# control_pulsador

control_pulsador/clock_map.png
The bar under the picture is 20 um long.
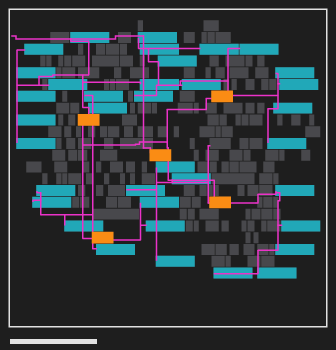
$ cat src/rtl/control_pulsador_pkg.sv
// Shared event codes, FSM state encoding and width helper for the button event sequencer.
package control_pulsador_pkg;

    localparam logic [1:0] EVT_PRESS   = 2'b00;
    localparam logic [1:0] EVT_RELEASE = 2'b01;
    localparam logic [1:0] EVT_LONG    = 2'b10;
    localparam logic [1:0] EVT_REPEAT  = 2'b11;

    typedef enum logic [1:0] {
        StIdle,
        StHeld,
        StLongWait,
        StRepeat
    } state_e;

    // One tick counter serves all three hold phases, so size it for the largest limit.
    function automatic int unsigned cnt_width(int unsigned a, int unsigned b, int unsigned c);
        int unsigned m;
        m = a;
        if (b > m) m = b;
        if (c > m) m = c;
        return $clog2(m) + 1;
    endfunction

endpackage

$ cat src/rtl/gen_tick.sv
// Free-running prescaler: pulses tick once every TICK_DIV cycles, restartable via clr.
module gen_tick #(
    parameter int unsigned TICK_DIV = 100000
) (
    input  logic clk,
    input  logic rst,
    input  logic clr,
    output logic tick
);

    localparam int unsigned W = $clog2(TICK_DIV) + 1;
    localparam logic [W-1:0] LAST = W'(TICK_DIV - 1);

    logic [W-1:0] pre_q, pre_d;

    always_comb begin
        tick  = ~clr & (pre_q == LAST);
        pre_d = pre_q + W'(1);
        if (clr || tick) begin
            pre_d = '0;
        end
    end

    always_ff @(posedge clk or posedge rst) begin
        if (rst) begin
            pre_q <= '0;
        end else begin
            pre_q <= pre_d;
        end
    end

endmodule

$ cat src/rtl/control_pulsador.sv
// Button event sequencer: turns a debounced level into PRESS/RELEASE/LONG/REPEAT events
// delivered over a single-entry valid/ready output register.
module control_pulsador
    import control_pulsador_pkg::*;
#(
    parameter int unsigned TICK_DIV         = 100000,
    parameter int unsigned LONG_TICKS       = 1000,
    parameter int unsigned REP_DELAY_TICKS  = 500,
    parameter int unsigned REP_PERIOD_TICKS = 100
) (
    input  logic       clk,
    input  logic       rst,
    input  logic       en,
    input  logic       btn_in,
    output logic       evt_valid,
    output logic [1:0] evt_code,
    input  logic       evt_ready,
    output logic       pressed,
    output logic       ovf,
    input  logic       ovf_clr
);

    localparam int unsigned CW = cnt_width(LONG_TICKS, REP_DELAY_TICKS, REP_PERIOD_TICKS);
    localparam logic [CW-1:0] LONG_TERM   = CW'(LONG_TICKS - 1);
    localparam logic [CW-1:0] DELAY_TERM  = CW'(REP_DELAY_TICKS - 1);
    localparam logic [CW-1:0] PERIOD_TERM = CW'(REP_PERIOD_TICKS - 1);

    state_e      state_q, state_d;
    logic [CW-1:0] cnt_q, cnt_d;
    logic        btn_q;
    logic        evt_valid_q, evt_valid_d;
    logic [1:0]  evt_code_q, evt_code_d;
    logic        ovf_q, ovf_d;

    logic        rise, fall, tick, tick_clr;
    logic        new_evt, load_ok;
    logic [1:0]  new_code;
    logic [CW-1:0] term;

    assign rise     = btn_in & ~btn_q;
    assign fall     = ~btn_in & btn_q;
    // Restarting the prescaler on rise aligns every hold deadline to the PRESS edge.
    assign tick_clr = rise | ~en;

    gen_tick #(
        .TICK_DIV (TICK_DIV)
    ) u_gen_tick (
        .clk  (clk),
        .rst  (rst),
        .clr  (tick_clr),
        .tick (tick)
    );

    always_comb begin
        state_d  = state_q;
        cnt_d    = cnt_q;
        new_evt  = 1'b0;
        new_code = EVT_PRESS;
        case (state_q)
            StHeld:     term = LONG_TERM;
            StLongWait: term = DELAY_TERM;
            default:    term = PERIOD_TERM;
        endcase

        if (!en) begin
            state_d = StIdle;
            cnt_d   = '0;
        end else if (state_q == StIdle) begin
            if (rise) begin
                new_evt  = 1'b1;
                new_code = EVT_PRESS;
                state_d  = StHeld;
                cnt_d    = '0;
            end
        end else if (fall) begin
            // Release outranks any timer expiry in the same cycle.
            new_evt  = 1'b1;
            new_code = EVT_RELEASE;
            state_d  = StIdle;
            cnt_d    = '0;
        end else if (tick) begin
            if (cnt_q == term) begin
                new_evt  = 1'b1;
                new_code = (state_q == StHeld) ? EVT_LONG : EVT_REPEAT;
                state_d  = (state_q == StHeld) ? StLongWait : StRepeat;
                cnt_d    = '0;
            end else begin
                cnt_d = cnt_q + CW'(1);
            end
        end
    end

    always_comb begin
        load_ok     = ~evt_valid_q | evt_ready;
        evt_valid_d = evt_valid_q;
        evt_code_d  = evt_code_q;
        if (new_evt && load_ok) begin
            evt_valid_d = 1'b1;
            evt_code_d  = new_code;
        end else if (evt_ready) begin
            evt_valid_d = 1'b0;
        end
        ovf_d = (new_evt & ~load_ok) | (ovf_q & ~ovf_clr);
    end

    always_ff @(posedge clk or posedge rst) begin
        if (rst) begin
            state_q     <= StIdle;
            cnt_q       <= '0;
            btn_q       <= 1'b0;
            evt_valid_q <= 1'b0;
            evt_code_q  <= EVT_PRESS;
            ovf_q       <= 1'b0;
        end else begin
            state_q     <= state_d;
            cnt_q       <= cnt_d;
            btn_q       <= btn_in;
            evt_valid_q <= evt_valid_d;
            evt_code_q  <= evt_code_d;
            ovf_q       <= ovf_d;
        end
    end

    assign evt_valid = evt_valid_q;
    assign evt_code  = evt_code_q;
    assign pressed   = btn_q;
    assign ovf       = ovf_q;

endmodule

$ cat config.mk
export PLATFORM = sky130hd
export DESIGN_NAME = control_pulsador
export DESIGN_NICKNAME = d
export VERILOG_FILES = /design/src/rtl/control_pulsador_pkg.sv /design/src/rtl/gen_tick.sv /design/src/rtl/control_pulsador.sv
export SDC_FILE = /design/constraint.sdc
export NUM_CORES = 1
export LEC_CHECK = 0
export CAP_MARGIN = 20
export CORE_UTILIZATION = 40
export CTS_CLUSTER_DIAMETER = 40
export DETAILED_ROUTE_END_ITERATION = 6
export DONT_BUFFER_PORTS = 1
export MAX_ROUTING_LAYER = met4
export PLACE_DENSITY_LB_ADDON = 0.3
export SETUP_SLACK_MARGIN = 0.15
export SLEW_MARGIN = 25
export SYNTH_ARGS = -nofsm -noshare
export SYNTH_HDL_FRONTEND = slang
export SYNTH_HIERARCHICAL = 1
export SYNTH_SLANG_ARGS = --single-unit
$ cat constraint.sdc
create_clock -name clk -period 3.3 [get_ports clk]
set_clock_uncertainty 0.2 [all_clocks]
set_input_delay 0.33 -clock clk [delete_from_list [all_inputs] [get_ports clk]]
set_output_delay 0.33 -clock clk [all_outputs]
set_load 0.005 [all_outputs]
==> qor_table.md <==
| Metric | This run |
|---|---|
| Status | finished clean |
| Sum of negative setup slack | 0 ns |
| Multi-input combinational area share | 0.467 |
| Clock buffer count in the final layout | 7 |
| Met1 GRT Util | 0.211 |
| # Cells Yosys | 208 |
| Net Sw Frac | 0.259 |
| Logic depth of the worst register-to-register path | 8 |
| Number of placed instances, taps included | 271 |
| DRC violation total after the first TritonRoute iteration | 134 |
| Non-clock inverter count | 10 |
| Leakage power summed over all cells | 0.962 nW |
| Proportion of cell area spent on the clock network | 0.0563 |
| Cell class with the largest area share | multi-input combinational cells |
| Post-CTS Hold Fix Bufs | 4 |
| Number of primary I/O pins | 11 |
| Final WS setup | 0.517 ns |
| Flip-flops | 36 |
| Worst setup EP type | flop |
| Total count of hold-check failures in the final report | 0 |
| Most frequent cell on the critical path | nor2_1 |
| Startpoint Class | flop |
| Die y size | 73.0 um |
| Worst setup path startpoint | u_gen_tick/pre_q[6] |
| Number of nets in the final layout | 226 |
| Post-detailed-routing wire length | 3.95 mm |
| Worst reg2reg path endpoint | cnt_q[8] |
| Adder-cell share of the synthesized area | 0.0310 |
| Cell area leaders | dfrtp_1 45%, nor2_1 4.8%, nand3_1 4.2%, xor2_1 3.5%, ha_1 3.1% |
| Floorplan Core Area | 4790 um^2 |
| Most flops, register | u_gen_tick/pre_q |
| Combinational Area | 1050 um^2 |
| Area fraction in compound gates after synthesis | 0.146 |
About control_pulsador/clock_map.png:
Magenta marks clock wires, length 528 um. Orange marks cells driving clock nets, count 5. Cyan marks flip-flops, count 36.
There are 6 routed clock nets. Position of the flops: widely spread.
Clk pwr share: 0.399
clock latency at the later pin of the worst-skew pair: 0.29 ns
clock network power: 0.429 mW


# settle_timer

[config.mk]
export PLATFORM = sky130hd
export DESIGN_NAME = settle_timer
export DESIGN_NICKNAME = d
export VERILOG_FILES = /design/src/rtl/tt_sweep_checker_settle_timer.sv
export SDC_FILE = /design/constraint.sdc
export NUM_CORES = 1
export LEC_CHECK = 0
export CAP_MARGIN = 20
export CORE_AREA = 4 4 41 43
export CTS_BUF_LIST = sky130_fd_sc_hd__clkbuf_4
export CTS_CLUSTER_SIZE = 25
export DETAILED_ROUTE_END_ITERATION = 10
export DIE_AREA = 0 0 45 47
export SYNTH_ARGS = -nofsm -noshare
export SYNTH_HDL_FRONTEND = slang
export SYNTH_SLANG_ARGS = --single-unit
[constraint.sdc]
create_clock -name clk -period 2.8 [get_ports clk]
set_input_delay 0.56 -clock clk [delete_from_list [all_inputs] [get_ports clk]]
set_output_delay 0.56 -clock clk [all_outputs]
set_load 0.01 [all_outputs]
[src/rtl/tt_sweep_checker_settle_timer.sv]
// Hold counter for the DRIVE phase: counts cycles a vector has been applied.
//   clk, rst_n : clock, synchronous active-low reset
//   load_i     : restart the count at zero (has priority over en_i)
//   en_i       : advance the count; it saturates at the terminal value
//   terminal_o : count equals SETTLE-1, i.e. the last hold cycle
module settle_timer #(
  parameter int SETTLE = 2
) (
  input  logic clk,
  input  logic rst_n,
  input  logic load_i,
  input  logic en_i,
  output logic terminal_o
);

  logic [3:0] cnt_q, cnt_d;

  assign terminal_o = (cnt_q == 4'(SETTLE - 1));

  // NOTE: every combinational output gets a default before any branch, so no
  // path leaves it unassigned and no latch is inferred.
  always_comb begin
    cnt_d = cnt_q;
    if (load_i) begin
      cnt_d = '0;
    end else if (en_i && !terminal_o) begin
      cnt_d = cnt_q + 4'd1;
    end
  end

  // NOTE: state registers use non-blocking assignment so every flop samples
  // the pre-edge value of its inputs regardless of process ordering.
  always_ff @(posedge clk) begin
    if (!rst_n) begin
      cnt_q <= '0;
    end else begin
      cnt_q <= cnt_d;
    end
  end

endmodule

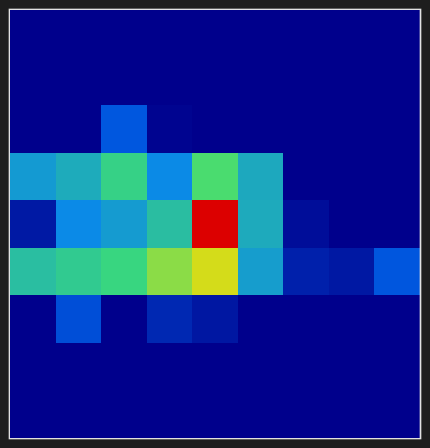
settle_timer/wire_density.png
The die is cut into 9 by 9 equal tiles; dark blue is low, red is high, scaled to the fullest tile. Values are wire area over tile area, all layers added.
4.9% of the tiles are over half the peak. The mean over all tiles is 0.030. The densest ninth of the die: middle. The fullest tile reaches 0.28. 68% of the tiles are nearly empty.
total routing resource utilization after global routing: 0.0466
DR vias: 186
WL per Instance: 8.20 um
post-detailed-routing wire length: 377 um

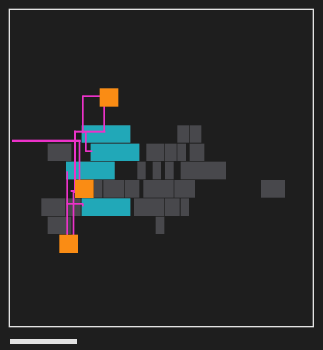
settle_timer/clock_map.png
The bar under the picture is 10 um long.
Magenta marks clock wires, length 72.8 um. Orange marks cells driving clock nets, count 3. Cyan marks flip-flops, count 4.
There are 4 routed clock nets.
clock latency at the later pin of the worst-skew pair: 0.23 ns
setup skew after layout: 0.0000666 ns
Clk pwr share: 0.479
clock network power: 0.0695 mW

==> qor_table.md <==
| Metric | This run |
|---|---|
| Cell with the largest stage delay on the worst path | clkdlybuf4s50_1 |
| Count of placed standard cells in the final layout, fillers left out | 46 |
| Area fraction of the dominant cell type after synthesis | 0.372 |
| Worst-path fanout max | 6 |
| First-pass GRT wire length | 614 um |
| Number of antenna violations at the first check in global routing | 0 |
| Synthesized chip area reported by yosys | 215 um^2 |
| Number of failing setup endpoints in the final timing report | 0 |
| Sum of negative setup slack | 0 ns |
| Max Clk Rate | 461 MHz |
| Net Sw Frac | 0.202 |
| Worst-case headroom to the max-slew limit | 0.848 |
| Flip-flops | 4 |
| Post-route core utilization | 0.228 |
| Cell area leaders | dfxtp_1 37%, ha_1 12%, nor3b_4 8.7%, or3_1 5.8%, nand2_1 5.2% |
| Non-clock inverter count | 2 |
| Avg Synthesized Cell Area | 8.97 um^2 |
| Max incr delay on CP | 0.58 ns |
| Number of nets in the final layout | 39 |
| Status | finished clean |
| Pwr Density | 489 nW/um^2 |
| Fraction of synthesized cell area in xor and xnor cells | 0.0407 |
| Setup slack after placement | 0.856 ns |
| Most frequent cells in the layout | 4 x dfxtp_1, 4 x clkdlybuf4s50_1, 3 x nand2_1, 3 x clkbuf_4 |
| EDFF count, synth | 0 |
| Buf+Inv Stages, Crit Path | 1 |
| Non-clk bufs | 4 |
| Sequential cell power | 0.0601 mW |
| Routed wl met2 | 139 um |
| DRC violation total after the first TritonRoute iteration | 0 |
| Net count after synthesis | 30 |
| Number of antenna cells inserted | 0 |
| Worst-case register-to-register setup slack | 1.51 ns |
| Endpoint of the worst hold path | cnt_q[2] |

# pipe_ctrl

pipe_ctrl/clock_map.png
The bar under the picture is 20 um long.
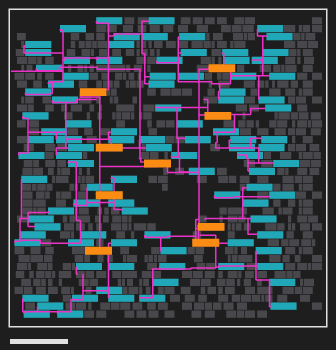
--- src/rtl/pipe_ctrl.sv ---
// Pipeline hazard controller: load-use stalls, EX-resolved redirects, data-memory wait
// freezes with a deferred redirect, and saturating stall/redirect counters.
module pipe_ctrl #(
  parameter int CNT_W = 32
) (
  input  logic             clk,
  input  logic             rst,
  input  logic [31:0]      id_inst,
  input  logic [4:0]       ex_rd,
  input  logic             ex_mem_read,
  input  logic             ex_redirect,
  input  logic [31:0]      ex_target,
  input  logic             dmem_req,
  input  logic             dmem_ready,
  output logic             pc_we,
  output logic             if_id_we,
  output logic             id_ex_we,
  output logic             ex_mem_we,
  output logic             if_id_flush,
  output logic             id_ex_flush,
  output logic             mem_wb_flush,
  output logic             pc_sel,
  output logic [31:0]      pc_target,
  output logic [CNT_W-1:0] stall_cnt,
  output logic [CNT_W-1:0] flush_cnt
);

  typedef enum logic [1:0] {RUN, MEM_WAIT, LU_STALL} state_t;

  state_t           state_q, state_d;
  logic             pend_v_q, pend_v_d;
  logic [31:0]      pend_tgt_q, pend_tgt_d;
  logic [CNT_W-1:0] stall_cnt_q, stall_cnt_d;
  logic [CNT_W-1:0] flush_cnt_q, flush_cnt_d;

  logic [6:0] opcode;
  logic       rs1_use, rs2_use, lu_hazard, mem_wait;
  logic       unused_inst_bits;

  function automatic logic [CNT_W-1:0] sat_inc(input logic [CNT_W-1:0] v);
    return (&v) ? v : v + CNT_W'(1);
  endfunction

  assign opcode    = id_inst[6:0];
  assign rs1_use   = opcode inside {7'b0010011, 7'b0000011, 7'b0100011,
                                    7'b1100011, 7'b1100111, 7'b0110011};
  assign rs2_use   = opcode inside {7'b0100011, 7'b1100011, 7'b0110011};
  assign lu_hazard = ex_mem_read && (ex_rd != 5'd0) &&
                     ((rs1_use && (id_inst[19:15] == ex_rd)) ||
                      (rs2_use && (id_inst[24:20] == ex_rd)));
  assign mem_wait  = dmem_req && !dmem_ready;
  assign unused_inst_bits = ^{id_inst[31:25], id_inst[14:7]};

  always_comb begin
    pc_we        = 1'b1;
    if_id_we     = 1'b1;
    id_ex_we     = 1'b1;
    ex_mem_we    = 1'b1;
    if_id_flush  = 1'b0;
    id_ex_flush  = 1'b0;
    mem_wb_flush = 1'b0;
    pc_sel       = 1'b0;
    pc_target    = 32'd0;
    state_d      = RUN;
    pend_v_d     = pend_v_q;
    pend_tgt_d   = pend_tgt_q;

    case (state_q)
      MEM_WAIT: begin
        if (!dmem_ready) begin
          {pc_we, if_id_we, id_ex_we, ex_mem_we} = 4'b0000;
          mem_wb_flush = 1'b1;
          state_d      = MEM_WAIT;
        end else if (pend_v_q) begin
          // the redirect seen on entry was deferred until memory released the pipe
          pc_sel      = 1'b1;
          pc_target   = pend_tgt_q;
          if_id_flush = 1'b1;
          id_ex_flush = 1'b1;
          pend_v_d    = 1'b0;
        end
      end
      default: begin
        if (mem_wait) begin
          {pc_we, if_id_we, id_ex_we, ex_mem_we} = 4'b0000;
          mem_wb_flush = 1'b1;
          state_d      = MEM_WAIT;
          if (ex_redirect) begin
            pend_v_d   = 1'b1;
            pend_tgt_d = ex_target;
          end
        end else if (ex_redirect) begin
          pc_sel      = 1'b1;
          pc_target   = ex_target;
          if_id_flush = 1'b1;
          id_ex_flush = 1'b1;
        end else if ((state_q == RUN) && lu_hazard) begin
          // LU_STALL skips this check so a held hazard stalls exactly once
          pc_we       = 1'b0;
          if_id_we    = 1'b0;
          id_ex_flush = 1'b1;
          state_d     = LU_STALL;
        end
      end
    endcase

    if (rst) begin
      {pc_we, if_id_we, id_ex_we, ex_mem_we} = 4'b0000;
      {if_id_flush, id_ex_flush, mem_wb_flush} = 3'b111;
      pc_sel    = 1'b0;
      pc_target = 32'd0;
    end

    stall_cnt_d = pc_we  ? stall_cnt_q : sat_inc(stall_cnt_q);
    flush_cnt_d = pc_sel ? sat_inc(flush_cnt_q) : flush_cnt_q;
  end

  always_ff @(posedge clk or posedge rst) begin
    if (rst) begin
      state_q     <= RUN;
      pend_v_q    <= 1'b0;
      pend_tgt_q  <= 32'd0;
      stall_cnt_q <= '0;
      flush_cnt_q <= '0;
    end else begin
      state_q     <= state_d;
      pend_v_q    <= pend_v_d;
      pend_tgt_q  <= pend_tgt_d;
      stall_cnt_q <= stall_cnt_d;
      flush_cnt_q <= flush_cnt_d;
    end
  end

  assign stall_cnt = stall_cnt_q;
  assign flush_cnt = flush_cnt_q;

endmodule

--- config.mk ---
export PLATFORM = sky130hd
export DESIGN_NAME = pipe_ctrl
export DESIGN_NICKNAME = d
export VERILOG_FILES = /design/src/rtl/pipe_ctrl.sv
export SDC_FILE = /design/constraint.sdc
export NUM_CORES = 1
export LEC_CHECK = 0
export ABC_CLOCK_PERIOD_IN_PS = 10700
export CORE_UTILIZATION = 45
export DETAILED_ROUTE_END_ITERATION = 8
export PLACE_DENSITY = 0.8
export SYNTH_ARGS = -nofsm -noshare
export SYNTH_HDL_FRONTEND = slang
export SYNTH_SLANG_ARGS = --single-unit
--- constraint.sdc ---
create_clock -name clk -period 10.7 [get_ports clk]
set_input_delay 2.675 -clock clk [delete_from_list [all_inputs] [get_ports clk]]
set_output_delay 2.675 -clock clk [all_outputs]
set_load 0.02 [all_outputs]
==> qor_table.md <==
| Metric | This run |
|---|---|
| Pwr Density | 152 nW/um^2 |
| CP Capture Point | if_id_we |
| Non-clk bufs | 170 |
| MI comb cells | 343 |
| Startpoint Class | input port |
| # Cells Yosys | 470 |
| Post-route worst hold slack | 0.484 ns |
| Worst hold path type | flop to flop |
| Hold path startpoint | pend_v_q |
| Final estimated routing congestion in global placement | 0.777 |
| Remaining antenna violation count after routing | 0 |
| Non-clock inverter count | 7 |
| Remaining design rule violation count | 0 |
| Cell Chain, Critical Path | clkdlybuf4s50_1 -> or4_1 -> o211ai_1 -> o31a_1 -> buf_4 -> clkdlybuf4s50_1 |
| Cell area leaders | dfrtp_1 49%, mux2_2 7.5%, xor2_1 6.9%, xnor2_1 5.5%, a22oi_1 4.7% |
| Setup slack after placement | 2.86 ns |
| Number of I/O port buffers | 163 |
| Final WS setup | 2.87 ns |
| Number of antenna cells inserted | 0 |
| Worst-case headroom to the max-slew limit | 0.414 |
| Worst setup path startpoint | ex_rd[1] |
| Signal arrival time at the worst endpoint | 5.16 ns |
| Post-detailed-routing wire length | 12.0 mm |
| Status | finished clean |
| Registers, synthesis | 99 |
| Crit path time final | 7.83 ns |
| Number of cell rows | 38 |
| Max-cap violations | 0 |
| Tapcells | 140 |
| Net Sw Frac | 0.305 |
| Share of synthesized registers carrying an async set or reset | 1.00 |
| Met1 WL | 5.35 mm |
| Area fraction of the dominant cell type after synthesis | 0.486 |
| Synth logic family | simple AND/OR/NAND/NOR gates |
| Area fraction in and, or, nand and nor cells | 0.217 |
| Flop pwr share | 0.453 |
| Total count of hold-check failures in the final report | 0 |
| R2r startpoint | stall_cnt[0] |
| Most frequent cells in the layout | 163 x clkdlybuf4s50_1, 99 x dfrtp_1, 49 x nor2_1 |
| Worst-path fanout max | 33 |
| Post-DR vias/cell | 5.37 |
| Multi-input combinational area share | 0.348 |
| Pin slew with the least headroom to its limit | 0.878 ns |
| Most used routing layer | met2 |
| Dpl hpwl | 8.64 mm |
| Number of gates resized after CTS | 0 |
| Layout cell share with drive strength beyond 1 | 0.128 |
| Number of placed instances, taps included | 759 |
| Combinational share of power | 0.260 |
| Total routing resource utilization after global routing | 0.210 |
| Clock network power | 0.311 mW |
| Endpoint of the worst hold path | pend_v_q |
| Maximum number of pins on one net before global-route repair | 71 |
| Worst-case register-to-register setup slack | 7.96 ns |
| Total length of routed met3 wires | 840 um |
| Synthesized chip area reported by yosys | 5090 um^2 |
| P_comb | 0.282 mW |
| Setup repair after global routing missed its margin | false |
| Number of nets in the final layout | 707 |
| Root buf cell | clkbuf_16 |
| Width of the chip | 108 um |
| Share of synthesized area occupied by flip-flops and latches | 0.486 |
| Unique cell types | 48 |
| Synthesis-to-layout area growth | 40.1% |
| Max Root-Sink Buffers | 2 |
| Fraction of synthesized cell area in xor and xnor cells | 0.124 |
| Area of all placed cells without fillers | 7140 um^2 |
Notes on pipe_ctrl/clock_map.png above:
Orange marks cells driving clock nets, count 9. Cyan marks flip-flops, count 99. Magenta marks clock wires, length 1160 um.
There are 10 routed clock nets. Position of the flops: widely spread.
clock latency at the later pin of the worst-skew pair: 0.34 ns
Clk pwr share: 0.287


# seq_datapath

File: src/rtl/seq_datapath.sv
// seq_datapath: register file, A/B operands, shifter, ALU, C register and
// Z/N/V flags, sequenced by an FSM. Define SEQ_DATAPATH_SAT_EN for saturating ADD/SUB.
module seq_datapath #(
    parameter int WIDTH = 16,
    parameter int NREGS = 8,
    parameter int IMM_W = 5,
    localparam int RW = $clog2(NREGS)
) (
    input  logic             clk,
    input  logic             reset,
    input  logic             start,
    input  logic [1:0]       cmd,
    input  logic [RW-1:0]    rd,
    input  logic [RW-1:0]    rn,
    input  logic [RW-1:0]    rm,
    input  logic [1:0]       ALUop,
    input  logic [1:0]       shift,
    input  logic [WIDTH-1:0] datapath_in,
    output logic             busy,
    output logic             done,
    output logic [WIDTH-1:0] datapath_out,
    output logic             Z_out,
    output logic             N_out,
    output logic             V_out
);

    localparam int MSB = WIDTH - 1;

    localparam logic [1:0] CMD_REG = 2'b00;
    localparam logic [1:0] CMD_IMM = 2'b01;
    localparam logic [1:0] CMD_MOV = 2'b10;
    localparam logic [1:0] CMD_CMP = 2'b11;

    localparam logic [1:0] OP_ADD = 2'b00;
    localparam logic [1:0] OP_SUB = 2'b01;
    localparam logic [1:0] OP_AND = 2'b10;
    localparam logic [1:0] OP_NOT = 2'b11;

    localparam logic [1:0] SH_NONE = 2'b00;
    localparam logic [1:0] SH_LSL  = 2'b01;
    localparam logic [1:0] SH_LSR  = 2'b10;
    localparam logic [1:0] SH_ASR  = 2'b11;

`ifdef SEQ_DATAPATH_SAT_EN
    localparam logic [WIDTH-1:0] MAX_POS = {1'b0, {(WIDTH-1){1'b1}}};
    localparam logic [WIDTH-1:0] MIN_NEG = {1'b1, {(WIDTH-1){1'b0}}};
`endif

    typedef enum logic [2:0] {
        S_IDLE,
        S_LOADA,
        S_LOADB,
        S_EXEC,
        S_WB
    } state_t;

    state_t state_q, state_d;

    // Latched command fields
    logic [1:0]       cmd_q;
    logic [RW-1:0]    rd_q, rn_q, rm_q;
    logic [1:0]       aluop_q, shift_q;
    logic [WIDTH-1:0] din_q;

    // Datapath state
    logic [WIDTH-1:0] rf_q [NREGS];
    logic [WIDTH-1:0] a_q, a_d;
    logic [WIDTH-1:0] b_q, b_d;
    logic [WIDTH-1:0] c_q, c_d;
    logic             z_q, z_d;
    logic             n_q, n_d;
    logic             v_q, v_d;

    logic             capture;
    logic             rf_we;
    logic [WIDTH-1:0] b_sh;
    logic [WIDTH-1:0] imm_ext;
    logic [WIDTH-1:0] bin;
    logic [WIDTH-1:0] sum;
    logic [WIDTH-1:0] dif;
    logic [WIDTH-1:0] alu_res;
    logic             ovf;

    assign capture = (state_q == S_IDLE) && start;
    assign rf_we   = (state_q == S_WB) && (cmd_q != CMD_CMP);
    assign imm_ext = {{(WIDTH-IMM_W){din_q[IMM_W-1]}}, din_q[IMM_W-1:0]};

    assign busy         = (state_q != S_IDLE);
    assign done         = (state_q == S_WB);
    assign datapath_out = c_q;
    assign Z_out        = z_q;
    assign N_out        = n_q;
    assign V_out        = v_q;

    // FSM state register
    always_ff @(posedge clk) begin
        if (reset) begin
            state_q <= S_IDLE;
        end else begin
            state_q <= state_d;
        end
    end

    // Next-state sequencing; IMM skips LOADB, MOV skips both loads
    always_comb begin
        state_d = state_q;
        unique case (state_q)
            S_IDLE: begin
                if (start) begin
                    state_d = (cmd == CMD_MOV) ? S_EXEC : S_LOADA;
                end
            end
            S_LOADA: state_d = (cmd_q == CMD_IMM) ? S_EXEC : S_LOADB;
            S_LOADB: state_d = S_EXEC;
            S_EXEC:  state_d = S_WB;
            S_WB:    state_d = S_IDLE;
            default: state_d = S_IDLE;
        endcase
    end

    // Command capture; fields are free to change once the command is taken
    always_ff @(posedge clk) begin
        if (reset) begin
            cmd_q   <= CMD_REG;
            rd_q    <= '0;
            rn_q    <= '0;
            rm_q    <= '0;
            aluop_q <= OP_ADD;
            shift_q <= SH_NONE;
            din_q   <= '0;
        end else if (capture) begin
            cmd_q   <= cmd;
            rd_q    <= rd;
            rn_q    <= rn;
            rm_q    <= rm;
            aluop_q <= ALUop;
            shift_q <= shift;
            din_q   <= datapath_in;
        end
    end

    // One-bit shifter on the B operand
    always_comb begin
        b_sh = b_q;
        unique case (shift_q)
            SH_NONE: b_sh = b_q;
            SH_LSL:  b_sh = {b_q[MSB-1:0], 1'b0};
            SH_LSR:  b_sh = {1'b0, b_q[MSB:1]};
            SH_ASR:  b_sh = {b_q[MSB], b_q[MSB:1]};
            default: b_sh = b_q;
        endcase
    end

    // ALU with signed-overflow detection (and optional saturation)
    always_comb begin
        bin     = (cmd_q == CMD_IMM) ? imm_ext : b_sh;
        sum     = a_q + bin;
        dif     = a_q - bin;
        alu_res = sum;
        ovf     = 1'b0;
        unique case (aluop_q)
            OP_ADD: begin
                alu_res = sum;
                ovf = (a_q[MSB] == bin[MSB]) && (sum[MSB] != a_q[MSB]);
            end
            OP_SUB: begin
                alu_res = dif;
                ovf = (a_q[MSB] != bin[MSB]) && (dif[MSB] != a_q[MSB]);
            end
            OP_AND: alu_res = a_q & bin;
            OP_NOT: alu_res = ~bin;
            default: alu_res = sum;
        endcase
`ifdef SEQ_DATAPATH_SAT_EN
        // On overflow the true sign is the sign of A
        if (ovf) begin
            alu_res = a_q[MSB] ? MIN_NEG : MAX_POS;
        end
`endif
    end

    // Operand loads, result and flag updates per state
    always_comb begin
        a_d = a_q;
        b_d = b_q;
        c_d = c_q;
        z_d = z_q;
        n_d = n_q;
        v_d = v_q;
        unique case (state_q)
            S_LOADA: a_d = rf_q[rn_q];
            S_LOADB: b_d = rf_q[rm_q];
            S_EXEC: begin
                if (cmd_q == CMD_MOV) begin
                    c_d = din_q;
                end else begin
                    c_d = alu_res;
                    z_d = (alu_res == '0);
                    n_d = alu_res[MSB];
                    v_d = ovf;
                end
            end
            default: begin
                a_d = a_q;
            end
        endcase
    end

    // Datapath registers
    always_ff @(posedge clk) begin
        if (reset) begin
            a_q <= '0;
            b_q <= '0;
            c_q <= '0;
            z_q <= 1'b0;
            n_q <= 1'b0;
            v_q <= 1'b0;
        end else begin
            a_q <= a_d;
            b_q <= b_d;
            c_q <= c_d;
            z_q <= z_d;
            n_q <= n_d;
            v_q <= v_d;
        end
    end

    // Register file; written from C in WB except for CMP
    always_ff @(posedge clk) begin
        if (reset) begin
            for (int i = 0; i < NREGS; i++) begin
                rf_q[i] <= '0;
            end
        end else if (rf_we) begin
            rf_q[rd_q] <= c_q;
        end
    end

endmodule

File: config.mk
export PLATFORM = sky130hd
export DESIGN_NAME = seq_datapath
export DESIGN_NICKNAME = d
export VERILOG_FILES = /design/src/rtl/seq_datapath.sv
export SDC_FILE = /design/constraint.sdc
export NUM_CORES = 1
export LEC_CHECK = 0
export CORE_UTILIZATION = 50
export CTS_CLUSTER_DIAMETER = 30
export CTS_CLUSTER_SIZE = 20
export DETAILED_ROUTE_END_ITERATION = 7
export PLACE_DENSITY = 0.67
export SETUP_SLACK_MARGIN = 0.5
export SLEW_MARGIN = 20
export SYNTH_ARGS = -nofsm -noshare
export SYNTH_HDL_FRONTEND = slang
export SYNTH_SLANG_ARGS = --single-unit
File: constraint.sdc
create_clock -name clk -period 4.36 [get_ports clk]
set_input_delay 0.436 -clock clk [delete_from_list [all_inputs] [get_ports clk]]
set_output_delay 0.436 -clock clk [all_outputs]
set_load 0.02 [all_outputs]
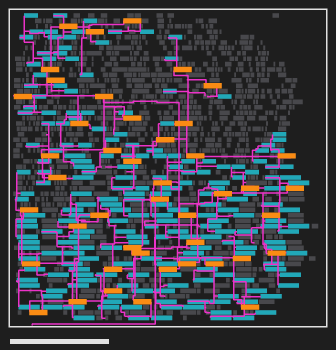
seq_datapath/clock_map.png
The bar under the picture is 50 um long.
Magenta marks clock wires, length 3000 um. Orange marks cells driving clock nets, count 44. Cyan marks flip-flops, count 213.
There are 45 routed clock nets. Position of the flops: widely spread.
clock network power: 3.15 mW
Clk pwr share: 0.436
setup skew after layout: 0.0250 ns
clock latency at the later pin of the worst-skew pair: 0.53 ns

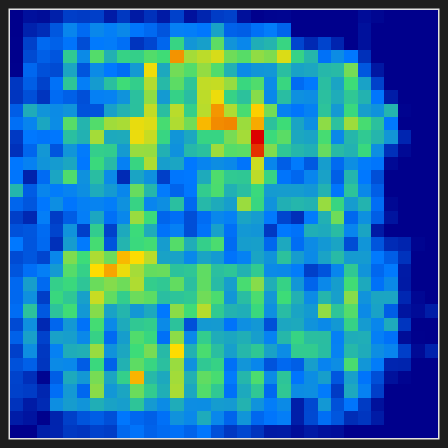
seq_datapath/wire_density.png
The die is cut into 32 by 32 equal tiles; dark blue is low, red is high, scaled to the fullest tile. Values are wire area over tile area, all layers added.
12% of the tiles are nearly empty. 14% of the tiles are over half the peak. The fullest tile reaches 0.80. The mean over all tiles is 0.24. The densest ninth of the die: top middle.
DR vias: 9703
WL per Instance: 23.2 um

==> qor_table.md <==
| Metric | This run |
|---|---|
| Status | finished clean |
| # Cells Yosys | 1163 |
| Fraction of the core area occupied by cells at floorplan | 0.509 |
| Power group with the largest share | clock |
| Non-clk bufs | 115 |
| Worst-path fanout max | 6 |
| Number of I/O port buffers | 54 |
| Required @ worst endpoint | 4.79 ns |
| Proportion of cell area spent on the clock network | 0.0934 |
| Registers, synthesis | 213 |
| Total gr overflow | 0 |
| Number of nets in the final layout | 1307 |
| Share of synthesized area occupied by flip-flops and latches | 0.449 |
| Met3 Resource Use GR | 0.0443 |
| Routed wl met2 | 17.5 mm |
| Share of synthesized registers carrying an async set or reset | 0 |

# rv_lsu_pipelined

rv_lsu_pipelined/drive_strength.png
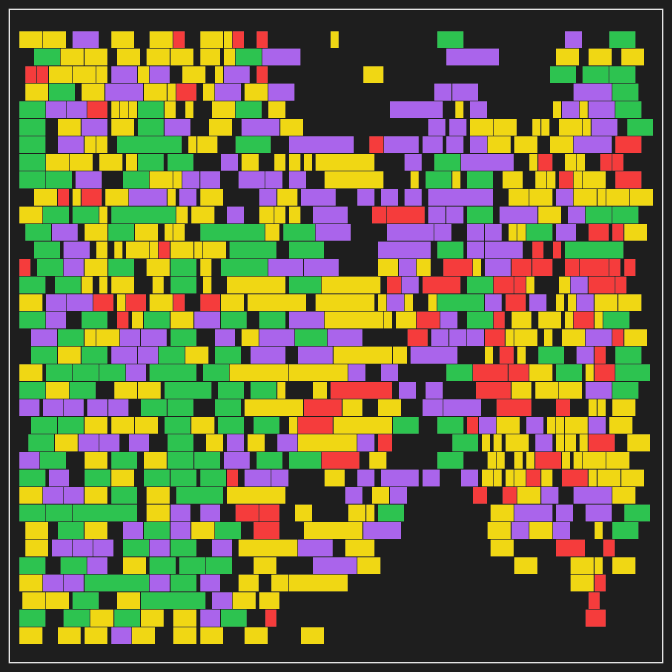
rv_lsu_pipelined/wire_density.png
The die is cut into 20 by 20 equal tiles; dark blue is low, red is high, scaled to the fullest tile. Values are wire area over tile area, all layers added.
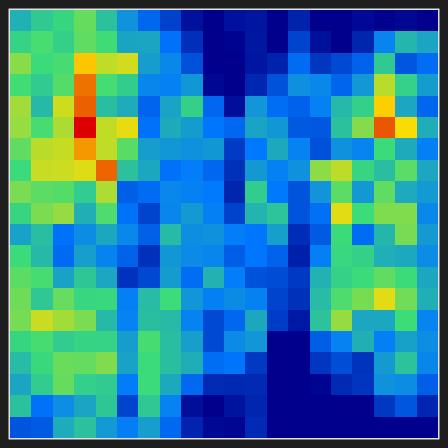
### config.mk
export PLATFORM = sky130hd
export DESIGN_NAME = rv_lsu_pipelined
export DESIGN_NICKNAME = d
export VERILOG_FILES = /design/src/rtl/rv_lsu_pipelined.sv
export SDC_FILE = /design/constraint.sdc
export NUM_CORES = 1
export LEC_CHECK = 0
export CAP_MARGIN = 15
export CORE_UTILIZATION = 25
export DETAILED_ROUTE_END_ITERATION = 8
export PLACE_DENSITY = 0.66
export SETUP_SLACK_MARGIN = 0.5
export SYNTH_ARGS = -nofsm -noshare
export SYNTH_HDL_FRONTEND = slang
export SYNTH_SLANG_ARGS = --single-unit
### constraint.sdc
create_clock -name clk_i -period 2.71 [get_ports clk_i]
set_clock_uncertainty 0.2 [all_clocks]
set_input_delay 0.4065 -clock clk_i [delete_from_list [all_inputs] [get_ports clk_i]]
set_output_delay 0.4065 -clock clk_i [all_outputs]
set_load 0.01 [all_outputs]
### src/rtl/rv_lsu_pipelined.sv
// Pipelined load-store unit: grant-based bus issue, in-order response FIFO,
// lane alignment, load extension, misalignment detection and kill handling.
// Ports: clk_i/arstn_i; lsu_* pipeline side (req, we, size, addr, data, kill,
// ready, stall, misaligned, rvalid, data_o, busy); data_* bus side
// (req, gnt, we, be, addr, wdata, rvalid, rdata).
module rv_lsu_pipelined #(
  parameter int XLEN            = 32,
  parameter int MAX_OUTSTANDING = 2
) (
  input  logic              clk_i,
  input  logic              arstn_i,
  input  logic              lsu_req_i,
  input  logic              lsu_we_i,
  input  logic [2:0]        lsu_size_i,
  input  logic [XLEN-1:0]   lsu_addr_i,
  input  logic [XLEN-1:0]   lsu_data_i,
  input  logic              lsu_kill_i,
  output logic              lsu_ready_o,
  output logic              lsu_stall_o,
  output logic              lsu_misaligned_o,
  output logic              lsu_rvalid_o,
  output logic [XLEN-1:0]   lsu_data_o,
  output logic              lsu_busy_o,
  output logic              data_req_o,
  input  logic              data_gnt_i,
  output logic              data_we_o,
  output logic [XLEN/8-1:0] data_be_o,
  output logic [XLEN-1:0]   data_addr_o,
  output logic [XLEN-1:0]   data_wdata_o,
  input  logic              data_rvalid_i,
  input  logic [XLEN-1:0]   data_rdata_i
);

  localparam int BW = XLEN / 8;
  localparam int PW = (MAX_OUTSTANDING > 1) ? $clog2(MAX_OUTSTANDING) : 1;
  localparam int CW = $clog2(MAX_OUTSTANDING + 1);
  localparam logic [CW-1:0] MAXC  = CW'(MAX_OUTSTANDING);
  localparam logic [PW-1:0] LASTP = PW'(MAX_OUTSTANDING - 1);

  typedef struct packed {
    logic       we;
    logic       uns;
    logic [1:0] sz;
    logic [1:0] off;
    logic       killed;
  } ent_t;

  ent_t          fifo_q [MAX_OUTSTANDING];
  logic [PW-1:0] wptr_q;
  logic [PW-1:0] rptr_q;
  logic [CW-1:0] cnt_q;

  logic [1:0]      sz;
  logic [1:0]      off;
  logic            uns;
  logic            misal;
  logic            accept;
  logic            pop;
  logic            head_live;
  ent_t            head;
  logic [XLEN-1:0] lane;

  assign sz  = lsu_size_i[1:0];
  assign uns = lsu_size_i[2];
  assign off = lsu_addr_i[1:0];

  assign misal = (sz == 2'b11)
               | ((sz == 2'b01) & off[0])
               | ((sz == 2'b10) & (off != 2'b00));

  assign data_req_o = lsu_req_i & ~misal & ~lsu_kill_i
                    & (cnt_q < MAXC);
  assign accept     = data_req_o & data_gnt_i;

  assign lsu_misaligned_o = lsu_req_i & misal;
  assign lsu_ready_o      = accept | lsu_misaligned_o;
  assign lsu_busy_o       = (cnt_q != '0);

  assign head = fifo_q[rptr_q];
  assign pop  = data_rvalid_i & (cnt_q != '0);

  assign head_live    = (cnt_q != '0) & ~head.we & ~head.killed;
  assign lsu_rvalid_o = pop & ~head.we & ~head.killed;

  // A kill flushes the pipeline, so nothing is left to hold for.
  assign lsu_stall_o = ~lsu_kill_i
                     & ((lsu_req_i & ~lsu_ready_o)
                     | (head_live & ~data_rvalid_i));

  // Bus payload is only driven while a request is presented.
  always_comb begin
    data_we_o    = 1'b0;
    data_be_o    = '0;
    data_addr_o  = '0;
    data_wdata_o = '0;
    if (data_req_o) begin
      data_we_o   = lsu_we_i;
      data_addr_o = {lsu_addr_i[XLEN-1:2], 2'b00};
      unique case (1'b1)
        sz == 2'b00: begin
          data_be_o    = BW'(1) << off;
          data_wdata_o = {BW{lsu_data_i[7:0]}};
        end
        sz == 2'b01: begin
          data_be_o    = BW'(3) << off;
          data_wdata_o = {(XLEN/16){lsu_data_i[15:0]}};
        end
        default: begin
          data_be_o    = BW'(15);
          data_wdata_o = lsu_data_i;
        end
      endcase
    end
  end

  assign lane = data_rdata_i >> {head.off, 3'b000};

  always_comb begin
    lsu_data_o = '0;
    if (lsu_rvalid_o) begin
      unique case (1'b1)
        head.sz == 2'b00:
          lsu_data_o = {{(XLEN-8){~head.uns & lane[7]}}, lane[7:0]};
        head.sz == 2'b01:
          lsu_data_o = {{(XLEN-16){~head.uns & lane[15]}}, lane[15:0]};
        default:
          lsu_data_o = lane;
      endcase
    end
  end

  always_ff @(posedge clk_i or negedge arstn_i) begin
    if (!arstn_i) begin
      for (int i = 0; i < MAX_OUTSTANDING; i++) fifo_q[i] <= '0;
      wptr_q <= '0;
      rptr_q <= '0;
      cnt_q  <= '0;
    end else begin
      if (lsu_kill_i) begin
        for (int i = 0; i < MAX_OUTSTANDING; i++) fifo_q[i].killed <= 1'b1;
      end
      if (accept) begin
        fifo_q[wptr_q] <= '{we: lsu_we_i, uns: uns, sz: sz,
                            off: off, killed: 1'b0};
        wptr_q <= (wptr_q == LASTP) ? '0 : wptr_q + 1'b1;
      end
      if (pop) begin
        rptr_q <= (rptr_q == LASTP) ? '0 : rptr_q + 1'b1;
      end
      cnt_q <= cnt_q + CW'(accept) - CW'(pop);
    end
  end

  a_no_orphan_rvalid : assert property (
    @(posedge clk_i) disable iff (!arstn_i)
    !(data_rvalid_i && (cnt_q == '0)));

endmodule

==> qor_table.md <==
| Metric | This run |
|---|---|
| Status | finished with violations |
| Failing checks | setup timing |
| Synth top cells by count | 62 x nand2_1, 42 x and2_1, 35 x mux2i_1 |
| Number of antenna cells inserted | 0 |
| Number of warnings the tools reported | 29 |
| Signal arrival time at the worst endpoint | 2.25 ns |
| Number of placed instances, taps included | 722 |
| Setup slack after placement | -0.505 ns |
| P_comb | 2.94 mW |
| Tapcells | 129 |
| CP Capture Point | lsu_data_o[16] |
| Crit path time final | 2.85 ns |
| Combinational Area | 2580 um^2 |
| Number of antenna violations at the first check in global routing | 0 |
| Fraction of synthesized cell area in xor and xnor cells | 0.0178 |
| Max incr delay on CP | 0.47 ns |
| Sequential cell power | 0.513 mW |
| H-tree Lvls | 1 |
| Proportion of cell area spent on the clock network | 0.00830 |
| Pin slew with the least headroom to its limit | 0.788 ns |
| Most frequent cells in the layout | 115 x buf_6, 98 x clkdlybuf4s50_1, 59 x buf_4 |
| Clock buffer count in the final layout | 4 |
| Dpl hpwl | 9.42 mm |
| Leakage power summed over all cells | 3.09 nW |
| Number of optimization iterations in the first detailed-route pass | 4 |
| Number of cell rows | 35 |
| Kind of critical path | flop to output port |
| Power after layout | 3.66 mW |
| Hold path startpoint | fifo_q[12] |
| Cell internal power dissipation | 2.17 mW |
| DIE AREA | 10200 um^2 |
| Registers, synthesis | 18 |
| Cell class with the largest area share | non-clock buffers |
| Cell Chain, Critical Path | buf_6 -> nor3b_4 -> o211ai_1 -> inv_1 -> a32oi_2 -> buf_4 -> buf_12 -> o21ai_2 -> buf_2 |
| Power group with the largest share | combinational logic |
| Number of CTS-inserted buffers | 3 |
| Commonest non-fill, non-tap cell in the layout | buf_6 |
| Most flops, register | fifo_q |
| Final WS setup | -0.143 ns |
| Max-cap violations | 0 |
| Number of failing setup endpoints in the final timing report | 14 |
| Share of synthesized registers carrying an async set or reset | 1.00 |
| Global Route met2 Usage | 0.515 |
| Flip-flop count of the largest register after layout | 14 |
| Worst-case register-to-register setup slack | 0.28 ns |
| MI comb cells | 298 |
| Max Clk Rate | 351 MHz |
| Non-clock buffer share of cell area | 0.506 |
| Flop pwr share | 0.140 |
| R2r startpoint | cnt_q[1] |
| Total count of hold-check failures in the final report | 0 |
| Root buf cell | clkbuf_8 |
| Required @ worst endpoint | 2.10 ns |
| Logic depth of the worst register-to-register path | 9 |
| Most used routing layer | met2 |
| Fraction of the core area occupied by cells at floorplan | 0.262 |
| Startpoint Class | flop |
| Worst-path fanout max | 6 |
| Number of I/O port buffers | 210 |
| Area of placed instances | 5230 um^2 |
| Clk pwr share | 0.058 |
About rv_lsu_pipelined/drive_strength.png:
Yellow marks drive 1 or less, cells 278, most used clkdlybuf4s50_1. Green marks drive 6 and up, cells 135, most used buf_6. Red marks drive 2, cells 80, most used buf_2. Purple marks drive 3 to 4, cells 163, most used buf_4.
area of all placed cells without fillers: 6640 um^2
Non-clk bufs: 330
synthesis-to-layout area growth: 170%
Final WS setup: -0.143 ns

About rv_lsu_pipelined/wire_density.png:
9.8% of the tiles are nearly empty. The mean over all tiles is 0.23. The densest ninth of the die: top left. 19% of the tiles are over half the peak.
DR vias: 3850
WL per Instance: 18.1 um
post-detailed-routing wire length: 14.2 mm


# change_dispenser

change_dispenser/drive_strength.png
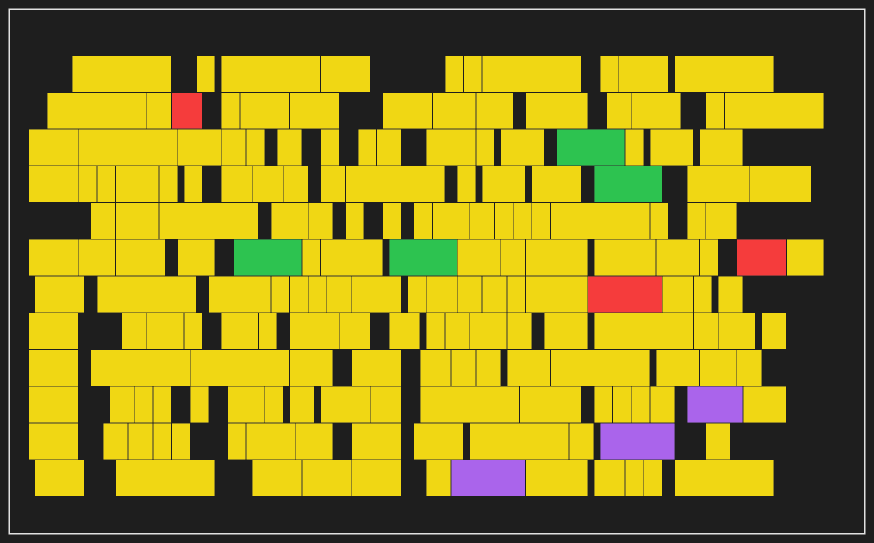
change_dispenser/wire_density.png
The die is cut into 13 by 8 equal tiles; dark blue is low, red is high, scaled to the fullest tile. Values are wire area over tile area, all layers added.
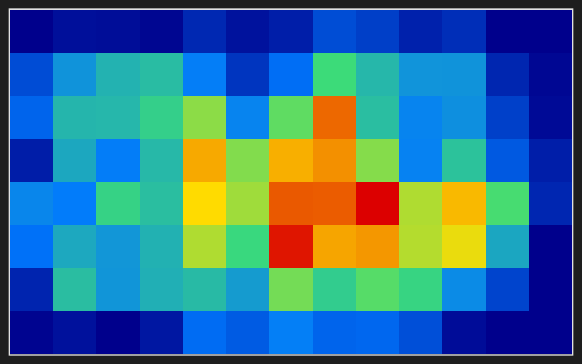
change_dispenser/clock_map.png
The bar under the picture is 20 um long.
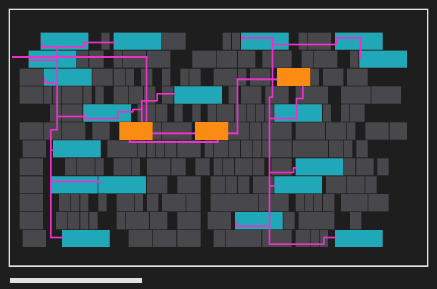
===== src/rtl/change_dispenser_pkg.sv =====
// Shared types and constants for the change dispenser: FSM states, coin codes
// and coin face values.
package change_pkg;

  typedef enum logic [1:0] {
    IDLE = 2'b00,
    VEND = 2'b01,
    PAY  = 2'b10,
    DONE = 2'b11
  } state_t;

  localparam logic [1:0] COIN_NONE = 2'b00;
  localparam logic [1:0] COIN_1    = 2'b01;
  localparam logic [1:0] COIN_5    = 2'b10;
  localparam logic [1:0] COIN_10   = 2'b11;

  localparam logic [1:0] DRINK_NONE = 2'b00;

  localparam logic [5:0] VAL_1  = 6'd1;
  localparam logic [5:0] VAL_5  = 6'd5;
  localparam logic [5:0] VAL_10 = 6'd10;

endpackage


===== src/rtl/change_dispenser_coin_stock.sv =====
// Finite coin stock counter: load to INIT, decrement on dispense, flag nonzero.
module coin_stock #(
  parameter int STOCK_W = 4,
  parameter int INIT    = 4
) (
  input  logic               clk,
  input  logic               load,
  input  logic               dec,
  output logic [STOCK_W-1:0] cnt,
  output logic               nonzero
);

  assign nonzero = (cnt != '0);

  // Load wins over decrement; an empty stock is never decremented.
  always_ff @(posedge clk) begin
    if (load) begin
      cnt <= STOCK_W'(INIT);
    end else if (dec && nonzero) begin
      cnt <= cnt - STOCK_W'(1);
    end
  end

endmodule


===== src/rtl/change_dispenser.sv =====
// Vends a drink, then pays change one coin per cycle with greedy 10/5/1
// selection from finite 10/5 stocks; done pulse closes each transaction.
module change_dispenser #(
  parameter int STOCK_W   = 4,
  parameter int INIT_TEN  = 4,
  parameter int INIT_FIVE = 4
) (
  input  logic               clk,
  input  logic               reset,
  input  logic               enable_i,
  input  logic [5:0]         change_i,
  input  logic [1:0]         drink_i,
  input  logic               refill_i,
  output logic               ready_o,
  output logic               drink_valid_o,
  output logic [1:0]         drink_o,
  output logic               coin_valid_o,
  output logic [1:0]         coin_o,
  output logic               done_o,
  output logic [STOCK_W-1:0] ten_cnt_o,
  output logic [STOCK_W-1:0] five_cnt_o
);

  import change_pkg::*;

  state_t     state, state_nxt;
  logic [5:0] remaining, remaining_nxt;
  logic [1:0] drink_q, drink_nxt;
  logic       ten_nz, five_nz;
  logic       take_ten, take_five;
  logic [5:0] coin_val;
  logic [1:0] coin_code;
  logic       in_idle, in_pay;
  logic       stock_load;

  assign in_idle = (state == IDLE);
  assign in_pay  = (state == PAY);

  // Refill only lands while idle, so an accepted transaction sees full stock.
  assign stock_load = reset | (in_idle & refill_i);

  coin_stock #(.STOCK_W(STOCK_W), .INIT(INIT_TEN)) u_ten_stock (
    .clk     (clk),
    .load    (stock_load),
    .dec     (in_pay & take_ten),
    .cnt     (ten_cnt_o),
    .nonzero (ten_nz)
  );

  coin_stock #(.STOCK_W(STOCK_W), .INIT(INIT_FIVE)) u_five_stock (
    .clk     (clk),
    .load    (stock_load),
    .dec     (in_pay & take_five),
    .cnt     (five_cnt_o),
    .nonzero (five_nz)
  );

  always_comb begin
    take_ten  = (remaining >= VAL_10) && ten_nz;
    take_five = !take_ten && (remaining >= VAL_5) && five_nz;
    coin_val  = VAL_1;
    coin_code = COIN_1;
    if (take_ten) begin
      coin_val  = VAL_10;
      coin_code = COIN_10;
    end else if (take_five) begin
      coin_val  = VAL_5;
      coin_code = COIN_5;
    end
  end

  always_comb begin
    state_nxt     = state;
    remaining_nxt = remaining;
    drink_nxt     = drink_q;
    unique case (state)
      IDLE: begin
        if (enable_i) begin
          remaining_nxt = change_i;
          drink_nxt     = drink_i;
          if (drink_i != DRINK_NONE) state_nxt = VEND;
          else if (change_i != '0)   state_nxt = PAY;
          else                       state_nxt = DONE;
        end
      end
      VEND: state_nxt = (remaining != '0) ? PAY : DONE;
      PAY: begin
        // coin_val never exceeds remaining, so this cannot wrap.
        remaining_nxt = remaining - coin_val;
        if (remaining_nxt == '0) state_nxt = DONE;
      end
      DONE: state_nxt = IDLE;
      default: state_nxt = IDLE;
    endcase
  end

  always_ff @(posedge clk) begin
    if (reset) begin
      state     <= IDLE;
      remaining <= '0;
      drink_q   <= DRINK_NONE;
    end else begin
      state     <= state_nxt;
      remaining <= remaining_nxt;
      drink_q   <= drink_nxt;
    end
  end

  assign ready_o       = in_idle;
  assign drink_valid_o = (state == VEND);
  assign drink_o       = drink_q;
  assign coin_valid_o  = in_pay;
  assign coin_o        = in_pay ? coin_code : COIN_NONE;
  assign done_o        = (state == DONE);

endmodule


===== config.mk =====
export PLATFORM = sky130hd
export DESIGN_NAME = change_dispenser
export DESIGN_NICKNAME = d
export VERILOG_FILES = /design/src/rtl/change_dispenser_pkg.sv /design/src/rtl/change_dispenser_coin_stock.sv /design/src/rtl/change_dispenser.sv
export SDC_FILE = /design/constraint.sdc
export NUM_CORES = 1
export LEC_CHECK = 0
export CORE_ASPECT_RATIO = 0.6
export CORE_MARGIN = 1
export CORE_UTILIZATION = 55
export CTS_BUF_LIST = sky130_fd_sc_hd__clkbuf_8
export DETAILED_ROUTE_END_ITERATION = 7
export PLACE_DENSITY = 0.9
export SLEW_MARGIN = 20
export SYNTH_ARGS = -nofsm -noshare
export SYNTH_HDL_FRONTEND = slang
export SYNTH_SLANG_ARGS = --single-unit

===== constraint.sdc =====
create_clock -name clk -period 5.65 [get_ports clk]
set_input_delay 1.13 -clock clk [delete_from_list [all_inputs] [get_ports clk]]
set_output_delay 1.13 -clock clk [all_outputs]
set_load 0.02 [all_outputs]

==> qor_table.md <==
| Metric | This run |
|---|---|
| Status | finished clean |
| Share of synthesized registers carrying an async set or reset | 0 |
| Setup slack after placement | 2.26 ns |
| Number of I/O port buffers | 27 |
| Final estimated routing congestion in global placement | 0.924 |
| Most frequent cells in the layout | 27 x clkdlybuf4s50_1, 24 x nor2_1, 18 x dfxtp_1 |
| Cell area leaders | dfxtp_1 29%, ha_1 10%, nor2_1 7.3%, a21oi_1 5.3%, a211oi_1 4.9% |
| Number of gates resized after CTS | 0 |
| Remaining antenna violation count after routing | 0 |
| Maximum number of pins on one net before global-route repair | 15 |
| Max incr delay on CP | 0.62 ns |
| Required @ worst endpoint | 4.52 ns |
| VDD IR-drop max | 301 uV |
| Fraction of synthesized cell area in xor and xnor cells | 0.0495 |
| Number of cell rows | 12 |
| Filler cells | 142 |
| Registers, synthesis | 18 |
| Adder-cell share of the synthesized area | 0.117 |
| Combinational share of power | 0.658 |
| Mux cell area share after synthesis | 0.0324 |
| Number of optimization iterations in the first detailed-route pass | 6 |
| Width of the chip | 63.2 um |
| Number of nets in the final layout | 207 |
| Floorplan Core Area | 1980 um^2 |
| Non-clk bufs | 27 |
| Tally of yosys warning messages | 0 |
| Total count of hold-check failures in the final report | 0 |
| Number of antenna violations at the first check in global routing | 0 |
| Area fraction of the dominant cell type after synthesis | 0.291 |
| Uppermost layer routed | met4 |
| DRC violation total after the first TritonRoute iteration | 126 |
| Number of antenna cells inserted | 0 |
| Leading area contributor after synthesis | dfxtp_1 |
| Signal arrival time at the worst endpoint | 2.43 ns |
| Post-DR vias/cell | 6.06 |
| Root buf cell | clkbuf_8 |
| Worst-case headroom to the max-slew limit | 0.549 |
| Post-synthesis instance total | 157 |
| Die y size | 38.7 um |
| Number of global-route vias before repair | 1159 |
| Commonest non-fill, non-tap cell in the layout | clkdlybuf4s50_1 |
| Synth logic family | simple AND/OR/NAND/NOR gates |
| Dominant register cell | dfxtp_1 |
| Pwr Density | 557 nW/um^2 |
| Post-route core utilization | 0.793 |
| Most used routing layer | met2 |
| First-pass GRT wire length | 5.66 mm |
| Multi-input combinational area share | 0.518 |
| Leakage power summed over all cells | 0.593 nW |
| Hold path startpoint | drink_o[1] |
| Clk sink count | 18 |
| Buf+Inv Stages, Crit Path | 3 |
| Sequential cell power | 0.191 mW |
| Number of CTS-inserted buffers | 3 |
| Cell Chain, Critical Path | inv_1 -> ha_1 -> clkinv_1 -> o21ai_0 -> clkdlybuf4s50_1 |
| Max Root-Sink Buffers | 2 |
| Max-cap violations | 0 |
| Clk pwr share | 0.124 |
| Most flops, register | remaining |
| Pin slew with the least headroom to its limit | 0.676 ns |
| Flip-flop and latch share of the layout cell area | 0.229 |
| Cell class with the largest area share | multi-input combinational cells |
| Number of failing setup endpoints in the final timing report | 0 |
| Number of warnings the tools reported | 29 |
| Net Sw Frac | 0.482 |
| DIE AREA | 2450 um^2 |
Notes on change_dispenser/drive_strength.png above:
Yellow marks drive 1 or less, cells 173, most used clkdlybuf4s50_1. Green marks drive 6 and up, cells 4, most used clkbuf_8. Purple marks drive 3 to 4, cells 3, most used mux2_4. Red marks drive 2, cells 3.
area of all placed cells without fillers: 1570 um^2
Final WS setup: 2.09 ns
synthesis-to-layout area growth: 27.0%

Notes on change_dispenser/wire_density.png above:
11% of the tiles are nearly empty. The mean over all tiles is 0.23. 23% of the tiles are over half the peak. The emptiest ninth of the die: top right.
total routing resource utilization after global routing: 0.313
WL per Instance: 16.1 um
post-detailed-routing wire length: 3.41 mm

Notes on change_dispenser/clock_map.png above:
Cyan marks flip-flops, count 18. Magenta marks clock wires, length 252 um. Orange marks cells driving clock nets, count 3.
Position of the flops: widely spread. There are 4 routed clock nets.
clock latency at the later pin of the worst-skew pair: 0.26 ns
setup skew after layout: 0.00344 ns


# od_receiver

$ cat src/rtl/od_receiver.sv
// od_receiver: open-drain node receiver. Synchronizes the raw pulled-up net,
// debounces it with a consecutive-sample filter, and reports edges, high-pulse
// width, rejected transitions and a stuck-low condition.
module od_receiver #(
  parameter int unsigned SYNC_STAGES  = 2,
  parameter int unsigned FILTER       = 3,
  parameter int unsigned WIDTH_BITS   = 8,
  parameter int unsigned STUCK_CYCLES = 200
) (
  input  logic                  clk,
  input  logic                  rst_n,
  input  logic                  node,
  input  logic                  clr,
  output logic                  level,
  output logic                  rise,
  output logic                  fall,
  output logic [WIDTH_BITS-1:0] width,
  output logic                  width_valid,
  output logic [WIDTH_BITS-1:0] glitch_cnt,
  output logic                  stuck
);

  typedef enum logic [1:0] {
    LOW       = 2'd0,
    QUAL_HIGH = 2'd1,
    HIGH      = 2'd2,
    QUAL_LOW  = 2'd3
  } state_e;

  localparam int unsigned FCW = (FILTER < 2) ? 1 : $clog2(FILTER + 1);
  localparam int unsigned LCW = (STUCK_CYCLES < 2) ? 1 : $clog2(STUCK_CYCLES + 1);
  localparam logic [FCW-1:0] FILT_LAST = FCW'(FILTER - 1);
  localparam logic [LCW-1:0] LO_MAX    = LCW'(STUCK_CYCLES);
  localparam logic [LCW-1:0] LO_LAST   = LCW'(STUCK_CYCLES - 1);

  logic [SYNC_STAGES-1:0] sync_q;
  logic                   s;
  state_e                 state_q;
  logic                   level_q, rise_q, fall_q, width_valid_q;
  logic [WIDTH_BITS-1:0]  width_q, hi_q;
  logic [FCW-1:0]         filt_q;
  logic [LCW-1:0]         lo_q;
  logic [WIDTH_BITS-1:0]  glitch_q, glitch_d;
  logic                   stuck_q, stuck_d;
  logic                   commit_hi, commit_lo, glitch_ev, lo_reach;

  assign s = sync_q[SYNC_STAGES-1];

  // Synchronizer chain on the raw node, idling at the pulled-up level.
  always_ff @(posedge clk or negedge rst_n) begin
    if (!rst_n) sync_q <= '1;
    else        sync_q <= {sync_q[SYNC_STAGES-2:0], node};
  end

  // Decode commits and rejected transitions from the current state and sample.
  always_comb begin
    commit_hi = 1'b0;
    commit_lo = 1'b0;
    glitch_ev = 1'b0;
    unique case (state_q)
      LOW:       commit_hi = s && (FILTER == 1);
      QUAL_HIGH: if (s) commit_hi = (filt_q == FILT_LAST); else glitch_ev = 1'b1;
      HIGH:      commit_lo = !s && (FILTER == 1);
      QUAL_LOW:  if (!s) commit_lo = (filt_q == FILT_LAST); else glitch_ev = 1'b1;
    endcase
    lo_reach = !level_q && !commit_hi && (lo_q == LO_LAST);
  end

  // Filter state machine with registered level, strobes, width and time counters.
  always_ff @(posedge clk or negedge rst_n) begin
    if (!rst_n) begin
      state_q       <= HIGH;
      level_q       <= 1'b1;
      rise_q        <= 1'b0;
      fall_q        <= 1'b0;
      width_valid_q <= 1'b0;
      width_q       <= '0;
      filt_q        <= '0;
      hi_q          <= '0;
      lo_q          <= '0;
    end else begin
      rise_q        <= commit_hi;
      fall_q        <= commit_lo;
      width_valid_q <= commit_lo;
      if (commit_lo) width_q <= hi_q;

      // hi_q == 0 marks "no rise seen since reset", so a fall straight out of
      // reset reports width 0 rather than the idle-high time.
      if (commit_hi)                               hi_q <= WIDTH_BITS'(1);
      else if (level_q && hi_q != '0 && hi_q != '1) hi_q <= hi_q + 1'b1;

      if (commit_hi)                   lo_q <= '0;
      else if (!level_q && lo_q != LO_MAX) lo_q <= lo_q + 1'b1;

      unique case (state_q)
        LOW: begin
          if (commit_hi) begin
            state_q <= HIGH;
            level_q <= 1'b1;
          end else if (s) begin
            state_q <= QUAL_HIGH;
            filt_q  <= FCW'(1);
          end
        end
        QUAL_HIGH: begin
          if (commit_hi) begin
            state_q <= HIGH;
            level_q <= 1'b1;
          end else if (s) begin
            filt_q <= filt_q + 1'b1;
          end else begin
            state_q <= LOW;
          end
        end
        HIGH: begin
          if (commit_lo) begin
            state_q <= LOW;
            level_q <= 1'b0;
          end else if (!s) begin
            state_q <= QUAL_LOW;
            filt_q  <= FCW'(1);
          end
        end
        QUAL_LOW: begin
          if (commit_lo) begin
            state_q <= LOW;
            level_q <= 1'b0;
          end else if (!s) begin
            filt_q <= filt_q + 1'b1;
          end else begin
            state_q <= HIGH;
          end
        end
      endcase
    end
  end

  // Next glitch count and stuck flag; clr overrides any same-cycle update.
  always_comb begin
    glitch_d = glitch_q;
    if (glitch_ev && glitch_q != '1) glitch_d = glitch_q + 1'b1;
    if (clr) glitch_d = '0;
    stuck_d = stuck_q;
    if (commit_hi) stuck_d = 1'b0;
    if (lo_reach)  stuck_d = 1'b1;
    if (clr)       stuck_d = 1'b0;
  end

  // Glitch count and stuck flag registers.
  always_ff @(posedge clk or negedge rst_n) begin
    if (!rst_n) begin
      glitch_q <= '0;
      stuck_q  <= 1'b0;
    end else begin
      glitch_q <= glitch_d;
      stuck_q  <= stuck_d;
    end
  end

  assign level       = level_q;
  assign rise        = rise_q;
  assign fall        = fall_q;
  assign width       = width_q;
  assign width_valid = width_valid_q;
  assign glitch_cnt  = glitch_q;
  assign stuck       = stuck_q;

endmodule

$ cat config.mk
export PLATFORM = sky130hd
export DESIGN_NAME = od_receiver
export DESIGN_NICKNAME = d
export VERILOG_FILES = /design/src/rtl/od_receiver.sv
export SDC_FILE = /design/constraint.sdc
export NUM_CORES = 1
export LEC_CHECK = 0
export ABC_CLOCK_PERIOD_IN_PS = 2150
export CAP_MARGIN = 20
export CORE_MARGIN = 3
export CORE_UTILIZATION = 40
export CTS_CLUSTER_SIZE = 20
export DETAILED_ROUTE_END_ITERATION = 8
export GPL_ROUTABILITY_DRIVEN = 1
export GPL_TIMING_DRIVEN = 0
export PLACE_DENSITY = 0.66
export SLEW_MARGIN = 40
export SYNTH_ARGS = -nofsm -noshare
export SYNTH_HDL_FRONTEND = slang
export SYNTH_SLANG_ARGS = --single-unit
$ cat constraint.sdc
create_clock -name clk -period 2.15 [get_ports clk]
set_input_delay 0.645 -clock clk [delete_from_list [all_inputs] [get_ports clk]]
set_output_delay 0.645 -clock clk [all_outputs]
set_load 0.005 [all_outputs]
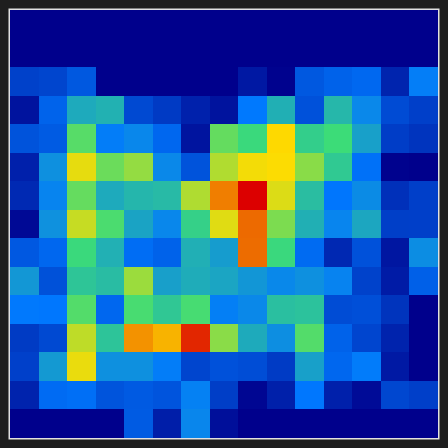
od_receiver/wire_density.png
The die is cut into 15 by 15 equal tiles; dark blue is low, red is high, scaled to the fullest tile. Values are wire area over tile area, all layers added.
The fullest tile reaches 0.41. 14% of the tiles are over half the peak. 24% of the tiles are nearly empty. The densest ninth of the die: middle. The mean over all tiles is 0.099.
total routing resource utilization after global routing: 0.136
post-detailed-routing wire length: 3.78 mm
DR vias: 1544
WL per Instance: 12.7 um

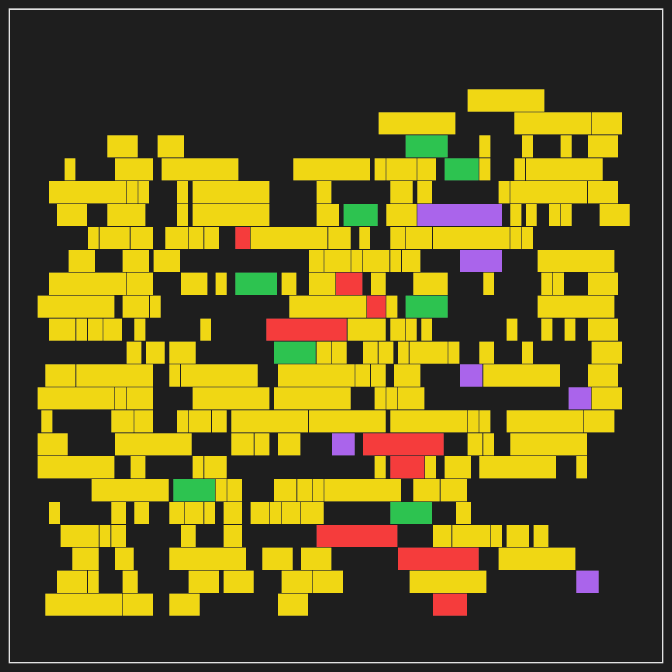
od_receiver/drive_strength.png
Green marks drive 6 and up, cells 8, most used clkbuf_8. Yellow marks drive 1 or less, cells 209, most used dfrtp_1. Purple marks drive 3 to 4, cells 6, most used buf_4. Red marks drive 2, cells 9, most used dfstp_2.
synthesis-to-layout area growth: 20.1%
area of all placed cells without fillers: 2450 um^2
Non-clk bufs: 33

==> qor_table.md <==
| Metric | This run |
|---|---|
| Post-route worst hold slack | 0.325 ns |
| Status | finished clean |
| Global Route met2 Usage | 0.213 |
| Clk pwr share | 0.204 |
| First-pass GRT wire length | 6.56 mm |
| Cell family with the largest share of critical-path delay | flip-flops |
| Number of failing setup endpoints in the final timing report | 0 |
| Logic depth of the worst register-to-register path | 7 |
| Non-clock inverter count | 11 |
| Filler cells | 458 |
| Flop pwr share | 0.457 |
| Met1 WL | 1.80 mm |
| Sum of negative setup slack | 0 ns |
| Floorplan Core Area | 4820 um^2 |
| Register area | 1060 um^2 |
| Fraction of the core area occupied by cells at floorplan | 0.423 |

# inst_mem_rv64

inst_mem_rv64/wire_density.png
The die is cut into 21 by 29 equal tiles; dark blue is low, red is high, scaled to the fullest tile. Values are wire area over tile area, all layers added.
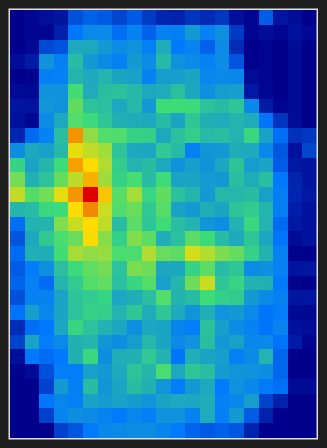
inst_mem_rv64/zoom.png
The bar under the picture is 10 um long. Window x 193 to 218, y 389 to 414 um. Cells in gray, sequential cells in the stronger gray; small squares are vias.
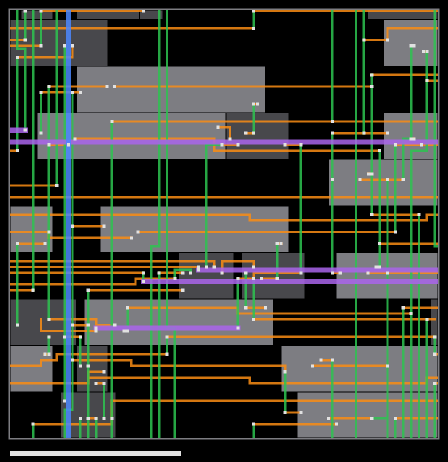
inst_mem_rv64/clock_map.png
The bar under the picture is 100 um long.
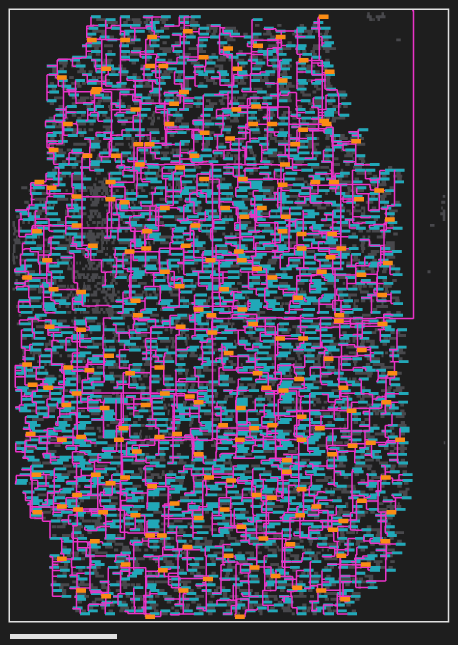
<file path="src/rtl/inst_mem_rv64.sv">
// inst_mem_rv64: byte-organised RV64 instruction memory.
//
// The fetch path is combinational: INST_CODE follows PC and the memory contents
// with zero latency and no output register. A single clocked word-write port
// lets the host patch instructions after reset. An asynchronous active-high
// RESET reloads a fixed eight-instruction boot program and clears the rest of
// the memory. RESET also blocks writes while it is high.
//
// Optional feature, macro INST_MEM_ALIGN_CHECK_EN:
//   defined     - MISALIGNED = |PC[1:0]. An in-range misaligned fetch returns
//                 NOP_WORD.
//   not defined - MISALIGNED is tied low. PC[1:0] is ignored and the aligned
//                 word is returned.
// Out-of-range fetches always return zero, whichever build is used.

module inst_mem_rv64 #(
  parameter int unsigned MEM_BYTES = 256,
  parameter logic [31:0] NOP_WORD  = 32'h0000_0013
) (
  input  logic        CLK,
  input  logic        RESET,
  input  logic [63:0] PC,
  output logic [31:0] INST_CODE,
  input  logic        WR_EN,
  input  logic [63:0] WR_ADDR,
  input  logic [31:0] WR_DATA,
  output logic        OUT_OF_RANGE,
  output logic        MISALIGNED
);

  // Width of a byte index into the storage array.
  localparam int unsigned AW = $clog2(MEM_BYTES);

  // Size of the boot program in bytes (eight 32-bit instructions).
  localparam int unsigned BOOT_BYTES = 32;

  // Boot program packed as bytes. Byte A sits at bits [8A+7:8A], so each word
  // is stored little-endian exactly as it appears in memory.
  localparam logic [8*BOOT_BYTES-1:0] BOOT_IMAGE = {
    32'h0011_3423,  // 28: sd   x1,8(x2)
    32'h0020_C3B3,  // 24: xor  x7,x1,x2
    32'h0020_E333,  // 20: or   x6,x1,x2
    32'h0020_F2B3,  // 16: and  x5,x1,x2
    32'h4020_8233,  // 12: sub  x4,x1,x2
    32'h0020_81B3,  //  8: add  x3,x1,x2
    32'h00A0_0113,  //  4: addi x2,x0,10
    32'h0050_0093   //  0: addi x1,x0,5
  };

  // Byte storage
  logic [7:0] mem [MEM_BYTES];

  // ---------------------------------------------------------------------------
  // Write-side decode
  // ---------------------------------------------------------------------------

  // Word-aligned write address. The low two bits are dropped by masking so
  // that the full port is consumed.
  logic [63:0] wr_word_addr;
  logic        wr_in_range;
  logic        wr_fire;
  logic [AW-1:0] wr_base;

  // Decide whether this cycle's write lands inside the memory.
  always_comb begin
    wr_word_addr = WR_ADDR & ~64'h3;
    // Full 64-bit compare, so high address bits never alias into the array.
    wr_in_range  = (wr_word_addr < 64'(MEM_BYTES));
    wr_fire      = WR_EN && wr_in_range;
    wr_base      = wr_word_addr[AW-1:0];
  end

  // ---------------------------------------------------------------------------
  // Storage: asynchronous boot-image load, clocked word write
  // ---------------------------------------------------------------------------

  // While RESET is high every clock edge also takes this branch. The image is
  // therefore held, and a write presented at a coincident edge is discarded.
  always_ff @(posedge CLK or posedge RESET) begin
    if (RESET) begin
      for (int i = 0; i < int'(BOOT_BYTES); i++) begin
        mem[AW'(i)] <= BOOT_IMAGE[8*i +: 8];
      end
      for (int i = int'(BOOT_BYTES); i < int'(MEM_BYTES); i++) begin
        mem[AW'(i)] <= 8'h00;
      end
    end else if (wr_fire) begin
      for (int k = 0; k < 4; k++) begin
        mem[wr_base + AW'(k)] <= WR_DATA[8*k +: 8];
      end
    end
  end

  // ---------------------------------------------------------------------------
  // Read path
  // ---------------------------------------------------------------------------

  logic          rd_in_range;
  logic [AW-1:0] rd_base;
  logic [31:0]   rd_word;
  logic          align_fault;

  // Assemble the aligned word addressed by PC, little-endian.
  always_comb begin
    rd_in_range = (PC < 64'(MEM_BYTES));
    rd_base     = {PC[AW-1:2], 2'b00};
    rd_word     = {mem[rd_base + AW'(3)], mem[rd_base + AW'(2)],
                   mem[rd_base + AW'(1)], mem[rd_base]};
  end

`ifdef INST_MEM_ALIGN_CHECK_EN
  // Flag any fetch that is not on a 4-byte boundary.
  always_comb begin
    align_fault = |PC[1:0];
  end
`else
  // Without the check, low PC bits are simply ignored.
  always_comb begin
    align_fault = 1'b0;
  end
`endif

  // Select the fetch result. Out-of-range has priority over misalignment.
  always_comb begin
    OUT_OF_RANGE = !rd_in_range;
    MISALIGNED   = align_fault;
    if (!rd_in_range) begin
      INST_CODE = 32'h0000_0000;
    end else if (align_fault) begin
      INST_CODE = NOP_WORD;
    end else begin
      INST_CODE = rd_word;
    end
  end

endmodule

</file>
<file path="config.mk">
export PLATFORM = sky130hd
export DESIGN_NAME = inst_mem_rv64
export DESIGN_NICKNAME = d
export VERILOG_FILES = /design/src/rtl/inst_mem_rv64.sv
export SDC_FILE = /design/constraint.sdc
export NUM_CORES = 2
export LEC_CHECK = 0
export CORE_ASPECT_RATIO = 1.4
export CORE_MARGIN = 2
export CORE_UTILIZATION = 38
export DETAILED_ROUTE_END_ITERATION = 7
export DONT_BUFFER_PORTS = 1
export GPL_ROUTABILITY_DRIVEN = 0
export PLACE_DENSITY_LB_ADDON = 0.15
export SLEW_MARGIN = 20
export SYNTH_ARGS = -nofsm -noshare
export SYNTH_HDL_FRONTEND = slang
export SYNTH_SLANG_ARGS = --single-unit
</file>
<file path="constraint.sdc">
create_clock -name CLK -period 59.3 [get_ports CLK]
set_input_delay 11.86 -clock CLK [delete_from_list [all_inputs] [get_ports CLK]]
set_output_delay 11.86 -clock CLK [all_outputs]
set_load 0.05 [all_outputs]
</file>
==> qor_table.md <==
| Metric | This run |
|---|---|
| Synthesis-to-layout area growth | 11.7% |
| Area of all placed cells without fillers | 98300 um^2 |
| Leading area contributor after synthesis | edfxtp_1 |
| DIE AREA | 236000 um^2 |
| Combinational share of power | 0.029 |
| EDFF count, synth | 1024 |
| Count of placed standard cells in the final layout, fillers left out | 8203 |
| Number of cell rows | 209 |
| Required @ worst endpoint | 47.44 ns |
| Failing checks | slew limit |
| Number of buffers added for setup after CTS | 0 |
| Unique cell types | 56 |
| Number of nets in the final layout | 5137 |
| Tapcells | 3059 |
| Leakage power summed over all cells | 39.1 nW |
| Flip-flop and latch share of the layout cell area | 0.574 |
| Total count of hold-check failures in the final report | 0 |
| Max incr delay on CP | 0.71 ns |
| Status | finished with violations |
| CTS tree | built |
| Number of failing setup endpoints in the final timing report | 0 |
| Flip-flop count of the largest register after layout | 2048 |
| Final Slew Violations | 164 |
| Remaining antenna violation count after routing | 0 |
| Adder-cell share of the synthesized area | 0 |
## Picture notes: inst_mem_rv64/wire_density.png
The emptiest ninth of the die: top right. The fullest tile reaches 0.60. The mean over all tiles is 0.19. 13% of the tiles are over half the peak.
post-detailed-routing wire length: 277 mm
total routing resource utilization after global routing: 0.234
DR vias: 47484
WL per Instance: 33.8 um

## Picture notes: inst_mem_rv64/zoom.png
Blue marks met4. Green marks met2. Purple marks met3. Orange marks met1.
Most frequent: edfxtp_1 (8), mux2i_1 (2). Netlist names of flops here include `mem` (8). 14 logic cells have their middle in the window. Sequential cells in the window: 8.

## Picture notes: inst_mem_rv64/clock_map.png
Cyan marks flip-flops, count 2048. Magenta marks clock wires, length 27.2 mm. Orange marks cells driving clock nets, count 209.
There are 210 routed clock nets. Position of the flops: widely spread.
clock network power: 1.29 mW
setup skew after layout: 0 ns
Clk pwr share: 0.451


# hazard_controller

[src/rtl/hazard_pkg.sv]
// rtl/hazard_pkg.sv - shared types and constants for the hazard controller
//
// Purpose: FSM state encoding, trap cause codes and the register index type
// used by hazard_controller and hazard_compare.
package hazard_pkg;

  typedef enum logic [1:0] {
    RUN   = 2'b00,
    STALL = 2'b01,
    TRAP  = 2'b10
  } state_e;

  localparam logic [1:0] CAUSE_ALU = 2'b01;
  localparam logic [1:0] CAUSE_MEM = 2'b10;

  typedef logic [2:0] reg_idx_t;

endpackage

[src/rtl/hazard_compare.sv]
// rtl/hazard_compare.sv - combinational load-use dependency detector
//
// Purpose: flags a hit when the load in EX writes a register that the ID
// bundle actually reads. r0 is an ordinary register here and is compared
// like any other index.
// Ports:
//   alu_rm_i, alu_rn_i, mem_rn_i, mem_rd_i  source indices of the ID bundle
//   use_alu_rm_i .. use_mem_rd_i            per-index "is read" flags
//   ex_mem_rd_i                             destination of the load in EX
//   ex_mem_read_i                           MEM slot in EX is a load
//   hit_o                                   load-use dependency present
module hazard_compare
  import hazard_pkg::*;
(
  input  reg_idx_t alu_rm_i,
  input  reg_idx_t alu_rn_i,
  input  reg_idx_t mem_rn_i,
  input  reg_idx_t mem_rd_i,
  input  logic     use_alu_rm_i,
  input  logic     use_alu_rn_i,
  input  logic     use_mem_rn_i,
  input  logic     use_mem_rd_i,
  input  reg_idx_t ex_mem_rd_i,
  input  logic     ex_mem_read_i,
  output logic     hit_o
);

  logic match_alu_rm;
  logic match_alu_rn;
  logic match_mem_rn;
  logic match_mem_rd;

  assign match_alu_rm = use_alu_rm_i && (alu_rm_i == ex_mem_rd_i);
  assign match_alu_rn = use_alu_rn_i && (alu_rn_i == ex_mem_rd_i);
  assign match_mem_rn = use_mem_rn_i && (mem_rn_i == ex_mem_rd_i);
  // mem_rd is a source only for stores, which is what use_mem_rd_i marks.
  assign match_mem_rd = use_mem_rd_i && (mem_rd_i == ex_mem_rd_i);

  assign hit_o = ex_mem_read_i &&
                 (match_alu_rm || match_alu_rn || match_mem_rn || match_mem_rd);

endmodule

[src/rtl/hazard_controller.sv]
// rtl/hazard_controller.sv - pipeline sequencing controller for the two-slot core
//
// Purpose: drives PC, IF/ID and ID/EX enables to handle load-use stalls,
// jump/branch squashes and undefined-instruction traps; keeps a saturating
// count of stall cycles.
// Ports:
//   clk, reset                    clock, asynchronous active-low reset
//   id_*                          ID bundle indices, use flags, jump, faults
//   ex_memRead, ex_mem_rd         load in EX and its destination
//   ex_branchTaken                branch in EX resolved taken
//   trap_ack                      trap acknowledge
//   pc_write, p1_*, p2_*          pipeline enables / flush / bubble (Mealy)
//   trap, trap_cause              registered trap status
//   stall_count                   saturating stall cycle counter
module hazard_controller
  import hazard_pkg::*;
#(
  parameter int unsigned LOAD_STALL_CYCLES = 1,
  parameter int unsigned STALL_COUNT_W     = 16
) (
  input  logic                     clk,
  input  logic                     reset,
  input  logic                     id_valid,
  input  logic [2:0]               id_alu_rm,
  input  logic [2:0]               id_alu_rn,
  input  logic [2:0]               id_mem_rn,
  input  logic [2:0]               id_mem_rd,
  input  logic                     id_alu_useRm,
  input  logic                     id_alu_useRn,
  input  logic                     id_mem_useRn,
  input  logic                     id_mem_useRd,
  input  logic                     id_isJump,
  input  logic                     id_alu_undefinedInstruction,
  input  logic                     id_mem_undefinedInstruction,
  input  logic                     ex_memRead,
  input  logic [2:0]               ex_mem_rd,
  input  logic                     ex_branchTaken,
  input  logic                     trap_ack,
  output logic                     pc_write,
  output logic                     p1_pipeline_regWrite,
  output logic                     p1_flush,
  output logic                     p2_pipeline_regWrite,
  output logic                     p2_bubble,
  output logic                     trap,
  output logic [1:0]               trap_cause,
  output logic [STALL_COUNT_W-1:0] stall_count
);

  // First hit cycle is spent in RUN, so STALL covers the remaining cycles.
  localparam logic [2:0] STALL_RELOAD = 3'(LOAD_STALL_CYCLES - 1);

  state_e                   state_q, state_d;
  logic [2:0]               cnt_q, cnt_d;
  logic                     trap_q, trap_d;
  logic [1:0]               cause_q, cause_d;
  logic [STALL_COUNT_W-1:0] stall_count_q, stall_count_d;

  logic cmp_hit;
  logic hit;
  logic fault;

  logic pc_write_c;
  logic p1_write_c;
  logic p1_flush_c;
  logic p2_write_c;
  logic p2_bubble_c;

  hazard_compare u_compare (
    .alu_rm_i      (id_alu_rm),
    .alu_rn_i      (id_alu_rn),
    .mem_rn_i      (id_mem_rn),
    .mem_rd_i      (id_mem_rd),
    .use_alu_rm_i  (id_alu_useRm),
    .use_alu_rn_i  (id_alu_useRn),
    .use_mem_rn_i  (id_mem_useRn),
    .use_mem_rd_i  (id_mem_useRd),
    .ex_mem_rd_i   (ex_mem_rd),
    .ex_mem_read_i (ex_memRead),
    .hit_o         (cmp_hit)
  );

  assign hit   = id_valid && cmp_hit;
  assign fault = id_valid && (id_alu_undefinedInstruction || id_mem_undefinedInstruction);

  always_comb begin
    pc_write_c  = 1'b1;
    p1_write_c  = 1'b1;
    p1_flush_c  = 1'b0;
    p2_write_c  = 1'b1;
    p2_bubble_c = 1'b0;
    state_d     = state_q;
    cnt_d       = cnt_q;
    trap_d      = trap_q;
    cause_d     = cause_q;

    case (state_q)
      RUN: begin
        if (ex_branchTaken) begin
          // Everything in ID is on the wrong path; squash it all.
          p1_flush_c  = 1'b1;
          p2_bubble_c = 1'b1;
        end else if (fault) begin
          pc_write_c  = 1'b0;
          p1_write_c  = 1'b0;
          p2_bubble_c = 1'b1;
          cause_d     = (id_alu_undefinedInstruction ? CAUSE_ALU : 2'b00) |
                        (id_mem_undefinedInstruction ? CAUSE_MEM : 2'b00);
          trap_d      = 1'b1;
          state_d     = TRAP;
        end else if (hit) begin
          pc_write_c  = 1'b0;
          p1_write_c  = 1'b0;
          p2_bubble_c = 1'b1;
          cnt_d       = STALL_RELOAD;
          if (STALL_RELOAD != 3'd0) begin
            state_d = STALL;
          end
        end else if (id_isJump) begin
          p1_flush_c = 1'b1;
        end
      end

      STALL: begin
        if (ex_branchTaken) begin
          p1_flush_c  = 1'b1;
          p2_bubble_c = 1'b1;
          cnt_d       = 3'd0;
          state_d     = RUN;
        end else begin
          pc_write_c  = 1'b0;
          p1_write_c  = 1'b0;
          p2_bubble_c = 1'b1;
          // <= 1 also recovers cleanly from a zero count.
          if (cnt_q <= 3'd1) begin
            cnt_d   = 3'd0;
            state_d = RUN;
          end else begin
            cnt_d = cnt_q - 3'd1;
          end
        end
      end

      TRAP: begin
        pc_write_c = 1'b0;
        p1_write_c = 1'b0;
        p2_write_c = 1'b0;
        if (trap_ack) begin
          p1_flush_c  = 1'b1;
          p1_write_c  = 1'b1;
          p2_bubble_c = 1'b1;
          p2_write_c  = 1'b1;
          trap_d      = 1'b0;
          cause_d     = 2'b00;
          state_d     = RUN;
        end
      end

      default: begin
        state_d = RUN;
        cnt_d   = 3'd0;
        trap_d  = 1'b0;
        cause_d = 2'b00;
      end
    endcase
  end

  always_comb begin
    stall_count_d = stall_count_q;
    if (!pc_write_c && (state_q != TRAP) && (stall_count_q != '1)) begin
      stall_count_d = stall_count_q + 1'b1;
    end
  end

  always_ff @(posedge clk or negedge reset) begin
    if (!reset) begin
      state_q       <= RUN;
      cnt_q         <= 3'd0;
      trap_q        <= 1'b0;
      cause_q       <= 2'b00;
      stall_count_q <= '0;
    end else begin
      state_q       <= state_d;
      cnt_q         <= cnt_d;
      trap_q        <= trap_d;
      cause_q       <= cause_d;
      stall_count_q <= stall_count_d;
    end
  end

  // While reset is held the pipeline is frozen and filled with NOPs.
  assign pc_write             = reset && pc_write_c;
  assign p1_pipeline_regWrite = reset && p1_write_c;
  assign p2_pipeline_regWrite = reset && p2_write_c;
  assign p1_flush             = !reset || p1_flush_c;
  assign p2_bubble            = !reset || p2_bubble_c;

  assign trap        = trap_q;
  assign trap_cause  = cause_q;
  assign stall_count = stall_count_q;

endmodule
[config.mk]
export PLATFORM = sky130hd
export DESIGN_NAME = hazard_controller
export DESIGN_NICKNAME = d
export VERILOG_FILES = /design/src/rtl/hazard_pkg.sv /design/src/rtl/hazard_compare.sv /design/src/rtl/hazard_controller.sv
export SDC_FILE = /design/constraint.sdc
export NUM_CORES = 1
export LEC_CHECK = 0
export ABC_AREA = 1
export CELL_PAD_IN_SITES_DETAIL_PLACEMENT = 1
export CELL_PAD_IN_SITES_GLOBAL_PLACEMENT = 2
export CORE_MARGIN = 2
export CORE_UTILIZATION = 23
export CTS_CLUSTER_SIZE = 24
export DETAILED_ROUTE_END_ITERATION = 7
export PLACE_DENSITY_LB_ADDON = 0.1
export SKIP_LAST_GASP = 1
export SLEW_MARGIN = 20
export SYNTH_ARGS = -nofsm -noshare
export SYNTH_HDL_FRONTEND = slang
export SYNTH_SLANG_ARGS = --single-unit
[constraint.sdc]
create_clock -name clk -period 1.85 [get_ports clk]
set_input_delay 0.2775 -clock clk [delete_from_list [all_inputs] [get_ports clk]]
set_output_delay 0.2775 -clock clk [all_outputs]
set_load 0.02 [all_outputs]
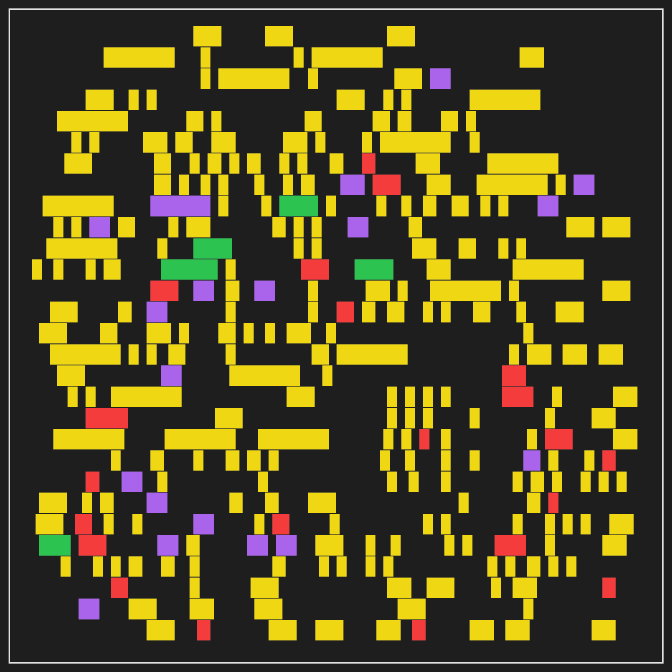
hazard_controller/drive_strength.png
Purple marks drive 3 to 4, cells 19, most used buf_4. Red marks drive 2, cells 21. Green marks drive 6 and up, cells 5, most used clkbuf_8. Yellow marks drive 1 or less, cells 246, most used nand2_1.
Non-clk bufs: 67
Final WS setup: 0.117 ns

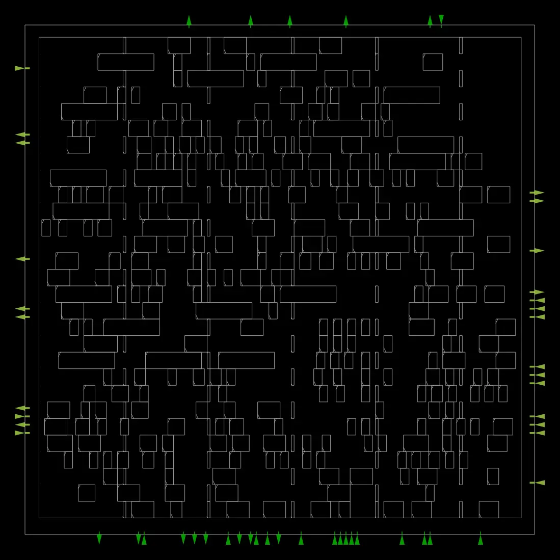
hazard_controller/final_placement.png
count of placed standard cells in the final layout, fillers left out: 368
Floorplan Core Area: 6240 um^2
number of cell rows: 29
post-route core utilization: 0.352

==> qor_table.md <==
| Metric | This run |
|---|---|
| Status | finished clean |
| Met3 Resource Use GR | 0.0277 |
| Uppermost layer routed | met4 |
| Share of synthesized registers carrying an async set or reset | 1.00 |
| Filler cells | 804 |
| Pwr Density | 598 nW/um^2 |
| Area fraction in and, or, nand and nor cells | 0.463 |
| Total count of hold-check failures in the final report | 0 |
| Logic depth of the worst register-to-register path | 9 |
| Adder-cell share of the synthesized area | 0.00858 |
| Area fraction in compound gates after synthesis | 0.0343 |
| Setup repair after global routing missed its margin | true |
| CP Capture Point | pc_write |
| Pin slew with the least headroom to its limit | 0.288 ns |
| Global Route met2 Usage | 0.221 |
| Cell family with the largest share of critical-path delay | simple AND/OR/NAND/NOR gates |
| Worst hold path type | input port to asynchronous set/reset pin |
| Switching power | 0.474 mW |
| Post-CTS Hold Fix Bufs | 0 |
| Startpoint Class | input port |
| Worst setup path startpoint | id_mem_rd[0] |
| Clock network power | 0.306 mW |
| Combinational Area | 865 um^2 |
| Layout cell share with drive strength beyond 1 | 0.155 |
| Number of buffers added for setup after CTS | 1 |
| Area fraction of the dominant cell type after synthesis | 0.326 |
| Remaining antenna violation count after routing | 0 |
| Cell class with the largest area share | multi-input combinational cells |
| DR vias | 1621 |
| Number of I/O port buffers | 51 |
| Total gr overflow | 0 |
| H-tree Lvls | 1 |
| Post-synthesis instance total | 226 |
| First-pass GRT wire length | 8.07 mm |
| Area of placed instances | 2150 um^2 |
| EDFF count, synth | 0 |
| Flip-flops | 19 |
| Required @ worst endpoint | 1.57 ns |
| Post-DR vias/cell | 4.40 |
| Cell Chain, Critical Path | dlygate4sd2_1 -> inv_1 -> nand2_1 -> nand3_1 -> nor2_1 -> nor2_1 -> nand2_1 -> nand2_1 -> nand2_2 -> nand2_2 -> nand2_1 -> nor2_1 -> buf_4 |
| Net count after synthesis | 255 |
| Total routing resource utilization after global routing | 0.138 |
| Non-clock buffer share of cell area | 0.272 |
| Sum of negative setup slack | 0 ns |
| Leading area contributor after synthesis | dfrtp_1 |
| Met1 WL | 2.35 mm |
| Fraction of synthesized cell area in xor and xnor cells | 0.0661 |
| DRC violation total after the first TritonRoute iteration | 38 |
| Post-layout period usage | 0.937 |
| Met1 GRT Util | 0.199 |
| Final estimated routing congestion in global placement | 0.775 |
| Number of CTS-inserted buffers | 3 |
| Root buf cell | clkbuf_8 |
| Total length of routed met3 wires | 158 um |
| Max Clk Rate | 577 MHz |
| Flop pwr share | 0.394 |
| Number of primary I/O pins | 52 |
| Most frequent cell on the critical path | nand2_1 |
| Signal arrival time at the worst endpoint | 1.46 ns |
| Registers, synthesis | 19 |
| Avg Synthesized Cell Area | 6.45 um^2 |
| Worst-case register-to-register setup slack | 0.13 ns |
| Synthesized chip area reported by yosys | 1460 um^2 |
| VDD IR-drop max | 368 uV |
| Maximum number of pins on one net before global-route repair | 23 |
| Most used routing layer | met2 |
| P_comb | 0.489 mW |
| Dpl hpwl | 3.66 mm |
| # Cells Yosys | 226 |
| Tally of yosys warning messages | 0 |

# dst_track_pipe_flat

dst_track_pipe_flat/final_placement.png
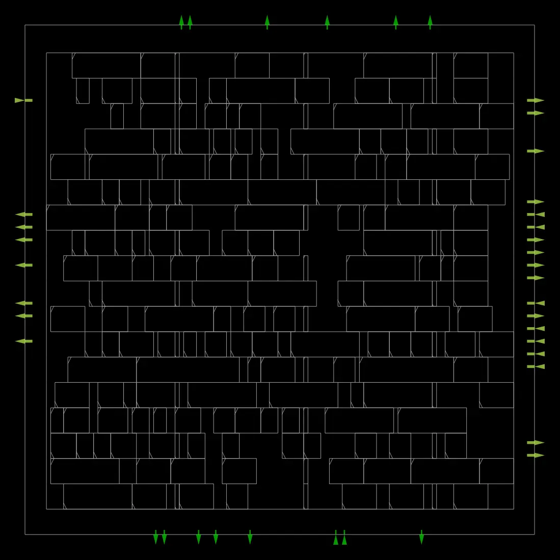
===== src/rtl/pipe_pkg.sv =====
// Shared definitions for the destination-tracking pipeline.
//   IDX_W  : register index width
//   NODST  : index carried by bubbles and no-write instructions (R0 is hard-zero)
//   CNT_W  : stall-cycle counter width
//   slot_t : per-stage record {valid, wen, idx}
package pipe_pkg;

  localparam int unsigned IDX_W = 3;
  localparam int unsigned CNT_W = 16;

  localparam logic [IDX_W-1:0] NODST = '0;

  typedef struct packed {
    logic             valid;
    logic             wen;
    logic [IDX_W-1:0] idx;
  } slot_t;

  localparam slot_t BUBBLE = '{valid: 1'b0, wen: 1'b0, idx: NODST};

  // A no-write instruction carries NODST so it can never match in the dependency checker.
  function automatic slot_t make_slot(input logic wen, input logic [IDX_W-1:0] idx);
    slot_t s;
    s.valid = 1'b1;
    s.wen   = wen;
    s.idx   = wen ? idx : NODST;
    return s;
  endfunction

endpackage


===== src/rtl/dst_track_pipe_if.sv =====
// Decode-side and stage-tracking signals of dst_track_pipe.
//   master : driven by decode / dependency checker / branch unit / perf monitor
//   slave  : the tracking pipeline itself
// Inputs to the pipe : D_valid, D_dst_idx, D_wen, D_stall, E_flush, stall_cnt_clr
// Outputs of the pipe: D_hold, {E,M,WB}_dst_idx, {E,M,WB}_valid, WB_wen, stall_cnt
interface dst_track_pipe_if;
  import pipe_pkg::*;

  logic             D_valid;
  logic [IDX_W-1:0] D_dst_idx;
  logic             D_wen;
  logic             D_stall;
  logic             E_flush;
  logic             stall_cnt_clr;

  logic             D_hold;
  logic [IDX_W-1:0] E_dst_idx;
  logic [IDX_W-1:0] M_dst_idx;
  logic [IDX_W-1:0] WB_dst_idx;
  logic             E_valid;
  logic             M_valid;
  logic             WB_valid;
  logic             WB_wen;
  logic [CNT_W-1:0] stall_cnt;

  modport master (
    output D_valid, D_dst_idx, D_wen, D_stall, E_flush, stall_cnt_clr,
    input  D_hold, E_dst_idx, M_dst_idx, WB_dst_idx,
    input  E_valid, M_valid, WB_valid, WB_wen, stall_cnt
  );

  modport slave (
    input  D_valid, D_dst_idx, D_wen, D_stall, E_flush, stall_cnt_clr,
    output D_hold, E_dst_idx, M_dst_idx, WB_dst_idx,
    output E_valid, M_valid, WB_valid, WB_wen, stall_cnt
  );

endinterface


===== src/rtl/dst_stage_slot.sv =====
// One pipeline stage slot holding {valid, wen, idx} of the instruction in that stage.
//   clk      : clock
//   rst      : synchronous active-high reset, forces a bubble
//   load     : capture slot_in at the next edge
//   bubble   : force a bubble at the next edge (wins over load)
//   slot_in  : incoming record
//   slot_out : registered record
module dst_stage_slot
  import pipe_pkg::*;
(
  input  logic  clk,
  input  logic  rst,
  input  logic  load,
  input  logic  bubble,
  input  slot_t slot_in,
  output slot_t slot_out
);

  slot_t slot_q;

  // Bubbles always carry NODST, so a squashed slot never exposes a stale index.
  always_ff @(posedge clk) begin
    if (rst || bubble) begin
      slot_q <= BUBBLE;
    end else if (load) begin
      slot_q <= slot_in;
    end
  end

  assign slot_out = slot_q;

endmodule


===== src/rtl/dst_track_pipe.sv =====
// Tracks the destination register of each in-flight instruction through E, M and WB.
// The E/M/WB indices feed the decode dependency checker, whose D_stall comes back
// combinationally in the same cycle. A stall or a flush puts a bubble into E; a stall
// (without flush) also holds the F/D register. Held cycles are counted, saturating.
//   clk, rst              : clock, synchronous active-high reset
//   pif.D_*               : decode instruction and hazard status
//   pif.E_flush           : branch in E squashes decode
//   pif.stall_cnt_clr     : clears the stall counter
//   pif.D_hold            : hold F/D this cycle (combinational)
//   pif.{E,M,WB}_dst_idx  : stage destinations, pif.{E,M,WB}_valid : stage occupancy
//   pif.WB_wen            : register-file write enable
//   pif.stall_cnt         : saturating count of held cycles
module dst_track_pipe
  import pipe_pkg::*;
(
  input  logic            clk,
  input  logic            rst,
  dst_track_pipe_if.slave pif
);

  logic             d_hold;
  logic             e_load;
  slot_t            d_slot;
  slot_t            e_slot;
  slot_t            m_slot;
  slot_t            wb_slot;
  logic [CNT_W-1:0] stall_cnt_q;

  // Flush outranks stall: the decode instruction is squashed, so there is nothing to hold.
  // Reset also masks the hold so no residual stall is seen while the pipe is being cleared.
  assign d_hold = pif.D_valid & pif.D_stall & ~pif.E_flush & ~rst;
  assign e_load = pif.D_valid & ~pif.D_stall & ~pif.E_flush;
  assign d_slot = make_slot(pif.D_wen, pif.D_dst_idx);

  dst_stage_slot u_e_slot (
    .clk      (clk),
    .rst      (rst),
    .load     (e_load),
    .bubble   (~e_load),
    .slot_in  (d_slot),
    .slot_out (e_slot)
  );

  // M and WB never stall; they advance every cycle.
  dst_stage_slot u_m_slot (
    .clk      (clk),
    .rst      (rst),
    .load     (1'b1),
    .bubble   (1'b0),
    .slot_in  (e_slot),
    .slot_out (m_slot)
  );

  dst_stage_slot u_wb_slot (
    .clk      (clk),
    .rst      (rst),
    .load     (1'b1),
    .bubble   (1'b0),
    .slot_in  (m_slot),
    .slot_out (wb_slot)
  );

  // Priority: rst, then clear, then saturating increment.
  always_ff @(posedge clk) begin
    if (rst) begin
      stall_cnt_q <= '0;
    end else if (pif.stall_cnt_clr) begin
      stall_cnt_q <= '0;
    end else if (d_hold && !(&stall_cnt_q)) begin
      stall_cnt_q <= stall_cnt_q + 1'b1;
    end
  end

  assign pif.D_hold     = d_hold;
  assign pif.E_dst_idx  = e_slot.idx;
  assign pif.M_dst_idx  = m_slot.idx;
  assign pif.WB_dst_idx = wb_slot.idx;
  assign pif.E_valid    = e_slot.valid;
  assign pif.M_valid    = m_slot.valid;
  assign pif.WB_valid   = wb_slot.valid;
  assign pif.WB_wen     = wb_slot.valid & wb_slot.wen & ~rst;
  assign pif.stall_cnt  = stall_cnt_q;

endmodule

===== src/flat_wrapper.sv =====
// flat-port wrapper written by rule: the top's interface ports become plain ports
module dst_track_pipe_flat import pipe_pkg::*;
  (clk, rst, pif_D_valid, pif_D_dst_idx, pif_D_wen, pif_D_stall, pif_E_flush, pif_stall_cnt_clr, pif_D_hold, pif_E_dst_idx, pif_M_dst_idx, pif_WB_dst_idx, pif_E_valid, pif_M_valid, pif_WB_valid, pif_WB_wen, pif_stall_cnt);
  dst_track_pipe_if pif_i ();
  input  logic clk;
  input  logic rst;
  input wire logic [$bits(pif_i.D_valid)-1:0] pif_D_valid;
  input wire logic [$bits(pif_i.D_dst_idx)-1:0] pif_D_dst_idx;
  input wire logic [$bits(pif_i.D_wen)-1:0] pif_D_wen;
  input wire logic [$bits(pif_i.D_stall)-1:0] pif_D_stall;
  input wire logic [$bits(pif_i.E_flush)-1:0] pif_E_flush;
  input wire logic [$bits(pif_i.stall_cnt_clr)-1:0] pif_stall_cnt_clr;
  output wire logic [$bits(pif_i.D_hold)-1:0] pif_D_hold;
  output wire logic [$bits(pif_i.E_dst_idx)-1:0] pif_E_dst_idx;
  output wire logic [$bits(pif_i.M_dst_idx)-1:0] pif_M_dst_idx;
  output wire logic [$bits(pif_i.WB_dst_idx)-1:0] pif_WB_dst_idx;
  output wire logic [$bits(pif_i.E_valid)-1:0] pif_E_valid;
  output wire logic [$bits(pif_i.M_valid)-1:0] pif_M_valid;
  output wire logic [$bits(pif_i.WB_valid)-1:0] pif_WB_valid;
  output wire logic [$bits(pif_i.WB_wen)-1:0] pif_WB_wen;
  output wire logic [$bits(pif_i.stall_cnt)-1:0] pif_stall_cnt;
  assign pif_i.D_valid = pif_D_valid;
  assign pif_i.D_dst_idx = pif_D_dst_idx;
  assign pif_i.D_wen = pif_D_wen;
  assign pif_i.D_stall = pif_D_stall;
  assign pif_i.E_flush = pif_E_flush;
  assign pif_i.stall_cnt_clr = pif_stall_cnt_clr;
  assign pif_D_hold = pif_i.D_hold;
  assign pif_E_dst_idx = pif_i.E_dst_idx;
  assign pif_M_dst_idx = pif_i.M_dst_idx;
  assign pif_WB_dst_idx = pif_i.WB_dst_idx;
  assign pif_E_valid = pif_i.E_valid;
  assign pif_M_valid = pif_i.M_valid;
  assign pif_WB_valid = pif_i.WB_valid;
  assign pif_WB_wen = pif_i.WB_wen;
  assign pif_stall_cnt = pif_i.stall_cnt;
  dst_track_pipe u_core (.clk(clk), .rst(rst), .pif(pif_i));
endmodule

===== config.mk =====
export PLATFORM = sky130hd
export DESIGN_NAME = dst_track_pipe_flat
export DESIGN_NICKNAME = d
export VERILOG_FILES = /design/src/rtl/pipe_pkg.sv /design/src/rtl/dst_track_pipe_if.sv /design/src/rtl/dst_stage_slot.sv /design/src/rtl/dst_track_pipe.sv /design/src/flat_wrapper.sv
export SDC_FILE = /design/constraint.sdc
export NUM_CORES = 1
export LEC_CHECK = 0
export CORE_MARGIN = 2
export CORE_UTILIZATION = 52
export CTS_BUF_LIST = sky130_fd_sc_hd__clkbuf_4 sky130_fd_sc_hd__clkbuf_8
export CTS_CLUSTER_SIZE = 28
export DETAILED_ROUTE_END_ITERATION = 10
export PLACE_DENSITY_LB_ADDON = 0.08
export SLEW_MARGIN = 30
export SYNTH_ARGS = -nofsm -noshare
export SYNTH_HDL_FRONTEND = slang
export SYNTH_SLANG_ARGS = --single-unit

===== constraint.sdc =====
create_clock -name clk -period 5.5 [get_ports clk]
set_clock_uncertainty 0.1 [all_clocks]
set_input_delay 1.1 -clock clk [delete_from_list [all_inputs] [get_ports clk]]
set_output_delay 1.1 -clock clk [all_outputs]
set_load 0.01 [all_outputs]

==> qor_table.md <==
| Metric | This run |
|---|---|
| Net count after synthesis | 148 |
| Crit path time final | 3.94 ns |
| Switching power | 0.0843 mW |
| Number of nets in the final layout | 181 |
| Non-clock buffer share of cell area | 0.222 |
| Fraction of synthesized cell area in xor and xnor cells | 0.0131 |
| Flop pwr share | 0.529 |
| Buf+Inv Stages, Crit Path | 3 |
| Status | finished clean |
| Width of the chip | 54.7 um |
| Worst-case headroom to the max-slew limit | 0.362 |
| Synth logic family | simple AND/OR/NAND/NOR gates |
| Number of gates resized after CTS | 0 |
| Clock latency at the later pin of the worst-skew pair | 0.33 ns |
| Area fraction in and, or, nand and nor cells | 0.290 |
About dst_track_pipe_flat/final_placement.png:
Filler cells: 201
count of placed standard cells in the final layout, fillers left out: 201


# adc_rate_ctrl

adc_rate_ctrl/drive_strength.png
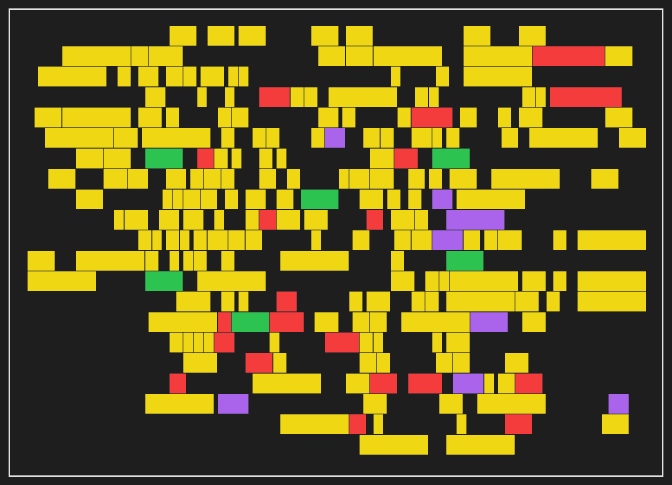
adc_rate_ctrl/wire_density.png
The die is cut into 17 by 12 equal tiles; dark blue is low, red is high, scaled to the fullest tile. Values are wire area over tile area, all layers added.
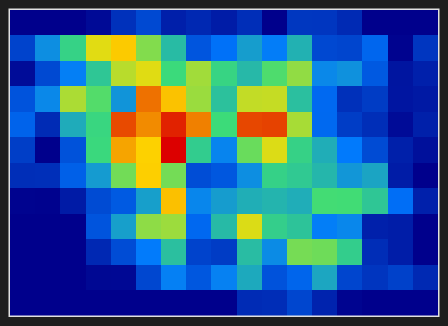
## config.mk

```make
export PLATFORM = sky130hd
export DESIGN_NAME = adc_rate_ctrl
export DESIGN_NICKNAME = d
export VERILOG_FILES = /design/src/rtl/adc_rate_pkg.sv /design/src/rtl/adc_sync2.sv /design/src/rtl/adc_rate_ctrl.sv
export SDC_FILE = /design/constraint.sdc
export NUM_CORES = 1
export LEC_CHECK = 0
export CORE_ASPECT_RATIO = 0.7
export CORE_MARGIN = 2
export CORE_UTILIZATION = 40
export DETAILED_ROUTE_END_ITERATION = 16
export PLACE_DENSITY = 0.58
export SYNTH_ARGS = -nofsm -noshare
export SYNTH_HDL_FRONTEND = slang
export SYNTH_HIERARCHICAL = 1
export SYNTH_SLANG_ARGS = --single-unit
```

## constraint.sdc

```tcl
create_clock -name clkin320 -period 4 [get_ports clkin320]
set_input_delay 1 -clock clkin320 [delete_from_list [all_inputs] [get_ports clkin320]]
set_output_delay 1 -clock clkin320 [all_outputs]
set_load 0.05 [all_outputs]
```

## src/rtl/adc_rate_pkg.sv

```systemverilog
// Shared types and constants for the ADC rate-changer startup/recovery sequencer.
package adc_rate_pkg;

  localparam int unsigned CTRL_CNT_W = 16;
  localparam int unsigned RETRY_W    = 4;
  localparam int unsigned CAUSE_W    = 2;
  localparam int unsigned STAT_W     = 16;

  typedef enum logic [2:0] {
    ST_IDLE      = 3'd0,
    ST_DCM_RST   = 3'd1,
    ST_WAIT_LOCK = 3'd2,
    ST_FIFO_RST  = 3'd3,
    ST_FILL      = 3'd4,
    ST_RUN       = 3'd5,
    ST_FAULT     = 3'd6,
    ST_FAILED    = 3'd7
  } adc_ctrl_state_t;

  localparam logic [CAUSE_W-1:0] FC_NONE         = 2'd0;
  localparam logic [CAUSE_W-1:0] FC_LOCK_TIMEOUT = 2'd1;
  localparam logic [CAUSE_W-1:0] FC_LOCK_LOSS    = 2'd2;
  localparam logic [CAUSE_W-1:0] FC_FIFO         = 2'd3;

endpackage

```

## src/rtl/adc_sync2.sv

```systemverilog
// Generic two-flop synchronizer, async active-low reset to 0.
module adc_sync2 (
  input  logic clk,
  input  logic rst_n,
  input  logic d,
  output logic q
);

  logic meta;

  always_ff @(posedge clk or negedge rst_n) begin
    if (!rst_n) begin
      meta <= 1'b0;
      q    <= 1'b0;
    end else begin
      meta <= d;
      q    <= meta;
    end
  end

endmodule

```

## src/rtl/adc_rate_ctrl.sv

```systemverilog
// Startup/recovery sequencer for the DCM, 320 MHz mux and CDC FIFO (clkin320 domain).
// Define ADC_RATE_CTRL_STATS_EN to add RUN-state fault event counters.
module adc_rate_ctrl
  import adc_rate_pkg::*;
#(
  parameter int unsigned RST_CYCLES      = 16,
  parameter int unsigned LOCK_TIMEOUT    = 4096,
  parameter int unsigned FIFO_RST_CYCLES = 8,
  parameter int unsigned FILL_CYCLES     = 32,
  parameter int unsigned MAX_RETRY       = 3
) (
  input  logic                  clkin320,
  input  logic                  reset_n,
  input  logic                  enable,
  input  logic                  restart,
  input  logic                  dcm_locked,
  input  logic                  fifo_empty,
  input  logic                  fifo_full,
  output logic                  dcm_reset,
  output logic                  fifo_rst,
  output logic                  data_valid,
  output logic [2:0]            state,
  output logic [CAUSE_W-1:0]    fault_cause,
  output logic [RETRY_W-1:0]    retry_cnt,
  output logic                  failed
`ifdef ADC_RATE_CTRL_STATS_EN
  ,
  output logic [STAT_W-1:0]     underflow_cnt,
  output logic [STAT_W-1:0]     overflow_cnt,
  output logic [STAT_W-1:0]     lock_loss_cnt
`endif
);

  localparam logic [CTRL_CNT_W-1:0] RST_LOAD  = CTRL_CNT_W'(RST_CYCLES - 1);
  localparam logic [CTRL_CNT_W-1:0] LOCK_LOAD = CTRL_CNT_W'(LOCK_TIMEOUT - 1);
  localparam logic [CTRL_CNT_W-1:0] FRST_LOAD = CTRL_CNT_W'(FIFO_RST_CYCLES - 1);
  localparam logic [CTRL_CNT_W-1:0] FILL_LOAD = CTRL_CNT_W'(FILL_CYCLES - 1);
  localparam logic [RETRY_W-1:0]    RETRY_LIMIT = RETRY_W'(MAX_RETRY);
  localparam logic [RETRY_W-1:0]    RETRY_SAT   = '1;

  logic                  lock_s;
  adc_ctrl_state_t       state_q, state_d;
  logic [CTRL_CNT_W-1:0] cnt_q, cnt_d;
  logic [RETRY_W-1:0]    retry_d;
  logic [CAUSE_W-1:0]    cause_d;
  logic                  fault_hit;
  logic                  dcm_reset_d, fifo_rst_d, data_valid_d, failed_d;

  adc_sync2 u_lock_sync (
    .clk   (clkin320),
    .rst_n (reset_n),
    .d     (dcm_locked),
    .q     (lock_s)
  );

  // State, phase counter and registered outputs
  always_ff @(posedge clkin320 or negedge reset_n) begin
    if (!reset_n) begin
      state_q     <= ST_IDLE;
      cnt_q       <= '0;
      retry_cnt   <= '0;
      fault_cause <= FC_NONE;
      dcm_reset   <= 1'b1;
      fifo_rst    <= 1'b1;
      data_valid  <= 1'b0;
      failed      <= 1'b0;
    end else begin
      state_q     <= state_d;
      cnt_q       <= cnt_d;
      retry_cnt   <= retry_d;
      fault_cause <= cause_d;
      dcm_reset   <= dcm_reset_d;
      fifo_rst    <= fifo_rst_d;
      data_valid  <= data_valid_d;
      failed      <= failed_d;
    end
  end

  assign state = state_q;

  // Next state: enable, then restart, then faults, then normal sequencing
  always_comb begin
    state_d   = state_q;
    cnt_d     = (cnt_q != '0) ? cnt_q - CTRL_CNT_W'(1) : cnt_q;
    retry_d   = retry_cnt;
    cause_d   = fault_cause;
    fault_hit = 1'b0;

    if (!enable) begin
      state_d = ST_IDLE;
      retry_d = '0;
    end else if (restart) begin
      state_d = ST_DCM_RST;
      cnt_d   = RST_LOAD;
      retry_d = '0;
      cause_d = FC_NONE;
    end else begin
      case (state_q)
        ST_IDLE: begin
          state_d = ST_DCM_RST;
          cnt_d   = RST_LOAD;
        end
        ST_DCM_RST: begin
          if (cnt_q == '0) begin
            state_d = ST_WAIT_LOCK;
            cnt_d   = LOCK_LOAD;
          end
        end
        ST_WAIT_LOCK: begin
          if (lock_s) begin
            state_d = ST_FIFO_RST;
            cnt_d   = FRST_LOAD;
          end else if (cnt_q == '0) begin
            fault_hit = 1'b1;
            cause_d   = FC_LOCK_TIMEOUT;
          end
        end
        ST_FIFO_RST: begin
          if (!lock_s) begin
            fault_hit = 1'b1;
            cause_d   = FC_LOCK_LOSS;
          end else if (cnt_q == '0) begin
            state_d = ST_FILL;
            cnt_d   = FILL_LOAD;
          end
        end
        ST_FILL: begin
          if (!lock_s) begin
            fault_hit = 1'b1;
            cause_d   = FC_LOCK_LOSS;
          end else if (fifo_empty) begin
            cnt_d = FILL_LOAD;
          end else if (cnt_q == '0) begin
            state_d = ST_RUN;
          end
        end
        ST_RUN: begin
          if (!lock_s) begin
            fault_hit = 1'b1;
            cause_d   = FC_LOCK_LOSS;
          end else if (fifo_empty || fifo_full) begin
            fault_hit = 1'b1;
            cause_d   = FC_FIFO;
          end
        end
        ST_FAULT: begin
          if (retry_cnt >= RETRY_LIMIT) begin
            state_d = ST_FAILED;
          end else begin
            state_d = ST_DCM_RST;
            cnt_d   = RST_LOAD;
          end
        end
        ST_FAILED: begin
          state_d = ST_FAILED;
        end
      endcase

      if (fault_hit) begin
        state_d = ST_FAULT;
        retry_d = (retry_cnt == RETRY_SAT) ? RETRY_SAT : retry_cnt + RETRY_W'(1);
      end
    end
  end

  // Output decode from the upcoming state so outputs track state_q exactly
  always_comb begin
    dcm_reset_d  = 1'b0;
    fifo_rst_d   = 1'b0;
    data_valid_d = 1'b0;
    failed_d     = 1'b0;
    case (state_d)
      ST_IDLE, ST_DCM_RST, ST_FAULT: begin
        dcm_reset_d = 1'b1;
        fifo_rst_d  = 1'b1;
      end
      ST_WAIT_LOCK, ST_FIFO_RST: begin
        fifo_rst_d = 1'b1;
      end
      ST_FILL: begin
        fifo_rst_d = 1'b0;
      end
      ST_RUN: begin
        data_valid_d = 1'b1;
      end
      ST_FAILED: begin
        dcm_reset_d = 1'b1;
        fifo_rst_d  = 1'b1;
        failed_d    = 1'b1;
      end
    endcase
  end

`ifdef ADC_RATE_CTRL_STATS_EN
  logic run_chk;
  assign run_chk = (state_q == ST_RUN) && enable && !restart;

  // RUN-state fault event counters; lock loss outranks FIFO, underflow outranks overflow
  always_ff @(posedge clkin320 or negedge reset_n) begin
    if (!reset_n) begin
      underflow_cnt <= '0;
      overflow_cnt  <= '0;
      lock_loss_cnt <= '0;
    end else if (restart) begin
      underflow_cnt <= '0;
      overflow_cnt  <= '0;
      lock_loss_cnt <= '0;
    end else if (run_chk) begin
      if (!lock_s) begin
        if (lock_loss_cnt != '1) lock_loss_cnt <= lock_loss_cnt + STAT_W'(1);
      end else if (fifo_empty) begin
        if (underflow_cnt != '1) underflow_cnt <= underflow_cnt + STAT_W'(1);
      end else if (fifo_full) begin
        if (overflow_cnt != '1) overflow_cnt <= overflow_cnt + STAT_W'(1);
      end
    end
  end
`endif

endmodule

```

==> qor_table.md <==
| Metric | This run |
|---|---|
| Status | finished clean |
| Met1 WL | 2.51 mm |
| Fraction of the core area occupied by cells at floorplan | 0.407 |
| Number of placed instances, taps included | 275 |
| Avg Synthesized Cell Area | 9.25 um^2 |
| Net count after synthesis | 217 |
| Cell family with the largest share of critical-path delay | buffers and inverters |
| Leading area contributor after synthesis | dfrtp_1 |
| Remaining design rule violation count | 0 |
| Area fraction in compound gates after synthesis | 0.184 |
| Clk sink count | 31 |
| CP Capture Point | state[0] |
| Cell area leaders | dfrtp_1 38%, xnor2_1 5.0%, a21oi_1 5.0%, nor3_1 3.9%, dfstp_2 2.7% |
| Registers, synthesis | 31 |
| Setup slack after placement | 1.12 ns |
| Max Root-Sink Buffers | 2 |
| Final estimated routing congestion in global placement | 0.777 |
| Endpoint of the worst hold path | u_lock_sync/q |
| Combinational share of power | 0.165 |
| Signal arrival time at the worst endpoint | 1.91 ns |
| Mux cell area share after synthesis | 0.00523 |
| Synthesized chip area reported by yosys | 1920 um^2 |
| Number of global-route vias before repair | 1373 |
| Adder-cell share of the synthesized area | 0.0196 |
| Number of failing setup endpoints in the final timing report | 0 |
| Total count of hold-check failures in the final report | 0 |
| Non-clock inverter count | 7 |
| Logic depth of the worst register-to-register path | 5 |
| First-pass GRT wire length | 7.01 mm |
| Post-DR vias/cell | 5.68 |
| Cell Chain, Critical Path | clkdlybuf4s50_1 |
| Max-cap violations | 0 |
About adc_rate_ctrl/drive_strength.png:
Purple marks drive 3 to 4, cells 8. Yellow marks drive 1 or less, cells 192, most used dfrtp_1. Green marks drive 6 and up, cells 6, most used clkbuf_8. Red marks drive 2, cells 20, most used or2_2.
area of all placed cells without fillers: 2240 um^2
Non-clk bufs: 22
synthesis-to-layout area growth: 17.0%
Final WS setup: 1.09 ns

About adc_rate_ctrl/wire_density.png:
The mean over all tiles is 0.13. The emptiest ninth of the die: bottom left. The densest ninth of the die: middle. 19% of the tiles are nearly empty. 19% of the tiles are over half the peak. The fullest tile reaches 0.46.
DR vias: 1607
total routing resource utilization after global routing: 0.173
post-detailed-routing wire length: 4.42 mm
WL per Instance: 15.6 um


# ls_apb_ctrl

ls_apb_ctrl/clock_map.png
The bar under the picture is 50 um long.
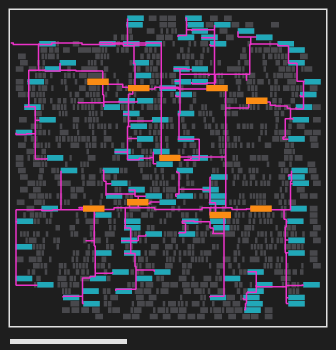
ls_apb_ctrl/drive_strength.png
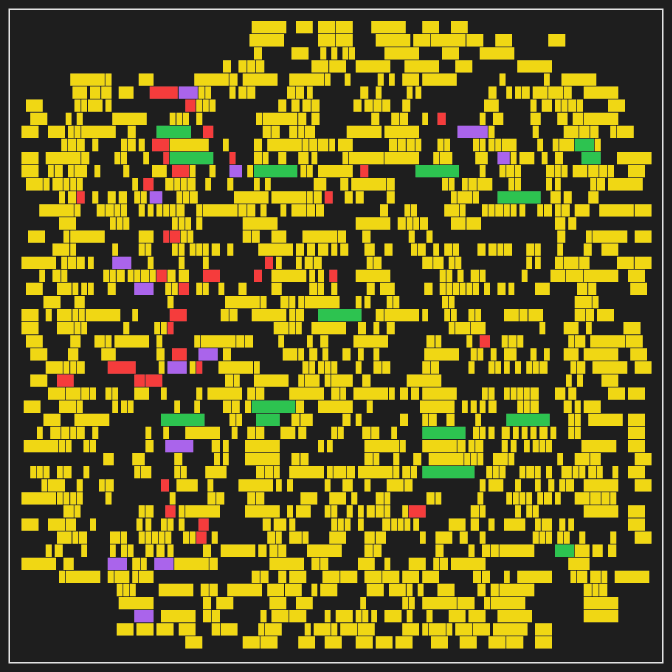
ls_apb_ctrl/zoom.png
The bar under the picture is 10 um long. Window x 55 to 80, y 82 to 107 um. Cells in gray, sequential cells in the stronger gray; small squares are vias.
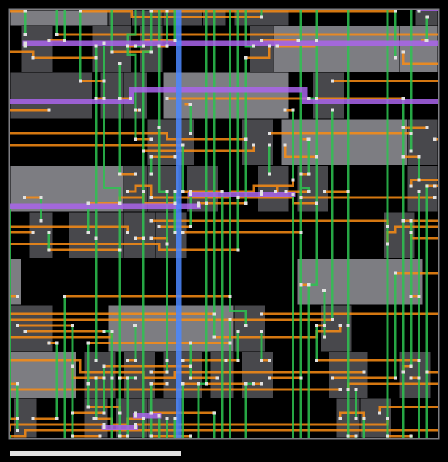
$ cat src/rtl/ls_apb_ctrl.sv
// APB-programmed frame sequencer for the line separator: holds image geometry and
// threshold, and walks a raster of pixel strobes once per START command.
module ls_apb_ctrl #(
  parameter int Amba_Addr_Depth = 20,
  parameter int Amba_Word       = 16,
  parameter int PixelPrecision  = 8
) (
  input  logic                       clk,
  input  logic                       rst,
  input  logic [Amba_Addr_Depth-1:0] PADDR,
  input  logic                       PSEL,
  input  logic                       PENABLE,
  input  logic                       PWRITE,
  input  logic [Amba_Word-1:0]       PWDATA,
  output logic [Amba_Word-1:0]       PRDATA,
  output logic [Amba_Word-1:0]       cfg_width,
  output logic [Amba_Word-1:0]       cfg_height,
  output logic [PixelPrecision-1:0]  cfg_thresh,
  output logic                       pix_en,
  output logic [Amba_Word-1:0]       pix_col,
  output logic [Amba_Word-1:0]       pix_row,
  output logic                       frame_done
);

  localparam logic [Amba_Addr_Depth-1:0] ADDR_CTRL   = Amba_Addr_Depth'(0);
  localparam logic [Amba_Addr_Depth-1:0] ADDR_WIDTH  = Amba_Addr_Depth'(1);
  localparam logic [Amba_Addr_Depth-1:0] ADDR_HEIGHT = Amba_Addr_Depth'(2);
  localparam logic [Amba_Addr_Depth-1:0] ADDR_THRESH = Amba_Addr_Depth'(3);
  localparam logic [Amba_Addr_Depth-1:0] ADDR_STATUS = Amba_Addr_Depth'(4);
  localparam logic [Amba_Addr_Depth-1:0] ADDR_PIXCNT = Amba_Addr_Depth'(5);

  typedef enum logic {IDLE, RUN} state_t;

  state_t                    state;
  state_t                    state_nxt;
  logic [Amba_Word-1:0]      width;
  logic [Amba_Word-1:0]      height;
  logic [PixelPrecision-1:0] thresh;
  logic [Amba_Word-1:0]      pixcnt;
  logic [Amba_Word-1:0]      col;
  logic [Amba_Word-1:0]      row;
  logic [Amba_Word-1:0]      rd_data;
  logic                      done;
  logic                      busy;
  logic                      wr_commit;
  logic                      rd_setup;
  logic                      start_req;
  logic                      abort_req;
  logic                      dims_ok;
  logic                      col_last;
  logic                      last_pix;
  logic                      go_run;
  logic                      finish;

  assign wr_commit = PSEL & PENABLE & PWRITE;
  assign rd_setup  = PSEL & ~PENABLE & ~PWRITE;
  assign start_req = wr_commit && (PADDR == ADDR_CTRL) && PWDATA[0];
  assign abort_req = wr_commit && (PADDR == ADDR_CTRL) && PWDATA[1];
  assign dims_ok   = (width != '0) && (height != '0);
  assign col_last  = (col == width - Amba_Word'(1));
  assign last_pix  = col_last && (row == height - Amba_Word'(1));
  assign busy      = (state == RUN);
  assign pix_en    = busy;

  assign cfg_width  = width;
  assign cfg_height = height;
  assign cfg_thresh = thresh;
  assign pix_col    = col;
  assign pix_row    = row;

  always_ff @(posedge clk) begin
    if (rst) state <= IDLE;
    else     state <= state_nxt;
  end

  // ABORT takes priority over both START and the natural end of frame.
  always_comb begin
    state_nxt = state;
    go_run    = 1'b0;
    finish    = 1'b0;
    case (state)
      IDLE: begin
        if (start_req && !abort_req && dims_ok) begin
          state_nxt = RUN;
          go_run    = 1'b1;
        end
      end
      RUN: begin
        if (abort_req) begin
          state_nxt = IDLE;
        end else if (last_pix) begin
          state_nxt = IDLE;
          finish    = 1'b1;
        end
      end
      default: state_nxt = IDLE;
    endcase
  end

  // Geometry and threshold are frozen while a frame is in flight.
  always_ff @(posedge clk) begin
    if (rst) begin
      width  <= '0;
      height <= '0;
      thresh <= '0;
    end else if (wr_commit && (state == IDLE)) begin
      case (PADDR)
        ADDR_WIDTH:  width  <= PWDATA;
        ADDR_HEIGHT: height <= PWDATA;
        ADDR_THRESH: thresh <= PWDATA[PixelPrecision-1:0];
        default: ;
      endcase
    end
  end

  always_ff @(posedge clk) begin
    if (rst) begin
      col        <= '0;
      row        <= '0;
      pixcnt     <= '0;
      done       <= 1'b0;
      frame_done <= 1'b0;
    end else begin
      frame_done <= finish;
      if (go_run) begin
        col    <= '0;
        row    <= '0;
        pixcnt <= '0;
        done   <= 1'b0;
      end else if (pix_en) begin
        pixcnt <= pixcnt + Amba_Word'(1);
        if (col_last) begin
          col <= '0;
          row <= row + Amba_Word'(1);
        end else begin
          col <= col + Amba_Word'(1);
        end
        if (finish) done <= 1'b1;
      end
    end
  end

  always_comb begin
    rd_data = '0;
    case (PADDR)
      ADDR_WIDTH:  rd_data = width;
      ADDR_HEIGHT: rd_data = height;
      ADDR_THRESH: rd_data = Amba_Word'(thresh);
      ADDR_STATUS: rd_data = Amba_Word'({done, busy});
      ADDR_PIXCNT: rd_data = pixcnt;
      default:     rd_data = '0;
    endcase
  end

  // Read data is captured in the setup phase and is zero outside the access phase.
  always_ff @(posedge clk) begin
    if (rst)           PRDATA <= '0;
    else if (rd_setup) PRDATA <= rd_data;
    else               PRDATA <= '0;
  end

endmodule

$ cat config.mk
export PLATFORM = sky130hd
export DESIGN_NAME = ls_apb_ctrl
export DESIGN_NICKNAME = d
export VERILOG_FILES = /design/src/rtl/ls_apb_ctrl.sv
export SDC_FILE = /design/constraint.sdc
export NUM_CORES = 1
export LEC_CHECK = 0
export ABC_AREA = 1
export CAP_MARGIN = 20
export CORE_MARGIN = 2
export CORE_UTILIZATION = 38
export DETAILED_ROUTE_END_ITERATION = 16
export GPL_TIMING_DRIVEN = 0
export MAX_ROUTING_LAYER = met4
export SETUP_SLACK_MARGIN = 0.4
export SLEW_MARGIN = 10
export SYNTH_ARGS = -nofsm -noshare
export SYNTH_HDL_FRONTEND = slang
export SYNTH_SLANG_ARGS = --single-unit
$ cat constraint.sdc
create_clock -name clk -period 5.9 [get_ports clk]
set_input_delay 1.475 -clock clk [delete_from_list [all_inputs] [get_ports clk]]
set_output_delay 1.475 -clock clk [all_outputs]
set_load 0.005 [all_outputs]
==> qor_table.md <==
| Metric | This run |
|---|---|
| Max incr delay on CP | 0.60 ns |
| Worst-path fanout max | 9 |
| R2r startpoint | cfg_width[0] |
| Tally of yosys warning messages | 0 |
| Dpl hpwl | 19.5 mm |
| Number of buffers added for setup after CTS | 0 |
| Filler cells | 1801 |
| Number of gates resized after CTS | 0 |
| Power group with the largest share | sequential cells |
| WL per Instance | 17.2 um |
| Number of failing setup endpoints in the final timing report | 0 |
| Cell class with the largest area share | multi-input combinational cells |
| Max Root-Sink Buffers | 2 |
| Area fraction in and, or, nand and nor cells | 0.360 |
| Commonest non-fill, non-tap cell in the layout | nand2_1 |
| Number of cell rows | 48 |
| Cell with the largest stage delay on the worst path | nor2_1 |
| Remaining antenna violation count after routing | 0 |
| Post-CTS Hold Fix Bufs | 0 |
| Flop pwr share | 0.513 |
| Flip-flops | 107 |
| Global Route met2 Usage | 0.484 |
| Cell count of the worst hold path | 2 |
| Status | finished clean |
| Startpoint Class | input port |
| Most frequent cell on the critical path | nand2_1 |
| Worst setup EP type | flop |
| # Cells Yosys | 1015 |
| EDFF count, synth | 0 |
| Number of I/O port buffers | 130 |
| Final estimated routing congestion in global placement | 0.960 |
| Number of nets in the final layout | 1202 |
| Multi-input combinational area share | 0.444 |
Notes on ls_apb_ctrl/clock_map.png above:
Cyan marks flip-flops, count 107. Orange marks cells driving clock nets, count 9. Magenta marks clock wires, length 1510 um.
There are 10 routed clock nets. Position of the flops: widely spread.
setup skew after layout: 0.00692 ns
clock latency at the later pin of the worst-skew pair: 0.36 ns

Notes on ls_apb_ctrl/drive_strength.png above:
Purple marks drive 3 to 4, cells 13, most used nor2_4. Yellow marks drive 1 or less, cells 1099, most used nand2_1. Red marks drive 2, cells 34. Green marks drive 6 and up, cells 15, most used clkbuf_16.
area of all placed cells without fillers: 8450 um^2
Non-clk bufs: 163
synthesis-to-layout area growth: 28.6%

Notes on ls_apb_ctrl/zoom.png above:
Blue marks met4. Orange marks met1. Green marks met2. Purple marks met3.
Netlist names of flops here include `pixcnt` (5), `cfg_height` (2). 45 logic cells have their middle in the window. Sequential cells in the window: 7. Most frequent: a21oi_1 (7), dfxtp_1 (7).



==> gallery <==
Wiring heat map.
shot_01.png
The die is cut into 27 by 27 equal tiles; dark blue is low, red is high, scaled to the fullest tile. Values are wire area over tile area, all layers added.
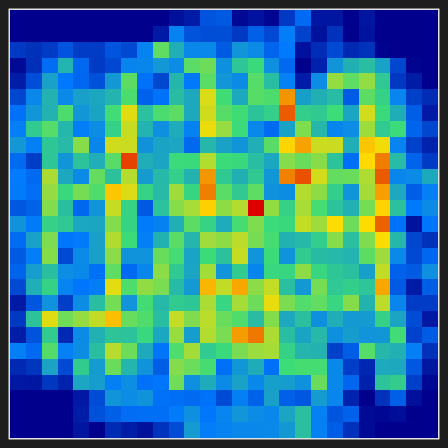
shot_02.png
The die is cut into 17 by 17 equal tiles; dark blue is low, red is high, scaled to the fullest tile. Values are wire area over tile area, all layers added.
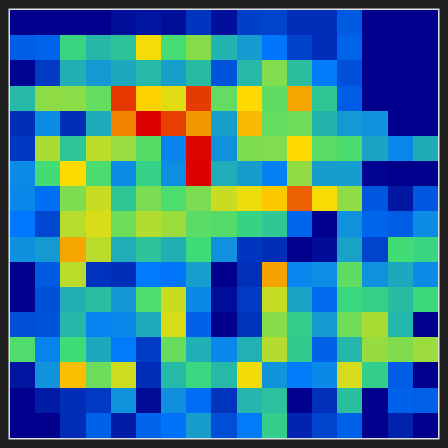
shot_03.png
The die is cut into 15 by 15 equal tiles; dark blue is low, red is high, scaled to the fullest tile. Values are wire area over tile area, all layers added.
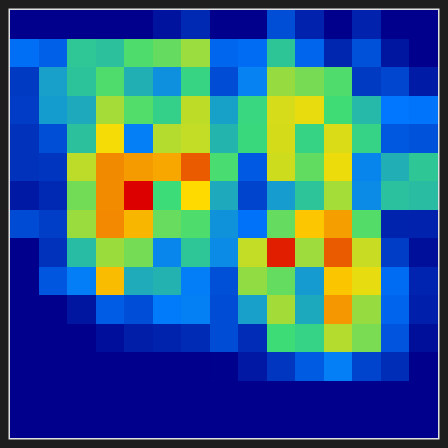
shot_04.png
The die is cut into 22 by 22 equal tiles; dark blue is low, red is high, scaled to the fullest tile. Values are wire area over tile area, all layers added.
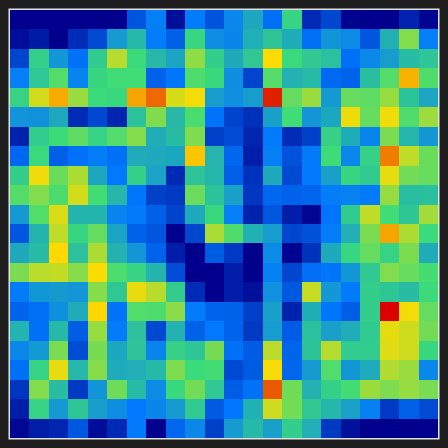
shot_05.png
The die is cut into 11 by 11 equal tiles; dark blue is low, red is high, scaled to the fullest tile. Values are wire area over tile area, all layers added.
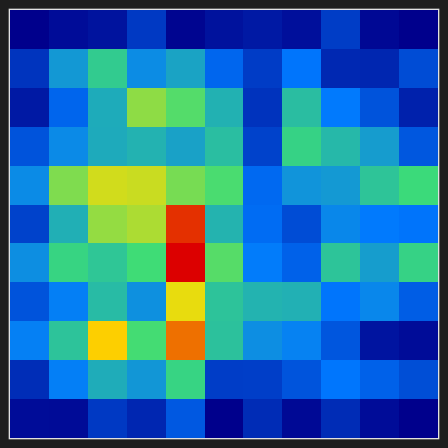
shot_04.png comes from pipe_ctrl.
shot_02.png comes from hazard_controller.
shot_01.png comes from ls_apb_ctrl.
shot_05.png comes from dst_track_pipe_flat.
shot_03.png comes from control_pulsador.


==> gallery <==
Cell outlines without signal wires.
panel A
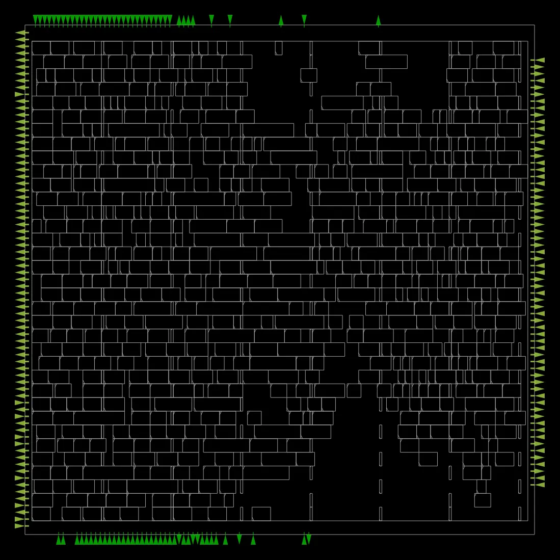
panel B
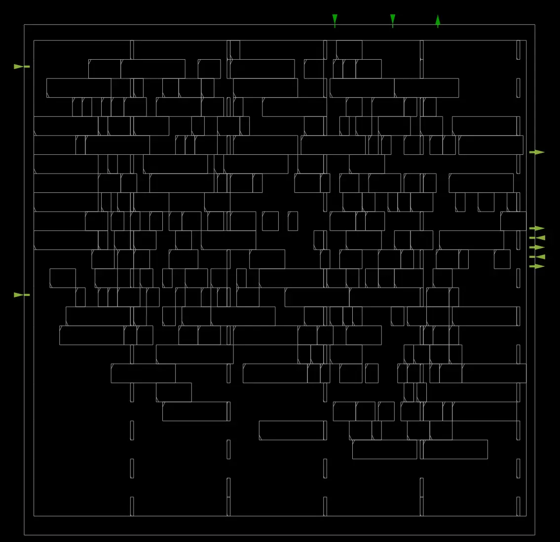
panel C
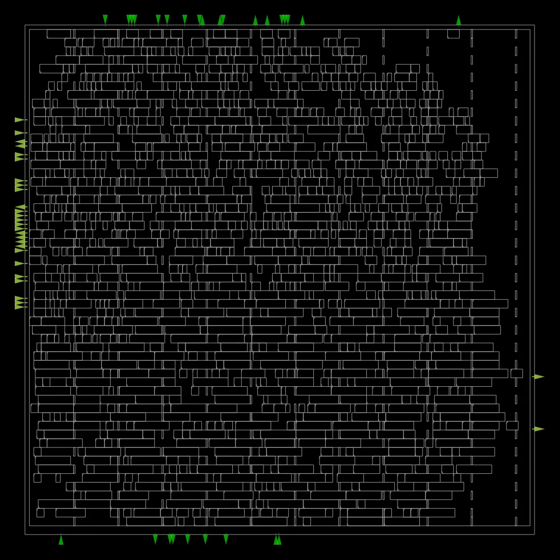
panel D
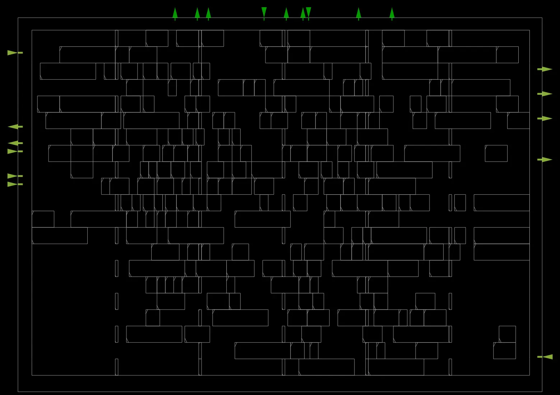
panel E
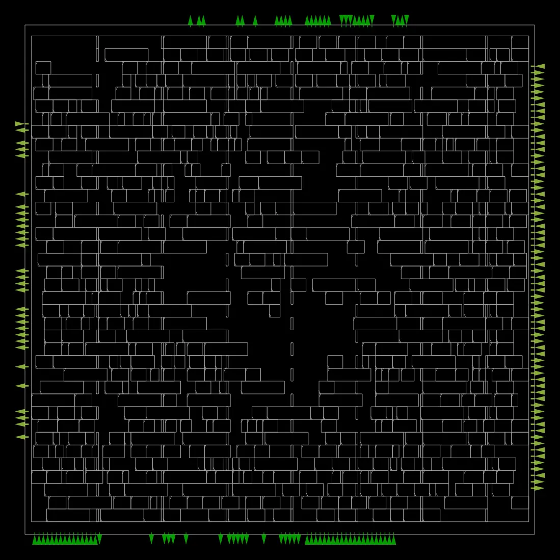
panel F
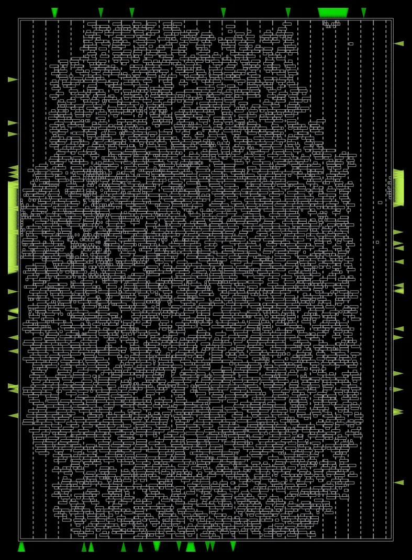
control_pulsador -> panel B
pipe_ctrl -> panel E
adc_rate_ctrl -> panel D
inst_mem_rv64 -> panel F
rv_lsu_pipelined -> panel A
seq_datapath -> panel C
The one with the fewest sequential cells is panel A.
The one with the most cells is panel F.

Power figures rest on the tool's default switching activity, not on a simulated workload.
